==================== block 1
Fig. 1: block 1, metal layers overlaid
Bar = 50 um.
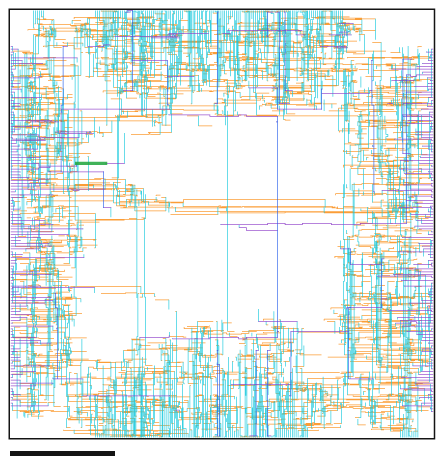

`src/rtl/core_bus_arbiter.sv`:
```
// Shares one memory bus between the instruction-fetch and data ports.
// At most one bus transaction is in flight; each ends with a one-cycle ready pulse.
module core_bus_arbiter #(
    parameter int DATA_PRIO = 0
) (
    input  logic        clk,
    input  logic        rst,
    input  logic        i_valid,
    input  logic [63:0] i_addr,
    output logic        i_ready,
    output logic [31:0] i_data,
    input  logic        d_valid,
    input  logic [63:0] d_addr,
    input  logic [2:0]  d_size,
    input  logic [7:0]  d_strobe,
    input  logic [63:0] d_wdata,
    output logic        d_ready,
    output logic [63:0] d_rdata,
    output logic        c_valid,
    output logic        c_is_write,
    output logic [63:0] c_addr,
    output logic [2:0]  c_size,
    output logic [7:0]  c_strobe,
    output logic [63:0] c_wdata,
    input  logic        c_ready,
    input  logic [63:0] c_rdata
);

    typedef enum logic [1:0] {IDLE, BUSY_I, BUSY_D, RESP} state_e;

    state_e      state_q, state_d;
    logic        lastGrantD_q, lastGrantD_d;
    logic [63:0] addr_q, addr_d;
    logic [2:0]  size_q, size_d;
    logic [7:0]  strobe_q, strobe_d;
    logic [63:0] wdata_q, wdata_d;
    logic        fetchHi_q, fetchHi_d;
    logic [31:0] iData_q, iData_d;
    logic [63:0] dRdata_q, dRdata_d;

    always_ff @(posedge clk or posedge rst) begin
        if (rst) begin
            state_q      <= IDLE;
            lastGrantD_q <= 1'b0;
            addr_q       <= '0;
            size_q       <= '0;
            strobe_q     <= '0;
            wdata_q      <= '0;
            fetchHi_q    <= 1'b0;
            iData_q      <= '0;
            dRdata_q     <= '0;
        end else begin
            state_q      <= state_d;
            lastGrantD_q <= lastGrantD_d;
            addr_q       <= addr_d;
            size_q       <= size_d;
            strobe_q     <= strobe_d;
            wdata_q      <= wdata_d;
            fetchHi_q    <= fetchHi_d;
            iData_q      <= iData_d;
            dRdata_q     <= dRdata_d;
        end
    end

    // lastGrantD_q doubles as the owner of the transaction while BUSY/RESP,
    // since it is only rewritten when a new grant is made from IDLE.
    always_comb begin
        state_d      = state_q;
        lastGrantD_d = lastGrantD_q;
        addr_d       = addr_q;
        size_d       = size_q;
        strobe_d     = strobe_q;
        wdata_d      = wdata_q;
        fetchHi_d    = fetchHi_q;
        iData_d      = iData_q;
        dRdata_d     = dRdata_q;
        case (state_q)
            IDLE: begin
                if (d_valid && (!i_valid || DATA_PRIO != 0 || !lastGrantD_q)) begin
                    state_d      = BUSY_D;
                    lastGrantD_d = 1'b1;
                    addr_d       = d_addr;
                    size_d       = d_size;
                    strobe_d     = d_strobe;
                    wdata_d      = d_wdata;
                    fetchHi_d    = 1'b0;
                end else if (i_valid) begin
                    state_d      = BUSY_I;
                    lastGrantD_d = 1'b0;
                    addr_d       = i_addr;
                    size_d       = 3'd2;
                    strobe_d     = 8'h00;
                    wdata_d      = 64'h0;
                    fetchHi_d    = i_addr[2];
                end
            end
            BUSY_I: begin
                if (c_ready) begin
                    iData_d = fetchHi_q ? c_rdata[63:32] : c_rdata[31:0];
                    state_d = RESP;
                end
            end
            BUSY_D: begin
                if (c_ready) begin
                    dRdata_d = c_rdata;
                    state_d  = RESP;
                end
            end
            RESP:    state_d = IDLE;
            default: state_d = IDLE;
        endcase
    end

    assign c_valid    = (state_q == BUSY_I) || (state_q == BUSY_D);
    assign c_is_write = |strobe_q;
    assign c_addr     = addr_q;
    assign c_size     = size_q;
    assign c_strobe   = strobe_q;
    assign c_wdata    = wdata_q;
    assign i_ready    = (state_q == RESP) && !lastGrantD_q;
    assign d_ready    = (state_q == RESP) && lastGrantD_q;
    assign i_data     = iData_q;
    assign d_rdata    = dRdata_q;

endmodule

```
`config.mk`:
```
export PLATFORM = sky130hd
export DESIGN_NAME = core_bus_arbiter
export DESIGN_NICKNAME = d
export VERILOG_FILES = /design/src/rtl/core_bus_arbiter.sv
export SDC_FILE = /design/constraint.sdc
export NUM_CORES = 1
export LEC_CHECK = 0
export CAP_MARGIN = 20
export CORE_AREA = 2 2 200 202
export CTS_CLUSTER_SIZE = 8
export DETAILED_ROUTE_END_ITERATION = 8
export DIE_AREA = 0 0 202 204
export SETUP_SLACK_MARGIN = 0.3
export SLEW_MARGIN = 20
export SYNTH_ARGS = -nofsm -noshare
export SYNTH_HDL_FRONTEND = slang
export SYNTH_SLANG_ARGS = --single-unit
```
`constraint.sdc`:
```
create_clock -name clk -period 10.7 [get_ports clk]
set_clock_uncertainty 0.15 [all_clocks]
set_input_delay 2.675 -clock clk [delete_from_list [all_inputs] [get_ports clk]]
set_output_delay 2.675 -clock clk [all_outputs]
set_load 0.1 [all_outputs]
```
==================== block 2
$ cat config.mk
export PLATFORM = sky130hd
export DESIGN_NAME = wb_regfile_flat
export DESIGN_NICKNAME = d
export VERILOG_FILES = /design/src/rtl/wb_regfile_if.sv /design/src/rtl/wb_regfile.sv /design/src/flat_wrapper.sv
export SDC_FILE = /design/constraint.sdc
export NUM_CORES = 1
export LEC_CHECK = 0
export ABC_CLOCK_PERIOD_IN_PS = 10100
export CAP_MARGIN = 20
export CORE_UTILIZATION = 50
export CTS_BUF_LIST = sky130_fd_sc_hd__clkbuf_16
export DETAILED_ROUTE_END_ITERATION = 8
export PLACE_DENSITY_LB_ADDON = 0.1
export SLEW_MARGIN = 25
export SYNTH_ARGS = -nofsm -noshare
export SYNTH_HDL_FRONTEND = slang
export SYNTH_SLANG_ARGS = --single-unit
$ cat constraint.sdc
create_clock -name clk -period 10.1 [get_ports clk]
set_clock_uncertainty 0.05 [all_clocks]
set_input_delay 2.02 -clock clk [delete_from_list [all_inputs] [get_ports clk]]
set_output_delay 2.02 -clock clk [all_outputs]
set_load 0.03 [all_outputs]
$ cat src/rtl/wb_regfile_if.sv
// Bus bundle for wb_regfile: writeback, issue-reservation and read-port signals.
// The datapath side uses the master modport; the register file uses slave.
interface wb_regfile_if #(
  parameter int DATA_W = 16,
  parameter int ADDR_W = 3,
  parameter int NUM_RD = 2
);
  logic                       wb_valid;
  logic [1:0]                 wb_sel;
  logic [DATA_W-1:0]          wb_alu;
  logic [DATA_W-1:0]          wb_mem;
  logic [DATA_W-1:0]          wb_pc;
  logic [ADDR_W-1:0]          wb_dr;
  logic                       wb_setcc;
  logic                       iss_valid;
  logic [ADDR_W-1:0]          iss_dr;
  logic                       iss_ready;
  logic [NUM_RD*ADDR_W-1:0]   rd_addr;
  logic [NUM_RD*DATA_W-1:0]   rd_data;
  logic [NUM_RD-1:0]          rd_busy;
  logic [2:0]                 psr;
  logic                       sb_err;

  modport master (
    output wb_valid, wb_sel, wb_alu, wb_mem, wb_pc, wb_dr, wb_setcc,
    output iss_valid, iss_dr, rd_addr,
    input  iss_ready, rd_data, rd_busy, psr, sb_err
  );

  modport slave (
    input  wb_valid, wb_sel, wb_alu, wb_mem, wb_pc, wb_dr, wb_setcc,
    input  iss_valid, iss_dr, rd_addr,
    output iss_ready, rd_data, rd_busy, psr, sb_err
  );
endinterface

$ cat src/rtl/wb_regfile.sv
// LC3 writeback stage and register file: source mux, NZP update, per-register
// in-flight write scoreboard and NUM_RD combinational read ports with optional bypass.
module wb_regfile #(
  parameter int DATA_W = 16,
  parameter int ADDR_W = 3,
  parameter int NUM_RD = 2,
  parameter int CNT_W  = 2,
  parameter bit BYPASS = 1'b1
) (
  input  logic         clk,
  input  logic         rst,
  wb_regfile_if.slave  bus
);
  localparam int NREG = 1 << ADDR_W;
  localparam logic [CNT_W-1:0] CNT_MAX = '1;

  typedef enum logic [1:0] {
    SEL_ALU    = 2'd0,
    SEL_MEM    = 2'd1,
    SEL_PC     = 2'd2,
    SEL_CANCEL = 2'd3
  } wb_sel_e;

  logic [DATA_W-1:0] regs    [NREG];
  logic [CNT_W-1:0]  cnt     [NREG];
  logic [CNT_W-1:0]  cnt_nxt [NREG];
  logic [2:0]        psr_q;
  logic              sb_err_q;

  logic [DATA_W-1:0] dr_in;
  logic              we;
  logic              iss_fire;
  logic              wb_dec;
  logic              wb_underflow;
  logic [2:0]        nzp;

  // ---------------------------------------------------------------------------
  // Writeback source mux and condition codes of the value being written
  // ---------------------------------------------------------------------------
  always_comb begin
    // NOTE: every always_comb output gets a default first, so no path leaves it unassigned and no latch is inferred.
    dr_in = '0;
    unique case (wb_sel_e'(bus.wb_sel))
      SEL_ALU:    dr_in = bus.wb_alu;
      SEL_MEM:    dr_in = bus.wb_mem;
      SEL_PC:     dr_in = bus.wb_pc;
      SEL_CANCEL: dr_in = '0;
      default:    dr_in = '0;
    endcase
  end

  assign we  = bus.wb_valid && (wb_sel_e'(bus.wb_sel) != SEL_CANCEL);
  assign nzp = {dr_in[DATA_W-1], dr_in == '0, !dr_in[DATA_W-1] && (dr_in != '0)};

  // ---------------------------------------------------------------------------
  // Scoreboard: a writeback (including a cancel) releases one reservation; a
  // same-cycle writeback to the same register frees the slot for the new issue.
  // ---------------------------------------------------------------------------
  assign bus.iss_ready = (cnt[bus.iss_dr] != CNT_MAX) ||
                         (bus.wb_valid && (bus.wb_dr == bus.iss_dr) && (cnt[bus.iss_dr] != '0));
  assign iss_fire      = bus.iss_valid && bus.iss_ready;
  assign wb_dec        = bus.wb_valid && (cnt[bus.wb_dr] != '0);
  assign wb_underflow  = bus.wb_valid && (cnt[bus.wb_dr] == '0);

  always_comb begin
    for (int r = 0; r < NREG; r++) cnt_nxt[r] = cnt[r];
    if (!(iss_fire && bus.wb_valid && (bus.iss_dr == bus.wb_dr))) begin
      if (iss_fire) cnt_nxt[bus.iss_dr] = cnt[bus.iss_dr] + CNT_W'(1);
      if (wb_dec)   cnt_nxt[bus.wb_dr]  = cnt[bus.wb_dr] - CNT_W'(1);
    end
  end

  // ---------------------------------------------------------------------------
  // State: registers, counters, condition codes, sticky underflow flag
  // ---------------------------------------------------------------------------
  always_ff @(posedge clk) begin
    if (!rst) begin
      // NOTE: the register array is small and flop-based, so clearing it on reset is cheap and gives reads a defined value.
      for (int r = 0; r < NREG; r++) begin
        regs[r] <= '0;
        cnt[r]  <= '0;
      end
      psr_q    <= 3'b010;
      sb_err_q <= 1'b0;
    end else begin
      // NOTE: state is updated with non-blocking assignments so every process sees pre-edge values.
      for (int r = 0; r < NREG; r++) cnt[r] <= cnt_nxt[r];
      if (we) regs[bus.wb_dr] <= dr_in;
      if (we && bus.wb_setcc) psr_q <= nzp;
      if (wb_underflow) sb_err_q <= 1'b1;
    end
  end

  assign bus.psr    = psr_q;
  assign bus.sb_err = sb_err_q;

  // ---------------------------------------------------------------------------
  // Read ports: a bypassed read sees the in-flight value and that write's own
  // reservation no longer counts as busy.
  // ---------------------------------------------------------------------------
  function automatic logic [ADDR_W-1:0] port_addr(input int k);
    return bus.rd_addr[k*ADDR_W +: ADDR_W];
  endfunction

  always_comb begin
    bus.rd_data = '0;
    bus.rd_busy = '0;
    for (int k = 0; k < NUM_RD; k++) begin
      if (BYPASS && we && (bus.wb_dr == port_addr(k)))
        bus.rd_data[k*DATA_W +: DATA_W] = dr_in;
      else
        bus.rd_data[k*DATA_W +: DATA_W] = regs[port_addr(k)];

      if (BYPASS && bus.wb_valid && (bus.wb_dr == port_addr(k)))
        bus.rd_busy[k] = cnt[port_addr(k)] > CNT_W'(1);
      else
        bus.rd_busy[k] = cnt[port_addr(k)] != '0;
    end
  end

endmodule

$ cat src/flat_wrapper.sv
// flat-port wrapper written by rule: the top's interface ports become plain ports
module wb_regfile_flat 
#(
  parameter int DATA_W = 16,
  parameter int ADDR_W = 3,
  parameter int NUM_RD = 2,
  parameter int CNT_W  = 2,
  parameter bit BYPASS = 1'b1
)
  (clk, rst, bus_wb_valid, bus_wb_sel, bus_wb_alu, bus_wb_mem, bus_wb_pc, bus_wb_dr, bus_wb_setcc, bus_iss_valid, bus_iss_dr, bus_rd_addr, bus_iss_ready, bus_rd_data, bus_rd_busy, bus_psr, bus_sb_err);
  wb_regfile_if #(.DATA_W(DATA_W), .ADDR_W(ADDR_W), .NUM_RD(NUM_RD)) bus_i ();
  input  logic clk;
  input  logic rst;
  input wire logic [$bits(bus_i.wb_valid)-1:0] bus_wb_valid;
  input wire logic [$bits(bus_i.wb_sel)-1:0] bus_wb_sel;
  input wire logic [$bits(bus_i.wb_alu)-1:0] bus_wb_alu;
  input wire logic [$bits(bus_i.wb_mem)-1:0] bus_wb_mem;
  input wire logic [$bits(bus_i.wb_pc)-1:0] bus_wb_pc;
  input wire logic [$bits(bus_i.wb_dr)-1:0] bus_wb_dr;
  input wire logic [$bits(bus_i.wb_setcc)-1:0] bus_wb_setcc;
  input wire logic [$bits(bus_i.iss_valid)-1:0] bus_iss_valid;
  input wire logic [$bits(bus_i.iss_dr)-1:0] bus_iss_dr;
  input wire logic [$bits(bus_i.rd_addr)-1:0] bus_rd_addr;
  output wire logic [$bits(bus_i.iss_ready)-1:0] bus_iss_ready;
  output wire logic [$bits(bus_i.rd_data)-1:0] bus_rd_data;
  output wire logic [$bits(bus_i.rd_busy)-1:0] bus_rd_busy;
  output wire logic [$bits(bus_i.psr)-1:0] bus_psr;
  output wire logic [$bits(bus_i.sb_err)-1:0] bus_sb_err;
  assign bus_i.wb_valid = bus_wb_valid;
  assign bus_i.wb_sel = bus_wb_sel;
  assign bus_i.wb_alu = bus_wb_alu;
  assign bus_i.wb_mem = bus_wb_mem;
  assign bus_i.wb_pc = bus_wb_pc;
  assign bus_i.wb_dr = bus_wb_dr;
  assign bus_i.wb_setcc = bus_wb_setcc;
  assign bus_i.iss_valid = bus_iss_valid;
  assign bus_i.iss_dr = bus_iss_dr;
  assign bus_i.rd_addr = bus_rd_addr;
  assign bus_iss_ready = bus_i.iss_ready;
  assign bus_rd_data = bus_i.rd_data;
  assign bus_rd_busy = bus_i.rd_busy;
  assign bus_psr = bus_i.psr;
  assign bus_sb_err = bus_i.sb_err;
  wb_regfile #(.DATA_W(DATA_W), .ADDR_W(ADDR_W), .NUM_RD(NUM_RD), .CNT_W(CNT_W), .BYPASS(BYPASS)) u_core (.clk(clk), .rst(rst), .bus(bus_i));
endmodule
==================== block 3
File: src/rtl/spi_reader.sv
// -----------------------------------------------------------------------------
// spi_reader
//
// Receive-only SPI slave, mode 0, MSB first. The CS_N, SCLK and MOSI pins are
// brought into the CLK domain through a 2-flop synchronizer. A further flop
// on the synchronized SCLK detects its rising edges, and MOSI is sampled on
// each of those edges while CS_N is low. Each completed byte is pushed into a
// small receive buffer. A ready/enable handshake drains the buffer.
//
// Configuration:
//   SPI_READER_FIFO_EN  defined   -> the buffer is a 4-entry FIFO
//                       undefined -> the buffer is one holding register
//
// Ports:
//   CLK       in   system clock; all state changes on its rising edge
//   RST       in   synchronous, active-high reset
//   spi[2:0]  in   {CS_N, SCLK, MOSI}, asynchronous to CLK
//   read[7:0] out  oldest buffered byte; reads as 0x00 while RDY_read=0
//   RDY_read  out  at least one byte is buffered
//   EN_read   in   consumer takes the head byte this cycle
//   overrun   out  sticky: a completed byte arrived at a full buffer and was
//                  lost; only reset clears it
// -----------------------------------------------------------------------------
module spi_reader (
    input  logic       CLK,
    input  logic       RST,
    input  logic [2:0] spi,
    output logic [7:0] read,
    output logic       RDY_read,
    input  logic       EN_read,
    output logic       overrun
);

    typedef enum logic {IDLE, SHIFT} state_t;

    state_t     state;
    logic [2:0] sync1, sync2;
    logic       sclk_prev;
    logic [1:0] sync_vld;   // marks when sync2 holds a real pin sample
    logic       armed;      // CS_N has been seen high since reset
    logic [2:0] bit_cnt;
    logic [7:0] shreg;

    logic       cs_n, sclk, mosi;
    logic       sclk_rise;
    logic       byte_done;
    logic [7:0] byte_data;
    logic       full;
    logic       pop;
    logic       push_ok;

    assign cs_n      = sync2[2];
    assign sclk      = sync2[1];
    assign mosi      = sync2[0];
    assign sclk_rise = sclk & ~sclk_prev;
    assign byte_data = {shreg[6:0], mosi};
    assign byte_done = (state == SHIFT) && !cs_n && sclk_rise && (bit_cnt == 3'd7);

    assign pop       = EN_read && RDY_read;
    // A pop in the same cycle frees the slot the new byte needs.
    assign push_ok   = byte_done && (!full || pop);

    // Synchronizer, edge detect and receive FSM.
    // NOTE: clocked state uses non-blocking (<=) so every flop samples the
    // values from before the edge, whatever the order of the statements.
    always_ff @(posedge CLK) begin
        if (RST) begin
            sync1     <= 3'b100;
            sync2     <= 3'b100;
            sclk_prev <= 1'b0;
            sync_vld  <= 2'b00;
            armed     <= 1'b0;
            state     <= IDLE;
            bit_cnt   <= 3'd0;
            shreg     <= 8'h00;
        end else begin
            sync1     <= spi;
            sync2     <= sync1;
            sclk_prev <= sclk;
            sync_vld  <= {sync_vld[0], 1'b1};
            // The reset value of sync2 says CS_N=1. Until a genuine high
            // sample is seen, a CS_N that stayed low across a reset is not
            // treated as a new falling edge.
            if (sync_vld[1] && cs_n) armed <= 1'b1;

            case (state)
                IDLE: begin
                    bit_cnt <= 3'd0;
                    shreg   <= 8'h00;
                    if (armed && !cs_n) state <= SHIFT;
                end
                SHIFT: begin
                    if (cs_n) begin
                        // A partial byte is discarded. The buffer is untouched.
                        state   <= IDLE;
                        bit_cnt <= 3'd0;
                    end else if (sclk_rise) begin
                        shreg   <= byte_data;
                        bit_cnt <= bit_cnt + 3'd1;   // wraps 7->0 at byte end
                    end
                end
                default: state <= IDLE;
            endcase
        end
    end

`ifdef SPI_READER_FIFO_EN
    logic [7:0] mem [4];
    logic [1:0] wr_ptr, rd_ptr;
    logic [2:0] count;

    assign full     = (count == 3'd4);
    assign RDY_read = (count != 3'd0);
    assign read     = RDY_read ? mem[rd_ptr] : 8'h00;

    // NOTE: the storage array has no reset. Occupancy is tracked by count,
    // and read is gated, so a stale entry is never visible.
    always_ff @(posedge CLK) begin
        if (push_ok) mem[wr_ptr] <= byte_data;
    end

    always_ff @(posedge CLK) begin
        if (RST) begin
            wr_ptr <= 2'd0;
            rd_ptr <= 2'd0;
            count  <= 3'd0;
        end else begin
            if (push_ok) wr_ptr <= wr_ptr + 2'd1;
            if (pop)     rd_ptr <= rd_ptr + 2'd1;
            case ({push_ok, pop})
                2'b10:   count <= count + 3'd1;
                2'b01:   count <= count - 3'd1;
                default: count <= count;
            endcase
        end
    end
`else
    logic [7:0] hold;
    logic       hold_vld;

    assign full     = hold_vld;
    assign RDY_read = hold_vld;
    assign read     = hold_vld ? hold : 8'h00;

    always_ff @(posedge CLK) begin
        if (RST) begin
            hold     <= 8'h00;
            hold_vld <= 1'b0;
        end else if (push_ok) begin
            hold     <= byte_data;
            hold_vld <= 1'b1;
        end else if (pop) begin
            hold_vld <= 1'b0;
        end
    end
`endif

    always_ff @(posedge CLK) begin
        if (RST)                          overrun <= 1'b0;
        else if (byte_done && full && !pop) overrun <= 1'b1;
    end

endmodule

File: config.mk
export PLATFORM = sky130hd
export DESIGN_NAME = spi_reader
export DESIGN_NICKNAME = d
export VERILOG_FILES = /design/src/rtl/spi_reader.sv
export SDC_FILE = /design/constraint.sdc
export NUM_CORES = 1
export LEC_CHECK = 0
export CELL_PAD_IN_SITES_DETAIL_PLACEMENT = 0
export CELL_PAD_IN_SITES_GLOBAL_PLACEMENT = 1
export CORE_UTILIZATION = 43
export DETAILED_ROUTE_END_ITERATION = 7
export PLACE_DENSITY_LB_ADDON = 0.12
export SYNTH_ARGS = -nofsm -noshare
export SYNTH_HDL_FRONTEND = slang
export SYNTH_SLANG_ARGS = --single-unit
export TNS_END_PERCENT = 10
File: constraint.sdc
create_clock -name CLK -period 3.96 [get_ports CLK]
set_input_delay 0.792 -clock CLK [delete_from_list [all_inputs] [get_ports CLK]]
set_output_delay 0.792 -clock CLK [all_outputs]
set_load 0.05 [all_outputs]

==> notes/layouts.md <==
Pictures saved along the way, in no particular order.

Clock wires, drivers and flops.
shot_01.png
Bar = 50 um.
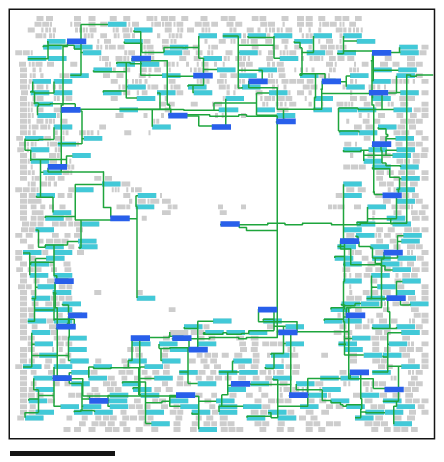
shot_02.png
Bar = 20 um.
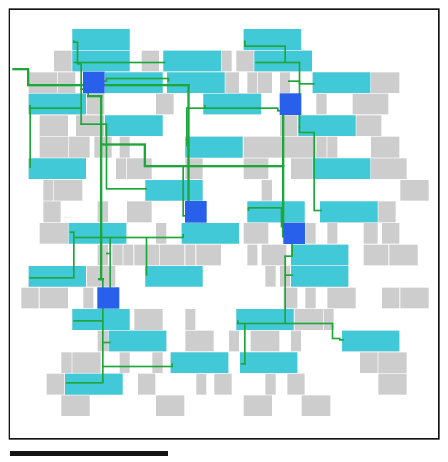
shot_03.png
Bar = 50 um.
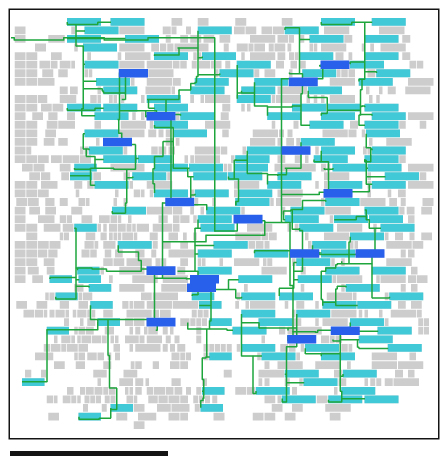
- block 1 = shot_01.png
- block 3 = shot_02.png
- block 2 = shot_03.png

Fig. 2: block 3, the clock network
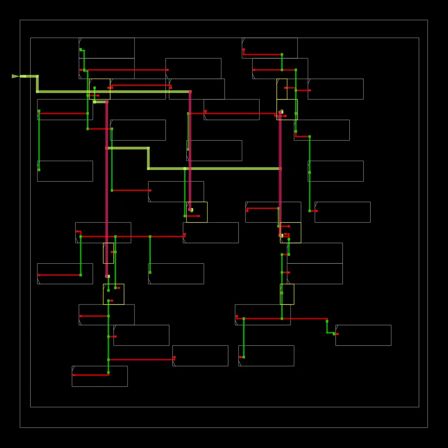
clkbuf count: 7
clk latency of the worst-skew pair: 320 ps

Fig. 3: block 3, I/O pins on the die edge
Pins as bars across the die edge, other pins in gray.
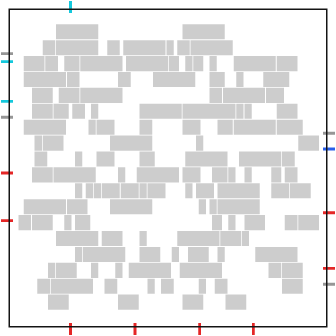
Cyan shows spi, pins 3, direction input, edge 2 west, 1 north. Blue shows EN_read, pins 1, direction input, edge east. Red shows read, pins 8, direction output, edge 4 south, 2 west, 2 east.
All pins by edge: 6 west, 5 east, 4 south, 1 north.
PortBufs: 15
Die Height: 54.05 um
die width: 54.05 um

==> impl_metrics.env, block 3 <==
# yosys + openroad results
export IMPL_buffers=16
export IMPL_placedCellCount=154
export IMPL_top_cells_by_count="31 x dfxtp_1, 16 x nand2_1, 14 x nor2_1, 10 x mux2i_1"
export IMPL_setup_violations=0
export IMPL_drt_iter0_drc=13
export IMPL_ys_seq_share_pct=53.28
export IMPL_cp_num_buf_inv=1
export IMPL_tightest_slew_ps=554.0
export IMPL_fin_util_pct=53.97
export IMPL_first_global_vias=712
export IMPL_clock_skew_final_ps=9.986
export IMPL_worstSetupEndpointType="output pin"
export IMPL_max_stage_delay_ps=790
export IMPL_netlist_area_sq_mm=0.001165
export IMPL_row_count=18
export IMPL_ff2ff_path_depth=3
export IMPL_synth_distinct_cells=20
export IMPL_post_route_min_period_ps=2562
export IMPL_hold_viol=0
export IMPL_antenna_found_initial=0
export IMPL_ant_nets=0
export IMPL_fin_tns_setup_ps=0
export IMPL_first_pass_iters=4
export IMPL_synth_top_cell_area_share_pct=53.28
export IMPL_avgViaCountPerCell=5.167
export IMPL_path_cells="and2_1 > clkdlybuf4s50_1"
export IMPL_cp_arrival_ps=1770
export IMPL_layout_cells_most_common="dfxtp_1"
export IMPL_drv_cap=0
export IMPL_grt_pass1_wl_um=2925
export IMPL_final_cell_mix="31 x dfxtp_1, 16 x nand2_1, 15 x clkdlybuf4s50_1"
export IMPL_place_hpwl_um=1279
export IMPL_nFillCells=250
export IMPL_status="finished clean"
export IMPL_fin_ws_ps=1398
export IMPL_path_delay_family="buffers and inverters"
export IMPL_reg_top3="hold: 8 flops, shreg: 7 flops"
[block 3: per-layer routing]
metal / vias to the layer above / track usage (%) / wire (um)
li1: 418 / - / -
met3: 8 / 5.932 / 85
met5: - / 0 / 0
met2: 20 / 24.69 / 843
met1: 391 / 15.72 / 887
met4: 0 / 11.54 / 55
[block 3: worst max-delay path by stage]
| stage | depth (start not counted) | from | endpoint |
|---|---|---|---|
| floorplan | 1 | RDY_read$_SDFFE_PP0P_ | read[2] |
| global placement | 5 | RST | bit_cnt[1]$_SDFFE_PP0P_ |
| detailed placement | 5 | RST | bit_cnt[0]$_SDFFE_PP0P_ |
| CTS | 2 | RDY_read$_SDFFE_PP0P_ | read[0] |
| global route | 2 | RDY_read$_SDFFE_PP0P_ | read[0] |
| finish | 2 | RDY_read$_SDFFE_PP0P_ | read[0] |
[block 3: cell families after synthesis]
group	after synthesis	synth area share [%]
AND-OR/OR-AND	10	6.660
XOR/XNOR	1	0.7520
adder cells (fa/ha/maj)	2	2.148
buffers and inverters	8	4.510
flip-flops	31	53.28
multiplexers	10	8.593
AND/OR/NAND/NOR	53	24.06
Fig. 4: block 2, register map, names as in the netlist
Other sequential cells in the stronger gray, the rest of the logic in the fainter gray.
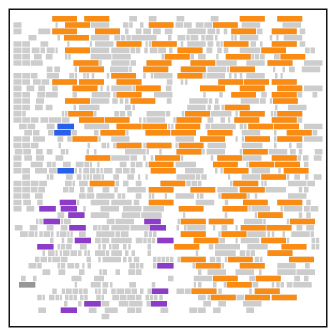
Orange shows u_core.regs, placed flops 128, where all over the die. Blue shows u_core.bus.psr, placed flops 3. Purple shows u_core.cnt, placed flops 16.
register share of the cell area: 39.57%
Flop area: 0.004244 sq mm
fin util: 61.80%

==> impl_metrics.env, block 2 <==
# yosys + openroad results
export IMPL_first_pass_iters=5
export IMPL_cts_path_max_buffers=2
export IMPL_buffers=123
export IMPL_grtUsageMet1_pct=40.95
export IMPL_top_logic_kind="multiplexers"
export IMPL_yosys_warnings=0
export IMPL_num_vias=7110
export IMPL_synth_top_cell_by_area="edfxtp_1"
export IMPL_min_from="u_core.bus.sb_err$_SDFFE_PN0P_"
export IMPL_gp_congestion=0.9421
export IMPL_yosys_cells=760
export IMPL_worst_hold_path_type="reg -> reg"
export IMPL_status="finished clean"
export IMPL_post_cts_buffers=0
export IMPL_hold_viol=0
block 2: stage by stage:
step                      setup slack [ps]  instance area, sq um  utilization (%)
after global placement                2763                 10060            57.95
after floorplan                       4252                  8931                -
after CTS                             2647                 10670            61.48
final                                 2635                 10730            61.80
after global routing                  2477                 10730            61.80
after detailed placement              2646                 10060            57.95
block 2: how the worst max path moves through the flow:
| stage | startpoint | endpoint | slack, ps | cells after the start |
|---|---|---|---|---|
| floorplan | bus_rd_addr[1] | bus_rd_data[10] | 4250 | 7 |
| global placement | bus_iss_dr[0] | bus_iss_ready | 2760 | 7 |
| detailed placement | bus_wb_sel[1] | bus_rd_data[11] | 2650 | 6 |
| CTS | bus_wb_sel[1] | bus_rd_data[11] | 2650 | 6 |
| global route | bus_iss_dr[0] | bus_iss_ready | 2480 | 7 |
| finish | bus_iss_dr[0] | bus_iss_ready | 2640 | 7 |
block 2: state kept, by name (all words and copies together) (netlist names):
name and count:
u_core.bus.sb_err 1, u_core.cnt 16, u_core.bus.psr 3, u_core.regs 128
Fig. 5: block 1, I/O pins on the die edge
Pins as bars across the die edge, other pins in gray.
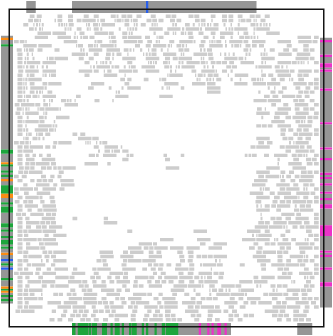
Green shows c_wdata, pins 64, direction output, edge 38 south, 26 west. Blue shows d_size, pins 3, direction input, edge 2 west, 1 north. Orange shows d_strobe, pins 8, direction input, edge west. Magenta shows i_data, pins 32, direction output, edge 26 east, 6 south.
Die Height: 204 um
die width: 202 um
PortBufs: 510

## Picture notes: Fig. 1
Orange shows met1, wire length 14100 um. Purple shows met3, wire length 2860 um. Green shows met5, wire length 13.8 um. Blue shows met4, wire length 873 um. Cyan shows met2, wire length 16200 um.
routed vias: 8342
GRT Total Usage: 16.00%
WL per Instance: 18.46 um
Routed WL: 34120 um

==> impl_metrics.env, block 1 <==
# yosys + openroad results
export IMPL_holdPathEnd="fetchHi_q$_DFFE_PP0P_"
export IMPL_synth_distinct_cells=24
export IMPL_flops=239
export IMPL_avgSynthCellArea_sq_um=11.70
export IMPL_antenna_found_initial=1
export IMPL_tightest_slew_ps=1082
export IMPL_netlist_instances=823
export IMPL_cts_tree="done"
export IMPL_relSlewSlack_pct=27.64
export IMPL_overflow=0
export IMPL_max_stage_delay_ps=1220
export IMPL_postCtsHoldBufs=0
export IMPL_first_global_vias=8736
export IMPL_cts_resized_gates=0
export IMPL_post_cts_buffers=0
export IMPL_timing_rr_start="lastGrantD_q$_DFFE_PP0P_"
export IMPL_status="finished clean"
export IMPL_clock_area_share_pct=5.789
export IMPL_synthFlopType="dfrtp_1"
export IMPL_fin_area_sq_mm=0.01612
export IMPL_buffers=521
export IMPL_io_pins=511
export IMPL_synth_async_reset_ratio_pct=100.0
export IMPL_min_from="fetchHi_q$_DFFE_PP0P_"
export IMPL_worstSetupEndpointType="output pin"
export IMPL_synth_top_cell_by_count="dfrtp_1"
export IMPL_first_pass_iters=5
export IMPL_path_delay_family="buffers and inverters"
export IMPL_synth_top_cell_area_share_pct=62.11
export IMPL_slew_violations=0
export IMPL_avgViaCountPerCell=4.514
export IMPL_startpoint="state_q[0]$_DFFE_PP0P_"
export IMPL_buf_share_pct=32.17
export IMPL_place_hpwl_um=24080
export IMPL_nFillCells=3754
export IMPL_clkbuf_count=38
[block 1: layer usage]
layer,vias up,wire [um],part of all wire (%),GRT usage (%)
met1,4055,14140,41,19.92
met4,2,872,2.6,5.121
met5,-,13,0.038,0
li1,3858,-,-,-
met3,61,2863,8.4,5.309
met2,366,16230,48,26.22
[block 1: cell usage in the layout, fill, tap and decap left out, types with 5 or more instances in the layout]
cell and instances:
clkdlybuf4s50_1 510, dfrtp_1 238, nand2_1 69, a22o_1 74, clkbuf_16 36, a21oi_1 160
ha_1 5, mux2_2 65, mux2i_1 34, nor2_1 97, buf_4 11
[block 1: logic make-up after synthesis]
logic type,count (synthesis),share of synthesized area (%)
AOI/OAI and AO/OA,240,15.61
adders and majority gates,5,0.6497
buffers and inverters,64,3.418
DFF,239,62.11
muxes,99,11.14
and+or+nand+nor,176,7.082
[block 1: sequential cells by signal, summed over array words and instances (netlist names)]
| name | count |
|---|---|
| c_addr | 64 |
| c_size | 3 |
| c_strobe | 8 |
| c_wdata | 64 |
| d_rdata | 64 |
| fetchHi_q | 1 |
| i_data | 32 |
| lastGrantD_q | 1 |
| state_q | 2 |

==================== block 4
Fig. 6: block 4, register map, names as in the netlist
Other sequential cells in the stronger gray, the rest of the logic in the fainter gray.
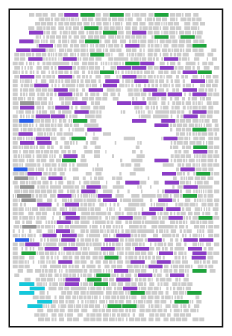

[config.mk]
export PLATFORM = sky130hd
export DESIGN_NAME = ex_operand_stage_flat
export DESIGN_NICKNAME = d
export VERILOG_FILES = /design/src/rtl/ex_operand_stage_if.sv /design/src/rtl/ex_operand_stage.sv /design/src/flat_wrapper.sv
export SDC_FILE = /design/constraint.sdc
export NUM_CORES = 1
export LEC_CHECK = 0
export ABC_AREA = 1
export ABC_CLOCK_PERIOD_IN_PS = 1780
export CORE_ASPECT_RATIO = 1.5
export CORE_UTILIZATION = 40
export CTS_BUF_LIST = sky130_fd_sc_hd__clkbuf_2
export DETAILED_ROUTE_END_ITERATION = 6
export GPL_TIMING_DRIVEN = 0
export PLACE_DENSITY = 0.85
export SYNTH_ARGS = -nofsm -noshare
export SYNTH_HDL_FRONTEND = slang
export SYNTH_SLANG_ARGS = --single-unit
[constraint.sdc]
create_clock -name i_clk -period 1.78 [get_ports i_clk]
set_clock_uncertainty 0.2 [all_clocks]
set_input_delay 0.356 -clock i_clk [delete_from_list [all_inputs] [get_ports i_clk]]
set_output_delay 0.356 -clock i_clk [all_outputs]
set_load 0.02 [all_outputs]
[src/rtl/ex_operand_stage_if.sv]
// ID/EX operand-stage bundle: decoded instruction in, forwarding producers in,
// ALU operands and registered EX control out.
interface ex_operand_stage_if #(
  parameter int unsigned W = 32
);
  logic         i_id_valid;
  logic [W-1:0] i_id_pc;
  logic [W-1:0] i_id_rs1_data;
  logic [W-1:0] i_id_rs2_data;
  logic [4:0]   i_id_rs1;
  logic [4:0]   i_id_rs2;
  logic [4:0]   i_id_rd;
  logic [W-1:0] i_id_imm;
  logic [2:0]   i_id_alu_op;
  logic [1:0]   i_id_alu_shift;
  logic         i_id_src_a_pc;
  logic         i_id_src_b_imm;
  logic         i_id_reg_write;
  logic         i_id_mem_read;
  logic         i_id_mem_write;
  logic         i_stall;
  logic         i_flush;
  logic [4:0]   i_exmem_rd;
  logic         i_exmem_reg_write;
  logic [W-1:0] i_exmem_result;
  logic [4:0]   i_memwb_rd;
  logic         i_memwb_reg_write;
  logic [W-1:0] i_memwb_result;

  logic [W-1:0] o_op_a;
  logic [W-1:0] o_op_b;
  logic [2:0]   o_alu_op;
  logic [1:0]   o_alu_shift;
  logic [W-1:0] o_store_data;
  logic [W-1:0] o_ex_pc;
  logic [4:0]   o_ex_rd;
  logic         o_ex_valid;
  logic         o_ex_reg_write;
  logic         o_ex_mem_read;
  logic         o_ex_mem_write;
  logic         o_load_use_hazard;

  modport master (
    output i_id_valid, i_id_pc, i_id_rs1_data, i_id_rs2_data, i_id_rs1, i_id_rs2, i_id_rd,
           i_id_imm, i_id_alu_op, i_id_alu_shift, i_id_src_a_pc, i_id_src_b_imm,
           i_id_reg_write, i_id_mem_read, i_id_mem_write, i_stall, i_flush,
           i_exmem_rd, i_exmem_reg_write, i_exmem_result,
           i_memwb_rd, i_memwb_reg_write, i_memwb_result,
    input  o_op_a, o_op_b, o_alu_op, o_alu_shift, o_store_data, o_ex_pc, o_ex_rd,
           o_ex_valid, o_ex_reg_write, o_ex_mem_read, o_ex_mem_write, o_load_use_hazard
  );

  modport slave (
    input  i_id_valid, i_id_pc, i_id_rs1_data, i_id_rs2_data, i_id_rs1, i_id_rs2, i_id_rd,
           i_id_imm, i_id_alu_op, i_id_alu_shift, i_id_src_a_pc, i_id_src_b_imm,
           i_id_reg_write, i_id_mem_read, i_id_mem_write, i_stall, i_flush,
           i_exmem_rd, i_exmem_reg_write, i_exmem_result,
           i_memwb_rd, i_memwb_reg_write, i_memwb_result,
    output o_op_a, o_op_b, o_alu_op, o_alu_shift, o_store_data, o_ex_pc, o_ex_rd,
           o_ex_valid, o_ex_reg_write, o_ex_mem_read, o_ex_mem_write, o_load_use_hazard
  );
endinterface

[src/rtl/ex_operand_stage.sv]
// ID/EX pipeline register with EX-stage rs1/rs2 forwarding, operand select and
// load-use hazard detection.
module ex_operand_stage #(
  parameter int unsigned XLEN = 1
) (
  input logic               i_clk,
  input logic               i_rst_n,
  ex_operand_stage_if.slave bus
);
  localparam int unsigned W = 1 << (XLEN + 4);

  typedef struct packed {
    logic         valid;
    logic         reg_write;
    logic         mem_read;
    logic         mem_write;
    logic         src_a_pc;
    logic         src_b_imm;
    logic [4:0]   rs1;
    logic [4:0]   rs2;
    logic [4:0]   rd;
    logic [W-1:0] rs1_data;
    logic [W-1:0] rs2_data;
    logic [W-1:0] pc;
    logic [W-1:0] imm;
    logic [2:0]   alu_op;
    logic [1:0]   alu_shift;
  } ex_entry_t;

  ex_entry_t    ex_q, ex_d, id_entry;
  logic [W-1:0] fwd_rs1, fwd_rs2;
  logic         load_use;

  function automatic logic [W-1:0] fwd(input logic [4:0] rs, input logic [W-1:0] reg_data);
    logic [W-1:0] val;
    val = reg_data;
    if (bus.i_exmem_reg_write && bus.i_exmem_rd != 5'd0 && bus.i_exmem_rd == rs) begin
      val = bus.i_exmem_result;
    end else if (bus.i_memwb_reg_write && bus.i_memwb_rd != 5'd0 && bus.i_memwb_rd == rs) begin
      val = bus.i_memwb_result;
    end
    return val;
  endfunction

  always_comb begin
    fwd_rs1 = fwd(ex_q.rs1, ex_q.rs1_data);
    fwd_rs2 = fwd(ex_q.rs2, ex_q.rs2_data);
  end

  // Conservative: compares both rs fields without knowing whether ID uses them.
  assign load_use = ex_q.valid && ex_q.mem_read && (ex_q.rd != 5'd0) && bus.i_id_valid &&
                    ((ex_q.rd == bus.i_id_rs1) || (ex_q.rd == bus.i_id_rs2));

  always_comb begin
    id_entry           = '0;
    id_entry.valid     = 1'b1;
    id_entry.reg_write = bus.i_id_reg_write;
    id_entry.mem_read  = bus.i_id_mem_read;
    id_entry.mem_write = bus.i_id_mem_write;
    id_entry.src_a_pc  = bus.i_id_src_a_pc;
    id_entry.src_b_imm = bus.i_id_src_b_imm;
    id_entry.rs1       = bus.i_id_rs1;
    id_entry.rs2       = bus.i_id_rs2;
    id_entry.rd        = bus.i_id_rd;
    id_entry.rs1_data  = bus.i_id_rs1_data;
    id_entry.rs2_data  = bus.i_id_rs2_data;
    id_entry.pc        = bus.i_id_pc;
    id_entry.imm       = bus.i_id_imm;
    id_entry.alu_op    = bus.i_id_alu_op;
    id_entry.alu_shift = bus.i_id_alu_shift;
  end

  always_comb begin
    ex_d = ex_q;
    if (bus.i_flush) begin
      ex_d = '0;
    end else if (bus.i_stall) begin
      // Refresh so a producer retiring during the stall is not lost.
      ex_d.rs1_data = fwd_rs1;
      ex_d.rs2_data = fwd_rs2;
    end else if (load_use || !bus.i_id_valid) begin
      ex_d = '0;
    end else begin
      ex_d = id_entry;
    end
  end

  always_ff @(posedge i_clk or negedge i_rst_n) begin
    if (!i_rst_n) begin
      ex_q <= '0;
    end else begin
      ex_q <= ex_d;
    end
  end

  assign bus.o_op_a            = ex_q.src_a_pc ? ex_q.pc : fwd_rs1;
  assign bus.o_op_b            = ex_q.src_b_imm ? ex_q.imm : fwd_rs2;
  assign bus.o_store_data      = fwd_rs2;
  assign bus.o_alu_op          = ex_q.alu_op;
  assign bus.o_alu_shift       = ex_q.alu_shift;
  assign bus.o_ex_pc           = ex_q.pc;
  assign bus.o_ex_rd           = ex_q.rd;
  assign bus.o_ex_valid        = ex_q.valid;
  assign bus.o_ex_reg_write    = ex_q.reg_write;
  assign bus.o_ex_mem_read     = ex_q.mem_read;
  assign bus.o_ex_mem_write    = ex_q.mem_write;
  assign bus.o_load_use_hazard = load_use;

endmodule

[src/flat_wrapper.sv]
// flat-port wrapper written by rule: the top's interface ports become plain ports
module ex_operand_stage_flat 
#(
  parameter int unsigned XLEN = 1
)
  (i_clk, i_rst_n, bus_i_id_valid, bus_i_id_pc, bus_i_id_rs1_data, bus_i_id_rs2_data, bus_i_id_rs1, bus_i_id_rs2, bus_i_id_rd, bus_i_id_imm, bus_i_id_alu_op, bus_i_id_alu_shift, bus_i_id_src_a_pc, bus_i_id_src_b_imm, bus_i_id_reg_write, bus_i_id_mem_read, bus_i_id_mem_write, bus_i_stall, bus_i_flush, bus_i_exmem_rd, bus_i_exmem_reg_write, bus_i_exmem_result, bus_i_memwb_rd, bus_i_memwb_reg_write, bus_i_memwb_result, bus_o_op_a, bus_o_op_b, bus_o_alu_op, bus_o_alu_shift, bus_o_store_data, bus_o_ex_pc, bus_o_ex_rd, bus_o_ex_valid, bus_o_ex_reg_write, bus_o_ex_mem_read, bus_o_ex_mem_write, bus_o_load_use_hazard);
  ex_operand_stage_if #(.W((32))) bus_i ();
  input logic i_clk;
  input logic i_rst_n;
  input wire logic [$bits(bus_i.i_id_valid)-1:0] bus_i_id_valid;
  input wire logic [$bits(bus_i.i_id_pc)-1:0] bus_i_id_pc;
  input wire logic [$bits(bus_i.i_id_rs1_data)-1:0] bus_i_id_rs1_data;
  input wire logic [$bits(bus_i.i_id_rs2_data)-1:0] bus_i_id_rs2_data;
  input wire logic [$bits(bus_i.i_id_rs1)-1:0] bus_i_id_rs1;
  input wire logic [$bits(bus_i.i_id_rs2)-1:0] bus_i_id_rs2;
  input wire logic [$bits(bus_i.i_id_rd)-1:0] bus_i_id_rd;
  input wire logic [$bits(bus_i.i_id_imm)-1:0] bus_i_id_imm;
  input wire logic [$bits(bus_i.i_id_alu_op)-1:0] bus_i_id_alu_op;
  input wire logic [$bits(bus_i.i_id_alu_shift)-1:0] bus_i_id_alu_shift;
  input wire logic [$bits(bus_i.i_id_src_a_pc)-1:0] bus_i_id_src_a_pc;
  input wire logic [$bits(bus_i.i_id_src_b_imm)-1:0] bus_i_id_src_b_imm;
  input wire logic [$bits(bus_i.i_id_reg_write)-1:0] bus_i_id_reg_write;
  input wire logic [$bits(bus_i.i_id_mem_read)-1:0] bus_i_id_mem_read;
  input wire logic [$bits(bus_i.i_id_mem_write)-1:0] bus_i_id_mem_write;
  input wire logic [$bits(bus_i.i_stall)-1:0] bus_i_stall;
  input wire logic [$bits(bus_i.i_flush)-1:0] bus_i_flush;
  input wire logic [$bits(bus_i.i_exmem_rd)-1:0] bus_i_exmem_rd;
  input wire logic [$bits(bus_i.i_exmem_reg_write)-1:0] bus_i_exmem_reg_write;
  input wire logic [$bits(bus_i.i_exmem_result)-1:0] bus_i_exmem_result;
  input wire logic [$bits(bus_i.i_memwb_rd)-1:0] bus_i_memwb_rd;
  input wire logic [$bits(bus_i.i_memwb_reg_write)-1:0] bus_i_memwb_reg_write;
  input wire logic [$bits(bus_i.i_memwb_result)-1:0] bus_i_memwb_result;
  output wire logic [$bits(bus_i.o_op_a)-1:0] bus_o_op_a;
  output wire logic [$bits(bus_i.o_op_b)-1:0] bus_o_op_b;
  output wire logic [$bits(bus_i.o_alu_op)-1:0] bus_o_alu_op;
  output wire logic [$bits(bus_i.o_alu_shift)-1:0] bus_o_alu_shift;
  output wire logic [$bits(bus_i.o_store_data)-1:0] bus_o_store_data;
  output wire logic [$bits(bus_i.o_ex_pc)-1:0] bus_o_ex_pc;
  output wire logic [$bits(bus_i.o_ex_rd)-1:0] bus_o_ex_rd;
  output wire logic [$bits(bus_i.o_ex_valid)-1:0] bus_o_ex_valid;
  output wire logic [$bits(bus_i.o_ex_reg_write)-1:0] bus_o_ex_reg_write;
  output wire logic [$bits(bus_i.o_ex_mem_read)-1:0] bus_o_ex_mem_read;
  output wire logic [$bits(bus_i.o_ex_mem_write)-1:0] bus_o_ex_mem_write;
  output wire logic [$bits(bus_i.o_load_use_hazard)-1:0] bus_o_load_use_hazard;
  assign bus_i.i_id_valid = bus_i_id_valid;
  assign bus_i.i_id_pc = bus_i_id_pc;
  assign bus_i.i_id_rs1_data = bus_i_id_rs1_data;
  assign bus_i.i_id_rs2_data = bus_i_id_rs2_data;
  assign bus_i.i_id_rs1 = bus_i_id_rs1;
  assign bus_i.i_id_rs2 = bus_i_id_rs2;
  assign bus_i.i_id_rd = bus_i_id_rd;
  assign bus_i.i_id_imm = bus_i_id_imm;
  assign bus_i.i_id_alu_op = bus_i_id_alu_op;
  assign bus_i.i_id_alu_shift = bus_i_id_alu_shift;
  assign bus_i.i_id_src_a_pc = bus_i_id_src_a_pc;
  assign bus_i.i_id_src_b_imm = bus_i_id_src_b_imm;
  assign bus_i.i_id_reg_write = bus_i_id_reg_write;
  assign bus_i.i_id_mem_read = bus_i_id_mem_read;
  assign bus_i.i_id_mem_write = bus_i_id_mem_write;
  assign bus_i.i_stall = bus_i_stall;
  assign bus_i.i_flush = bus_i_flush;
  assign bus_i.i_exmem_rd = bus_i_exmem_rd;
  assign bus_i.i_exmem_reg_write = bus_i_exmem_reg_write;
  assign bus_i.i_exmem_result = bus_i_exmem_result;
  assign bus_i.i_memwb_rd = bus_i_memwb_rd;
  assign bus_i.i_memwb_reg_write = bus_i_memwb_reg_write;
  assign bus_i.i_memwb_result = bus_i_memwb_result;
  assign bus_o_op_a = bus_i.o_op_a;
  assign bus_o_op_b = bus_i.o_op_b;
  assign bus_o_alu_op = bus_i.o_alu_op;
  assign bus_o_alu_shift = bus_i.o_alu_shift;
  assign bus_o_store_data = bus_i.o_store_data;
  assign bus_o_ex_pc = bus_i.o_ex_pc;
  assign bus_o_ex_rd = bus_i.o_ex_rd;
  assign bus_o_ex_valid = bus_i.o_ex_valid;
  assign bus_o_ex_reg_write = bus_i.o_ex_reg_write;
  assign bus_o_ex_mem_read = bus_i.o_ex_mem_read;
  assign bus_o_ex_mem_write = bus_i.o_ex_mem_write;
  assign bus_o_load_use_hazard = bus_i.o_load_use_hazard;
  ex_operand_stage #(.XLEN(XLEN)) u_core (.i_clk(i_clk), .i_rst_n(i_rst_n), .bus(bus_i));
endmodule
==================== block 5
<file path="src/rtl/sru_signal_observe_unit_if.sv">
// Bundles the observe unit's config, trigger handshake and status signals.
interface sru_signal_observe_unit_if #(
  parameter int unsigned HIST_W = 4,
  parameter int unsigned CNT_W  = 8
);
  logic              Qin;
  logic              CfgValid;
  logic              CfgReady;
  logic [HIST_W-1:0] CfgPattern;
  logic [HIST_W-1:0] CfgMask;
  logic [CNT_W-1:0]  CfgThreshold;
  logic              ArmEn;
  logic              TrigOut;
  logic              TrigAck;
  logic [CNT_W-1:0]  MatchCnt;
  logic              Busy;

  // PLA / controller side
  modport master (
    output Qin, CfgValid, CfgPattern, CfgMask, CfgThreshold, ArmEn, TrigAck,
    input  CfgReady, TrigOut, MatchCnt, Busy
  );

  // Observe unit side
  modport slave (
    input  Qin, CfgValid, CfgPattern, CfgMask, CfgThreshold, ArmEn, TrigAck,
    output CfgReady, TrigOut, MatchCnt, Busy
  );
endinterface

</file>
<file path="src/rtl/sru_signal_observe_unit.sv">
// Signal observe unit: counts masked pattern matches on a serial signal and
// raises a held trigger to the PLA once the programmed count is reached.
module sru_signal_observe_unit #(
  parameter int unsigned HIST_W = 4,
  parameter int unsigned CNT_W  = 8
) (
  input logic clk,
  input logic rst,
  sru_signal_observe_unit_if.slave bus
);

  localparam int unsigned FILL_W = $clog2(HIST_W + 1);

  typedef enum logic [1:0] {IDLE, ARMED, TRIGGERED} state_t;

  state_t            state, state_next;
  logic [HIST_W-1:0] hist;
  logic [HIST_W-1:0] pattern, pattern_next;
  logic [HIST_W-1:0] mask, mask_next;
  logic [CNT_W-1:0]  thr, thr_next;
  logic [CNT_W-1:0]  cnt, cnt_next;
  logic [FILL_W-1:0] fill, fill_next;
  logic              trig, trig_next;
  logic              cfg_ready, busy;
  logic [CNT_W-1:0]  thr_eff;
  logic [CNT_W:0]    cnt_inc;
  logic              fill_full;
  logic              match;

  // A zero threshold behaves like one; the increment keeps a carry bit for saturation
  assign thr_eff   = (thr == '0) ? CNT_W'(1) : thr;
  assign cnt_inc   = {1'b0, cnt} + (CNT_W + 1)'(1);
  assign fill_full = (fill == FILL_W'(HIST_W));
  assign match     = (state == ARMED) && fill_full && (mask != '0)
                     && (((hist ^ pattern) & mask) == '0);

  assign bus.CfgReady = cfg_ready;
  assign bus.Busy     = busy;
  assign bus.TrigOut  = trig;
  assign bus.MatchCnt = cnt;

  // State register
  always_ff @(posedge clk) begin
    if (rst) state <= IDLE;
    else     state <= state_next;
  end

  // Next-state, counters, config capture and trigger
  always_comb begin
    state_next   = state;
    pattern_next = pattern;
    mask_next    = mask;
    thr_next     = thr;
    cnt_next     = cnt;
    fill_next    = fill;
    trig_next    = trig;
    case (state)
      IDLE: begin
        fill_next = '0;
        if (bus.CfgValid) begin
          pattern_next = bus.CfgPattern;
          mask_next    = bus.CfgMask;
          thr_next     = bus.CfgThreshold;
        end
        if (bus.ArmEn) begin
          state_next = ARMED;
          cnt_next   = '0;
        end
      end
      ARMED: begin
        if (!fill_full) fill_next = fill + FILL_W'(1);
        if (!bus.ArmEn) begin
          state_next = IDLE;
          cnt_next   = '0;
          fill_next  = '0;
        end else if (match) begin
          cnt_next = cnt_inc[CNT_W] ? cnt : cnt_inc[CNT_W-1:0];
          if (cnt_inc >= {1'b0, thr_eff}) begin
            state_next = TRIGGERED;
            trig_next  = 1'b1;
          end
        end
      end
      TRIGGERED: begin
        if (!fill_full) fill_next = fill + FILL_W'(1);
        if (bus.TrigAck) begin
          trig_next  = 1'b0;
          cnt_next   = '0;
          fill_next  = '0;
          state_next = bus.ArmEn ? ARMED : IDLE;
        end
      end
      default: state_next = IDLE;
    endcase
  end

  // Datapath registers and registered status flags
  always_ff @(posedge clk) begin
    if (rst) begin
      hist      <= '0;
      pattern   <= '0;
      mask      <= '0;
      thr       <= CNT_W'(1);
      cnt       <= '0;
      fill      <= '0;
      trig      <= 1'b0;
      cfg_ready <= 1'b1;
      busy      <= 1'b0;
    end else begin
      hist      <= {hist[HIST_W-2:0], bus.Qin};
      pattern   <= pattern_next;
      mask      <= mask_next;
      thr       <= thr_next;
      cnt       <= cnt_next;
      fill      <= fill_next;
      trig      <= trig_next;
      cfg_ready <= (state_next == IDLE);
      busy      <= (state_next != IDLE);
    end
  end

endmodule

</file>
<file path="src/flat_wrapper.sv">
// flat-port wrapper written by rule: the top's interface ports become plain ports
module sru_signal_observe_unit_flat 
#(
  parameter int unsigned HIST_W = 4,
  parameter int unsigned CNT_W  = 8
)
  (clk, rst, bus_Qin, bus_CfgValid, bus_CfgPattern, bus_CfgMask, bus_CfgThreshold, bus_ArmEn, bus_TrigAck, bus_CfgReady, bus_TrigOut, bus_MatchCnt, bus_Busy);
  sru_signal_observe_unit_if #(.HIST_W(HIST_W), .CNT_W(CNT_W)) bus_i ();
  input logic clk;
  input logic rst;
  input wire logic [$bits(bus_i.Qin)-1:0] bus_Qin;
  input wire logic [$bits(bus_i.CfgValid)-1:0] bus_CfgValid;
  input wire logic [$bits(bus_i.CfgPattern)-1:0] bus_CfgPattern;
  input wire logic [$bits(bus_i.CfgMask)-1:0] bus_CfgMask;
  input wire logic [$bits(bus_i.CfgThreshold)-1:0] bus_CfgThreshold;
  input wire logic [$bits(bus_i.ArmEn)-1:0] bus_ArmEn;
  input wire logic [$bits(bus_i.TrigAck)-1:0] bus_TrigAck;
  output wire logic [$bits(bus_i.CfgReady)-1:0] bus_CfgReady;
  output wire logic [$bits(bus_i.TrigOut)-1:0] bus_TrigOut;
  output wire logic [$bits(bus_i.MatchCnt)-1:0] bus_MatchCnt;
  output wire logic [$bits(bus_i.Busy)-1:0] bus_Busy;
  assign bus_i.Qin = bus_Qin;
  assign bus_i.CfgValid = bus_CfgValid;
  assign bus_i.CfgPattern = bus_CfgPattern;
  assign bus_i.CfgMask = bus_CfgMask;
  assign bus_i.CfgThreshold = bus_CfgThreshold;
  assign bus_i.ArmEn = bus_ArmEn;
  assign bus_i.TrigAck = bus_TrigAck;
  assign bus_CfgReady = bus_i.CfgReady;
  assign bus_TrigOut = bus_i.TrigOut;
  assign bus_MatchCnt = bus_i.MatchCnt;
  assign bus_Busy = bus_i.Busy;
  sru_signal_observe_unit #(.HIST_W(HIST_W), .CNT_W(CNT_W)) u_core (.clk(clk), .rst(rst), .bus(bus_i));
endmodule
</file>
<file path="config.mk">
export PLATFORM = sky130hd
export DESIGN_NAME = sru_signal_observe_unit_flat
export DESIGN_NICKNAME = d
export VERILOG_FILES = /design/src/rtl/sru_signal_observe_unit_if.sv /design/src/rtl/sru_signal_observe_unit.sv /design/src/flat_wrapper.sv
export SDC_FILE = /design/constraint.sdc
export NUM_CORES = 1
export LEC_CHECK = 0
export CAP_MARGIN = 20
export CELL_PAD_IN_SITES_DETAIL_PLACEMENT = 1
export CELL_PAD_IN_SITES_GLOBAL_PLACEMENT = 2
export CORE_ASPECT_RATIO = 2
export CORE_MARGIN = 2
export CORE_UTILIZATION = 28
export DETAILED_ROUTE_END_ITERATION = 10
export PLACE_DENSITY_LB_ADDON = 0.1
export SLEW_MARGIN = 5
export SYNTH_ARGS = -nofsm -noshare
export SYNTH_HDL_FRONTEND = slang
export SYNTH_SLANG_ARGS = --single-unit
</file>
<file path="constraint.sdc">
create_clock -name clk -period 2.45 [get_ports clk]
set_clock_uncertainty 0.2 [all_clocks]
set_input_delay 0.49 -clock clk [delete_from_list [all_inputs] [get_ports clk]]
set_output_delay 0.49 -clock clk [all_outputs]
set_load 0.05 [all_outputs]
</file>
==================== block 6
$ cat src/rtl/uart_rx_os.sv
// uart_rx_os: oversampling UART receiver with majority vote, false-start reject and break detect
module uart_rx_os #(
  parameter int clk_freq    = 3_686_400,
  parameter int baud_rate   = 115_200,
  parameter int data_bits   = 8,
  parameter int parity_type = 0,
  parameter int stop_bits   = 1,
  parameter int oversample  = 16
) (
  input  logic                 clk,
  input  logic                 rst,
  input  logic                 rx,
  output logic [data_bits-1:0] rx_data_out,
  output logic                 rx_data_vld,
  output logic                 rx_parity_err,
  output logic                 rx_frame_err,
  output logic                 rx_break,
  output logic                 rx_active
);
  localparam int div   = clk_freq / (baud_rate * oversample);
  localparam int div_w = div > 2 ? $clog2(div) : 1;
  localparam int sw    = $clog2(oversample);
  if (div < 2) begin : g_bad_div
    $error("uart_rx_os: clk_freq/(baud_rate*oversample) must be >= 2");
  end
  if (data_bits < 5 || data_bits > 9 || parity_type > 2 || stop_bits < 1 || stop_bits > 2
      || oversample < 8 || oversample % 2 != 0) begin : g_bad_cfg
    $error("uart_rx_os: unsupported frame configuration");
  end
  typedef enum logic [2:0] {IDLE, START, DATA, PARITY, STOP, BRK} state_t;
  state_t r_state, w_next;
  logic r_sync1, r_sync2, r_prev;
  logic [2:0] r_warm;
  logic [div_w-1:0] r_div;
  logic [sw-1:0] r_smp;
  logic [3:0] r_bit;
  logic r_s0, r_s1, r_any1, r_perr, r_ferr, r_hi;
  logic [data_bits-1:0] r_shift;
  logic w_fall, w_start, w_tick, w_bit_end, w_vote_evt, w_vote, w_done, w_zero;
  // r_warm only lets an edge count once r_prev holds a real post-reset sample of the line
  assign w_fall     = r_warm[2] & r_prev & ~r_sync2;
  assign w_start    = (r_state == IDLE) & w_fall;
  assign w_tick     = r_div == div_w'(div - 1);
  assign w_bit_end  = w_tick & (r_smp == sw'(oversample - 1));
  assign w_vote_evt = w_tick & (r_smp == sw'(oversample / 2 + 1));
  assign w_vote     = (r_s0 & r_s1) | (r_s0 & r_sync2) | (r_s1 & r_sync2);
  assign w_done     = (r_state == STOP) & w_vote_evt & (r_bit == 4'(stop_bits - 1));
  assign w_zero     = ~(r_any1 | w_vote);
  assign rx_active  = r_state != IDLE;
  // state register
  always_ff @(posedge clk) r_state <= rst ? IDLE : w_next;
  // frame sequencing: bit ends advance the frame, the last stop vote ends it early
  always_comb begin
    w_next = r_state;
    case (r_state)
      IDLE:    w_next = w_fall ? START : IDLE;
      START:   w_next = (w_vote_evt & w_vote) ? IDLE : w_bit_end ? DATA : START;
      DATA:    w_next = (w_bit_end & (r_bit == 4'(data_bits - 1))) ? (parity_type != 0 ? PARITY : STOP) : DATA;
      PARITY:  w_next = w_bit_end ? STOP : PARITY;
      STOP:    w_next = w_done ? (w_zero ? BRK : IDLE) : STOP;
      BRK:     w_next = (w_tick & r_hi & r_sync2) ? IDLE : BRK;
      default: w_next = IDLE;
    endcase
  end
  // synchroniser, tick/sample timing, bit voting, deframing and result registers
  always_ff @(posedge clk) begin
    if (rst) begin
      r_sync1       <= 1'b1;
      r_sync2       <= 1'b1;
      r_prev        <= 1'b1;
      r_warm        <= '0;
      r_div         <= '0;
      r_smp         <= '0;
      r_bit         <= '0;
      r_s0          <= 1'b1;
      r_s1          <= 1'b1;
      r_any1        <= 1'b0;
      r_perr        <= 1'b0;
      r_ferr        <= 1'b0;
      r_hi          <= 1'b0;
      r_shift       <= '0;
      rx_data_out   <= '0;
      rx_data_vld   <= 1'b0;
      rx_parity_err <= 1'b0;
      rx_frame_err  <= 1'b0;
      rx_break      <= 1'b0;
    end else begin
      r_sync1       <= rx;
      r_sync2       <= r_sync1;
      r_prev        <= r_sync2;
      r_warm        <= {r_warm[1:0], 1'b1};
      r_div         <= (w_start | w_tick) ? '0 : r_div + div_w'(1);
      r_smp         <= w_start ? '0 : w_tick ? (w_bit_end ? '0 : r_smp + sw'(1)) : r_smp;
      r_bit         <= w_start ? '0 : (w_bit_end & (r_state != IDLE)) ? (w_next != r_state ? '0 : r_bit + 4'd1) : r_bit;
      if (w_tick && r_smp == sw'(oversample / 2 - 1)) r_s0 <= r_sync2;
      if (w_tick && r_smp == sw'(oversample / 2)) r_s1 <= r_sync2;
      if (r_state == DATA && w_vote_evt) r_shift <= {w_vote, r_shift[data_bits-1:1]};
      r_any1        <= w_start ? 1'b0 : r_any1 | (w_vote_evt & w_vote);
      r_perr        <= w_start ? 1'b0 : (r_state == PARITY && w_vote_evt) ? ((^r_shift ^ w_vote) ^ (parity_type == 1)) : r_perr;
      r_ferr        <= w_start ? 1'b0 : r_ferr | ((r_state == STOP) & w_vote_evt & ~w_vote);
      r_hi          <= (r_state == BRK) & r_sync2 & (r_hi | w_tick);
      rx_data_vld   <= w_done;
      rx_parity_err <= w_done & r_perr;
      rx_frame_err  <= w_done & (r_ferr | ~w_vote);
      rx_break      <= w_done & w_zero;
      if (w_done) rx_data_out <= r_shift;
    end
  end
endmodule
$ cat config.mk
export PLATFORM = sky130hd
export DESIGN_NAME = uart_rx_os
export DESIGN_NICKNAME = d
export VERILOG_FILES = /design/src/rtl/uart_rx_os.sv
export SDC_FILE = /design/constraint.sdc
export NUM_CORES = 1
export LEC_CHECK = 0
export ABC_AREA = 0
export CAP_MARGIN = 30
export CORE_MARGIN = 1.5
export CORE_UTILIZATION = 56
export CTS_CLUSTER_SIZE = 25
export DETAILED_ROUTE_END_ITERATION = 8
export PLACE_DENSITY = 0.89
export SYNTH_ARGS = -nofsm -noshare
export SYNTH_HDL_FRONTEND = slang
export SYNTH_SLANG_ARGS = --single-unit
$ cat constraint.sdc
create_clock -name clk -period 2.7 [get_ports clk]
set_clock_uncertainty 0.05 [all_clocks]
set_input_delay 0.81 -clock clk [delete_from_list [all_inputs] [get_ports clk]]
set_output_delay 0.81 -clock clk [all_outputs]
set_load 0.005 [all_outputs]
==================== block 7
**config.mk**
```make
export PLATFORM = sky130hd
export DESIGN_NAME = shift_exec_stage
export DESIGN_NICKNAME = d
export VERILOG_FILES = /design/src/rtl/shift_exec_pkg.sv /design/src/rtl/shift_exec_stage_core.sv /design/src/rtl/shift_exec_stage.sv
export SDC_FILE = /design/constraint.sdc
export NUM_CORES = 1
export LEC_CHECK = 0
export ABC_AREA = 1
export ABC_CLOCK_PERIOD_IN_PS = 6700
export CAP_MARGIN = 20
export CORE_MARGIN = 3
export CORE_UTILIZATION = 45
export DETAILED_ROUTE_END_ITERATION = 16
export PLACE_DENSITY_LB_ADDON = 0.3
export SLEW_MARGIN = 5
export SYNTH_ARGS = -nofsm -noshare
export SYNTH_HDL_FRONTEND = slang
export SYNTH_HIERARCHICAL = 1
export SYNTH_SLANG_ARGS = --single-unit
```
**constraint.sdc**
```tcl
create_clock -name clock -period 6.7 [get_ports clock]
set_input_delay 2.01 -clock clock [delete_from_list [all_inputs] [get_ports clock]]
set_output_delay 2.01 -clock clock [all_outputs]
set_load 0.01 [all_outputs]
```
**src/rtl/shift_exec_pkg.sv**
```systemverilog
// Shared constants, opcodes and pipeline payload types for the shift execution stage.
// The rotate opcode is enabled by defining SHIFT_EXEC_ROTATE_EN.
package shift_exec_pkg;

    localparam int WIDTH   = 32;
    localparam int SHAMT_W = 5;

    localparam logic [1:0] OP_SLL = 2'b00;
    localparam logic [1:0] OP_SRL = 2'b01;
    localparam logic [1:0] OP_SRA = 2'b10;
    localparam logic [1:0] OP_ROR = 2'b11;

    typedef struct packed {
        logic [WIDTH-1:0]   data;
        logic [SHAMT_W-1:0] shamt;
        logic [1:0]         op;
    } s1_t;

    typedef struct packed {
        logic [WIDTH-1:0] result;
        logic             err;
    } s2_t;

    // Left shifts reuse the right-shift ladder on a bit-reversed word.
    function automatic logic [WIDTH-1:0] bit_rev(input logic [WIDTH-1:0] v);
        logic [WIDTH-1:0] r;
        r = '0;
        for (int i = 0; i < WIDTH; i++) begin
            r[i] = v[WIDTH-1-i];
        end
        return r;
    endfunction

endpackage

```
**src/rtl/shift_exec_stage_core.sv**
```systemverilog
// Combinational shifter: a log2 ladder of fixed right shifts covering SLL, SRL, SRA and ROR.
// Op 11 is rotate-right when SHIFT_EXEC_ROTATE_EN is defined, otherwise an illegal opcode.
module shift_core
    import shift_exec_pkg::*;
(
    input  logic [WIDTH-1:0]   data,
    input  logic [SHAMT_W-1:0] shamt,
    input  logic [1:0]         op,
    output logic [WIDTH-1:0]   result,
    output logic               err
);

    localparam logic [WIDTH-1:0] ALL_ONES = {WIDTH{1'b1}};

    logic             illegal;
    logic             rot;
    logic             fill;
    logic [WIDTH-1:0] ladder;
    logic [WIDTH-1:0] wrap;

    always_comb begin
        illegal = 1'b0;
`ifdef SHIFT_EXEC_ROTATE_EN
        illegal = 1'b0;
`else
        illegal = (op == OP_ROR);
`endif
        rot    = (op == OP_ROR) && !illegal;
        fill   = (op == OP_SRA) && data[WIDTH-1];
        ladder = (op == OP_SLL) ? bit_rev(data) : data;
        wrap   = '0;

        // Each rung shifts by a power of two; the bits entering at the top are
        // the rotated-out bits, copies of the sign, or zeros.
        for (int k = 0; k < SHAMT_W; k++) begin
            if (shamt[k]) begin
                if (rot) begin
                    wrap = ladder << (WIDTH - (1 << k));
                end else if (fill) begin
                    wrap = ~(ALL_ONES >> (1 << k));
                end else begin
                    wrap = '0;
                end
                ladder = (ladder >> (1 << k)) | wrap;
            end
        end

        if (illegal) begin
            result = '0;
        end else if (op == OP_SLL) begin
            result = bit_rev(ladder);
        end else begin
            result = ladder;
        end
        err = illegal;
    end

endmodule

```
**src/rtl/shift_exec_stage.sv**
```systemverilog
// Two-stage pipelined shift unit with ready/valid on both sides and full backpressure.
// Op 11 rotates right when SHIFT_EXEC_ROTATE_EN is defined; otherwise it completes with out_err set.
module shift_exec_stage
    import shift_exec_pkg::*;
(
    input  logic               clock,
    input  logic               reset,
    input  logic               in_valid,
    output logic               in_ready,
    input  logic [WIDTH-1:0]   in_data,
    input  logic [SHAMT_W-1:0] in_shamt,
    input  logic [1:0]         in_op,
    output logic               out_valid,
    input  logic               out_ready,
    output logic [WIDTH-1:0]   out_result,
    output logic               out_zero,
    output logic               out_err
);

    // Handshake: a beat moves on a rising edge when valid && ready; ready never
    // looks at valid, and a stalled output keeps its payload unchanged.
    s1_t              s1_q;
    logic             s1_valid;
    s2_t              s2_q;
    logic             s2_valid;
    logic [31:0]      op_count;

    logic             adv1;
    logic             in_xfer;
    logic             out_xfer;
    logic [WIDTH-1:0] core_result;
    logic             core_err;

    assign adv1     = s1_valid && (!s2_valid || out_ready);
    assign in_ready = !s1_valid || adv1;
    assign in_xfer  = in_valid && in_ready;
    assign out_xfer = s2_valid && out_ready;

    shift_core u_core (
        .data   (s1_q.data),
        .shamt  (s1_q.shamt),
        .op     (s1_q.op),
        .result (core_result),
        .err    (core_err)
    );

    always_ff @(posedge clock or posedge reset) begin
        if (reset) begin
            s1_valid <= 1'b0;
            s1_q     <= '0;
        end else if (in_xfer) begin
            s1_valid     <= 1'b1;
            s1_q.data    <= in_data;
            s1_q.shamt   <= in_shamt;
            s1_q.op      <= in_op;
        end else if (adv1) begin
            s1_valid <= 1'b0;
        end
    end

    always_ff @(posedge clock or posedge reset) begin
        if (reset) begin
            s2_valid <= 1'b0;
            s2_q     <= '0;
        end else if (adv1) begin
            s2_valid     <= 1'b1;
            s2_q.result  <= core_result;
            s2_q.err     <= core_err;
        end else if (out_xfer) begin
            s2_valid <= 1'b0;
        end
    end

    always_ff @(posedge clock or posedge reset) begin
        if (reset) begin
            op_count <= '0;
        end else if (out_xfer) begin
            op_count <= op_count + 32'd1;
        end
    end

    // The zero flag is qualified by valid so that it reads 0 out of reset.
    assign out_valid  = s2_valid;
    assign out_result = s2_q.result;
    assign out_err    = s2_q.err;
    assign out_zero   = s2_valid && !s2_q.err && (s2_q.result == '0);

endmodule

```

==> screenshots <==
I/O pins on the die edge.
Pins as bars across the die edge, other pins in gray.
picture 1
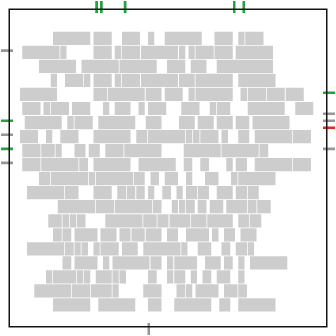
picture 2
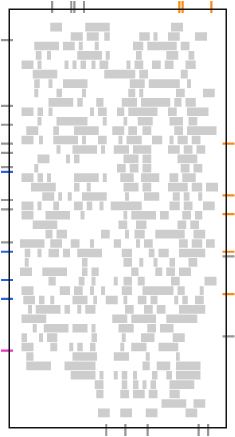
picture 3
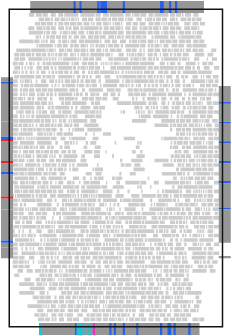
picture 4
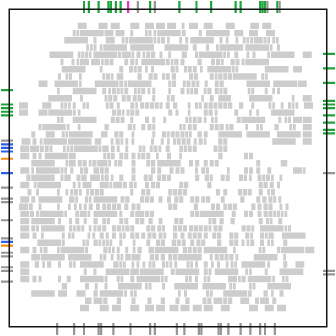
The one with the most pins is picture 3.
- picture 3 = block 4
- picture 2 = block 5
- picture 1 = block 6
- picture 4 = block 7

Fig. 7: block 7, register map, names as in the netlist
Other sequential cells in the stronger gray, the rest of the logic in the fainter gray.
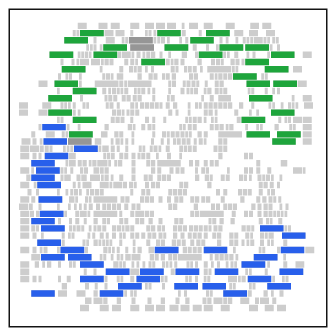
Green shows out_result, placed flops 32. Blue shows s1_q, placed flops 39.
Another 3 sequential cells are not colored.
fin util: 54.64%
Flop area: 0.001852 sq mm
seq pwr: 688 uW
register share of the cell area: 27.75%

Fig. 8: block 7, the clock network
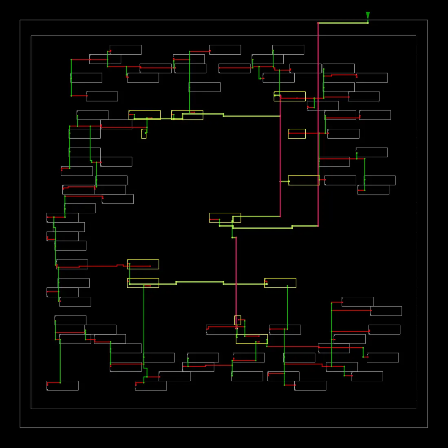
clk pwr: 423 uW
clk latency of the worst-skew pair: 330 ps
Inserted Clock Buffers: 9
worst clock skew: 6.956 ps
Flops: 74

==> impl_metrics.env, block 7 <==
# yosys + openroad results
export IMPL_nNonClkInverters=28
export IMPL_start_kind="input port"
export IMPL_worstSetupPathType="in -> out"
export IMPL_nFillCells=1274
export IMPL_fp_dieH_um=118.8
export IMPL_ff2ff_path_depth=14
export IMPL_post_dp_cell_area_sq_mm=0.006425
export IMPL_io_pins=79
export IMPL_row_count=40
export IMPL_cpMaxStageDelayCell="clkdlybuf4s50_1"
export IMPL_clock_area_share_pct=3.713
export IMPL_fin_tns_setup_ps=0
export IMPL_clk_pin_slew_worst_paths_ps=50
export IMPL_drv_cap=0
export IMPL_wl_per_cell_um=14.41
export IMPL_path_max_fanout=2
export IMPL_drc=0
export IMPL_syn_to_final_growth_pct=16.44
export IMPL_grt_busiest_layer="met2"
export IMPL_worst_ir_drop_vdd_uv=135.5
export IMPL_rsz0062_at_grt="false"
export IMPL_ant_nets=0
export IMPL_wirelength_um=16230
export IMPL_htreeDepth=3
export IMPL_synthesis_nets=971
export IMPL_gp_congestion=0.9359
export IMPL_status="finished clean"
export IMPL_worstSetupEndpointType="output pin"
export IMPL_cts_path_max_buffers=2
block 7: path summary, 6_finish.rpt:
path | to | slack (ps) | startpoint
min reg2reg | out_result[9]$_DFFE_PP0P_ | 500 | out_result[9]$_DFFE_PP0P_
max reg2reg | out_result[24]$_DFFE_PP0P_ | 3710 | s1_q[1]$_DFFE_PP0P_
max | in_ready | 1520 | out_ready
min in group asynchronous | s1_q[20]$_DFFE_PP0P_ | 2120 | reset
min | out_result[9]$_DFFE_PP0P_ | 500 | out_result[9]$_DFFE_PP0P_
max in group asynchronous | s1_q[0]$_DFFE_PP0P_ | 3620 | reset
block 7: sequential cells by signal, indices dropped and copies added, names as in the netlist:
register,flops
out_valid,1
s1_valid,1
s1_q,39
out_err,1
out_result,32
block 7: critical path: cells and delay by family:
kind                   cells  cell delay (ps)
buffers and inverters      3             1060
and+or+nand+nor            1               90
block 7: cells in the mapped netlist:
library cell / instances
nand3_2: 7
o211ai_1: 1
nand2_4: 1
nor2_1: 25
clkbuf_1: 15
nand2_1: 327
nand3_1: 383
buf_2: 33
inv_2: 3
a21oi_1: 3
nor2_4: 1
buf_6: 3
dfrtp_1: 74
nand4_1: 1
buf_8: 1
buf_1: 9
inv_1: 25
nand2_2: 8
buf_4: 8
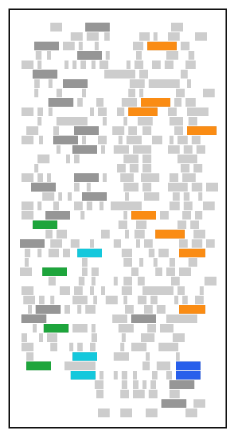
Fig. 9. Register map, names as in the netlist (block 5).
Other sequential cells in the stronger gray, the rest of the logic in the fainter gray.
Orange shows u_core.bus.MatchCnt, placed flops 8. Green shows u_core.hist, placed flops 4. Blue shows u_core.state, placed flops 2. Cyan shows u_core.fill, placed flops 3.
Another 19 sequential cells are not colored.
fin util: 43.46%
register share of the cell area: 25.78%
seq pwr: 622 uW
Flop area: 742.0 sq um

==> impl_metrics.env, block 5 <==
# yosys + openroad results
export IMPL_fin_ws_ps=-156.2
export IMPL_top_logic_kind="simple AND/OR/NAND/NOR gates"
export IMPL_grtUsageMet2_pct=33.36
export IMPL_worstSetupEndpointType="flop"
export IMPL_num_vias=1906
export IMPL_antenna_found_initial=0
export IMPL_min_from="u_core.thr[6]$_SDFFE_PP0P_"
export IMPL_hold_viol=0
export IMPL_cp_arrival_ps=2580
export IMPL_logic_gate_count=172
export IMPL_failed_checks="negative setup slack"
export IMPL_start_kind="flop"
export IMPL_grt_busiest_layer="met2"
export IMPL_tightest_slew_ps=590.3
export IMPL_path_max_fanout=4
export IMPL_relSlewSlack_pct=60.55
export IMPL_synth_async_reset_ratio_pct=0
export IMPL_cts_root_buffer="clkbuf_16"
export IMPL_ant_nets=0
export IMPL_cellInternalPower_uw=1146
export IMPL_buffers=72
export IMPL_port_buffers=32
export IMPL_maxClockFrequency_mhz=383.7
export IMPL_worstSetupPathType="reg -> reg"
export IMPL_final_cell_mix="43 x nand2_1, 40 x buf_4, 32 x clkdlybuf4s50_1"
export IMPL_topCellsByArea="dfxtp_1 38%, ha_1 9.9%, nand2_1 8.7%"
export IMPL_pwr_share_comb_pct=14.1
export IMPL_row_count=42
export IMPL_wl_met1_um=2109
export IMPL_power_density_mw_per_mm2=534.0
export IMPL_edf_count=0
export IMPL_drc=0
export IMPL_setup_violations=4
export IMPL_wl_per_cell_um=15.06
export IMPL_synth_distinct_cells=41
export IMPL_ys_seq_share_pct=37.89
export IMPL_flops=36
export IMPL_cpMaxStageDelayCell="dfxtp_4"
export IMPL_power_leader="the clock network"
export IMPL_post_route_min_period_ps=2606
export IMPL_clkbuf_count=6
export IMPL_nNonClkInverters=16
export IMPL_wl_met2_um=3402
export IMPL_synthesis_nets=269
export IMPL_status="finished with violations"
export IMPL_die_x_um=62.28
[block 5: per-stage QoR]
step | total power, uW | utilization, % | worst slack (ps) | cells | cell area (sq um)
6_report | 1537 | 43.46 | -156.2 | 392 | 2878
3_3_place_gp | 843.0 | 39.74 | -226.5 | 381 | 2631
3_5_place_dp | 845.8 | 39.74 | -293.5 | 381 | 2631
2_1_floorplan | 743.1 | - | -167.4 | 232 | 1956
5_1_grt | 1611 | 43.46 | -224.1 | 392 | 2878
4_1_cts | 1564 | 42.82 | -244.5 | 390 | 2835
[block 5: path summary, 6_finish.rpt]
kind,to,cells past startpoint
setup / recovery,u_core.bus.CfgReady$_SDFF_PP1_,11
hold / removal,u_core.thr[6]$_SDFFE_PP0P_,2
setup reg to reg,u_core.bus.CfgReady$_SDFF_PP1_,11
hold reg to reg,u_core.thr[6]$_SDFFE_PP0P_,2
[block 5: worst reg2reg max path: stages, from the launching register on]
cell and delay, ps:
dfxtp_4 370, ha_4 130, and4_4 220, nand2_4 60, xnor2_2 130, ha_1 290, a21o_1 180, a221oi_2 240
o211ai_1 120, buf_4 180, and3_4 160, o221a_2 220
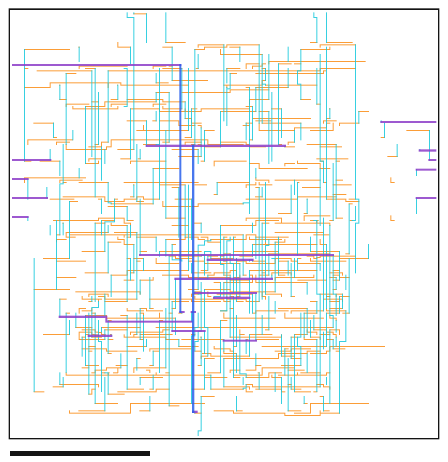
Fig. 10. Metal layers overlaid (block 6).
Bar = 20 um.
Purple shows met3, wire length 168 um. Blue shows met4, wire length 73.4 um. Cyan shows met2, wire length 1420 um. Orange shows met1, wire length 1550 um.
Routed WL: 3210 um
GRT Total Usage: 19.78%

Fig. 11: block 6, the clock network
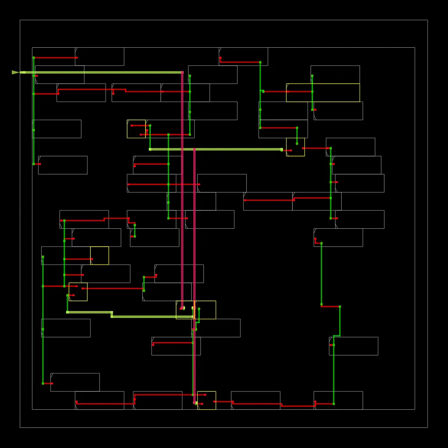
clk pwr: 415 uW
Inserted Clock Buffers: 5

==> impl_metrics.env, block 6 <==
# yosys + openroad results
export IMPL_fin_cells=262
export IMPL_antenna_found_initial=0
export IMPL_p_leak_uw=0.0009052
export IMPL_routed_top_layer="met4"
export IMPL_placedCellCount=254
export IMPL_grtUsageMet1_pct=27.37
export IMPL_netlist_instances=205
export IMPL_post_dp_cell_area_sq_mm=0.002064
export IMPL_cp_arrival_ps=1750
export IMPL_fin_tns_setup_ps=0
export IMPL_first_pass_iters=4
export IMPL_edf_count=0
export IMPL_avgViaCountPerCell=5.359
export IMPL_largestClassByArea="logic gates"
export IMPL_drv_cap=0
export IMPL_synth_top_cell_area_share_pct=46.35
export IMPL_power_frac_clock_pct=37.4
export IMPL_seq_cell_share_pct=41.00
export IMPL_seqPwrFrac_pct=59.9
export IMPL_synth_async_reset_ratio_pct=0
export IMPL_maxClockFrequency_mhz=383.1
export IMPL_power_density_mw_per_mm2=516.7
export IMPL_worstSetupPathType="reg -> out"
export IMPL_comb_area_sq_um=940.9
export IMPL_status="finished clean"
-- block 6: worst max-delay path, stage by stage, from the launching register on --
cell,delay [ps]
dfxtp_1,440
or3_1,490
clkdlybuf4s50_1,480
-- block 6: cells in the mapped netlist, types with 2 or more instances --
library cell and n:
and2_1 2, nor2_1 27, clkbuf_1 8, inv_1 6, nor2b_1 5, a21oi_1 7
dfxtp_1 44, o2111ai_1 2, xnor2_1 7, nor3_1 4, nand3_1 10, nand4_1 5
o211ai_1 2, ha_1 5, buf_2 3, nand2_1 17, mux2i_1 19, or2_2 5
a31oi_1 3, o21ai_0 3, xor2_1 2, nor3b_1 2
-- block 6: cells by family (layout without fill, tap and decap cells) --
| group | Yosys count | count (layout) | share of synthesized area [%] |
|---|---|---|---|
| and+or+nand+nor | 84 | 84 | 21.99 |
| DFF | 44 | 44 | 46.35 |
| AOI/OAI and AO/OA | 23 | 23 | 8.229 |
| muxes | 21 | 21 | 11.32 |
| buffers and inverters | 18 | 31 | 4.147 |
| xor gates and xnor gates | 9 | 9 | 4.148 |
| adders and majority gates | 6 | 6 | 3.818 |
Fig. 12: block 4, the clock network
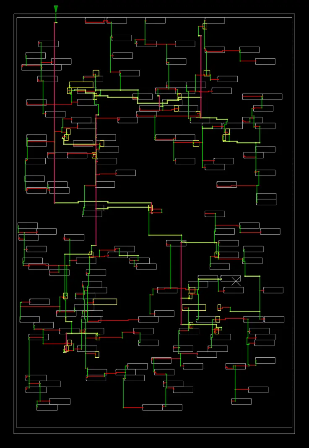
Inserted Clock Buffers: 17
clock sink count: 154
clkbuf count: 17
clk pwr: 2260 uW
clk latency of the worst-skew pair: 880 ps

Fig. 13: block 4, clock wires, drivers and flops
Bar = 50 um.
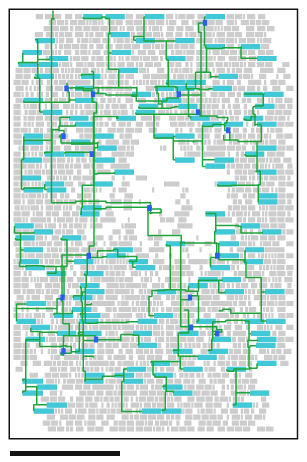
Blue shows cells driving clock nets, count 17. Cyan shows flip-flops, count 154. Green shows clock wires, length 2460 um.
There are 18 routed clock nets.
Clock Power Share: 24.1%

## Picture notes: Fig. 6
Blue shows u_core.bus.o_alu_op, placed flops 3. Purple shows u_core.ex_q, placed flops 108, where all over the die. Cyan shows u_core.bus.o_ex_rd, placed flops 5, where south-west. Green shows u_core.bus.o_ex_pc, placed flops 32.
Another 6 sequential cells are not colored.
Flop area: 0.003861 sq mm
fin util: 76.94%
seq pwr: 3770 uW
register share of the cell area: 20.61%

==> impl_metrics.env, block 4 <==
# yosys + openroad results
export IMPL_drt_iter0_drc=1585
export IMPL_p_total_uw=9408
export IMPL_grt_use_total_pct=39.37
export IMPL_cts_tree="done"
export IMPL_top_register="u_core.ex_q"
export IMPL_synthesis_nets=1592
export IMPL_power_leader="registers"
export IMPL_synth_async_reset_ratio_pct=100.0
export IMPL_status="finished with violations"
export IMPL_fin_ws_ps=-1676
export IMPL_setup_violations=297
export IMPL_failed_checks="design-rule violations, negative setup slack"
export IMPL_drc=1
export IMPL_ys_chip_area_sq_mm=0.009912
export IMPL_hold_viol=0
export IMPL_fp_dieH_um=194.8
==> block 4: cells in the final DEF, fill, tap and decap left out, drive strengths merged <==
master / count
nand4: 66
or2: 1
nand2: 448
dfrtp: 154
nor2: 15
o21ai: 4
clkinv: 10
dlygate4sd3: 155
clkdlybuf4s50: 232
xor2: 17
bufinv: 3
nor3: 4
clkbuf: 63
diode: 4
clkinvlp: 4
a21oi: 1
buf: 321
xnor2: 10
nand3: 414
inv: 41
and2: 32
nand3b: 1
==> block 4: per-layer routing <==
metal  GRT usage (%)  share of wire [%]  up-vias
met3           9.854                9.8      502
met1           42.06                 32     6543
met4           27.33                9.2        4
met2           66.73                 48     1236
li1                -                  -     5753
met5               0              0.040        -
==> block 4: cell families (layout without fill, tap and decap cells) <==
family	Yosys count	after routing	share of synthesized area, %
AND-OR/OR-AND	5	5	0.2524
XOR/XNOR	27	27	2.461
buffers and inverters	191	829	11.25
flip-flops	154	154	38.88
other	0	4	0
AND/OR/NAND/NOR	981	981	47.16
==> block 4: what timing repair did <==
action | CTS | global route
resized | 587 | 606
gates cloned | 2 | 9
setup buffers | 19 | 62
hold endpoints to repair | 307 | 0
pin swaps | 14 | 65
endpoints found under the setup margin | 294 | 337
hold buffers | 155 | 0


## Gallery

Metal layers overlaid.
Plate I
Bar = 20 um.
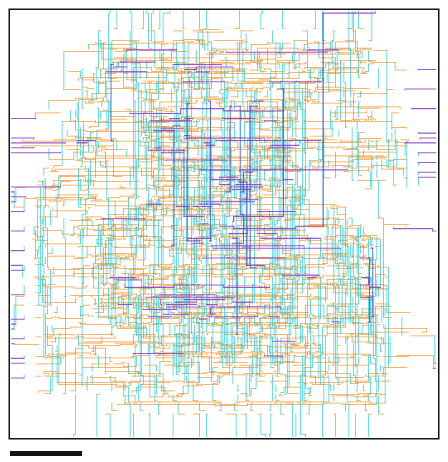
Plate II
Bar = 20 um.
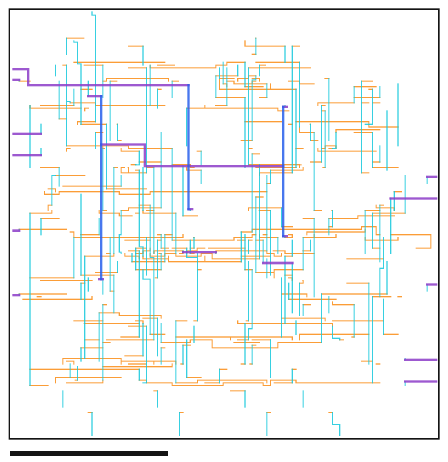
Plate III
Bar = 50 um.
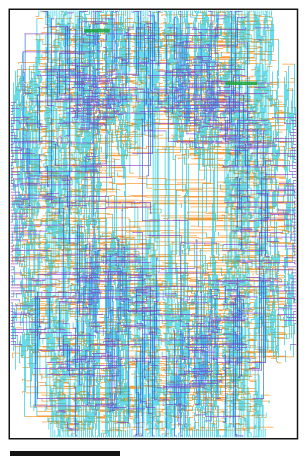
Plate IV
Bar = 20 um.
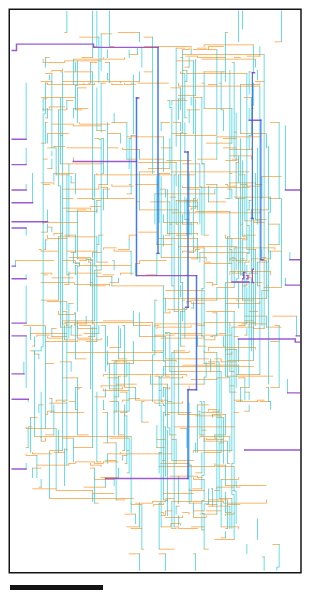
Plate V
Bar = 50 um.
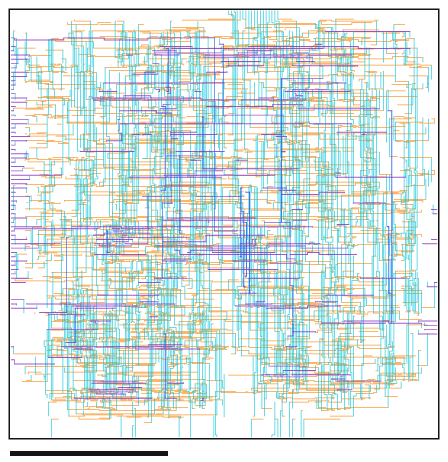
| from | picture |
|---|---|
| block 5 | Plate IV |
| block 7 | Plate I |
| block 3 | Plate II |
| block 4 | Plate III |
| block 2 | Plate V |
The one with the most wire is Plate III.
The one with the smallest die is Plate II.


==> gallery <==
Clock wires, drivers and flops.
Bar = 20 um.
image #1
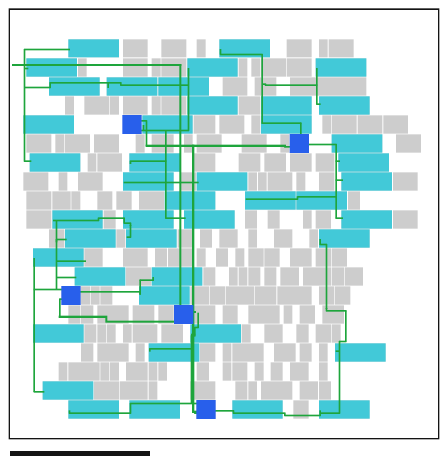
image #2
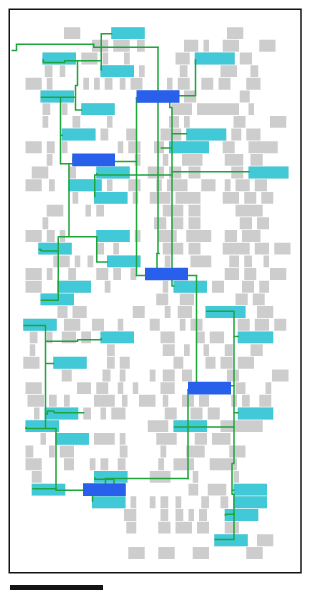
image #3
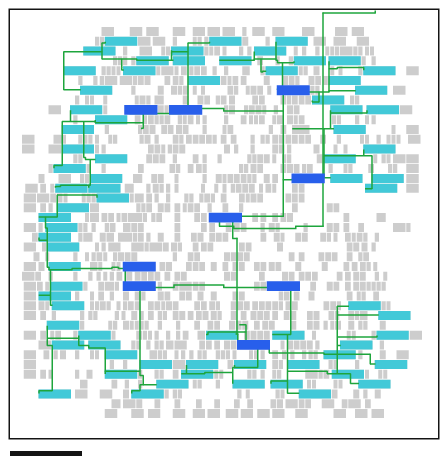
For block 5, see image #2.
For block 7, see image #3.
For block 6, see image #1.
The one with the largest die is image #3.
The one with the smallest die is image #1.

Power figures rest on the tool's default switching activity, not on a simulated workload.
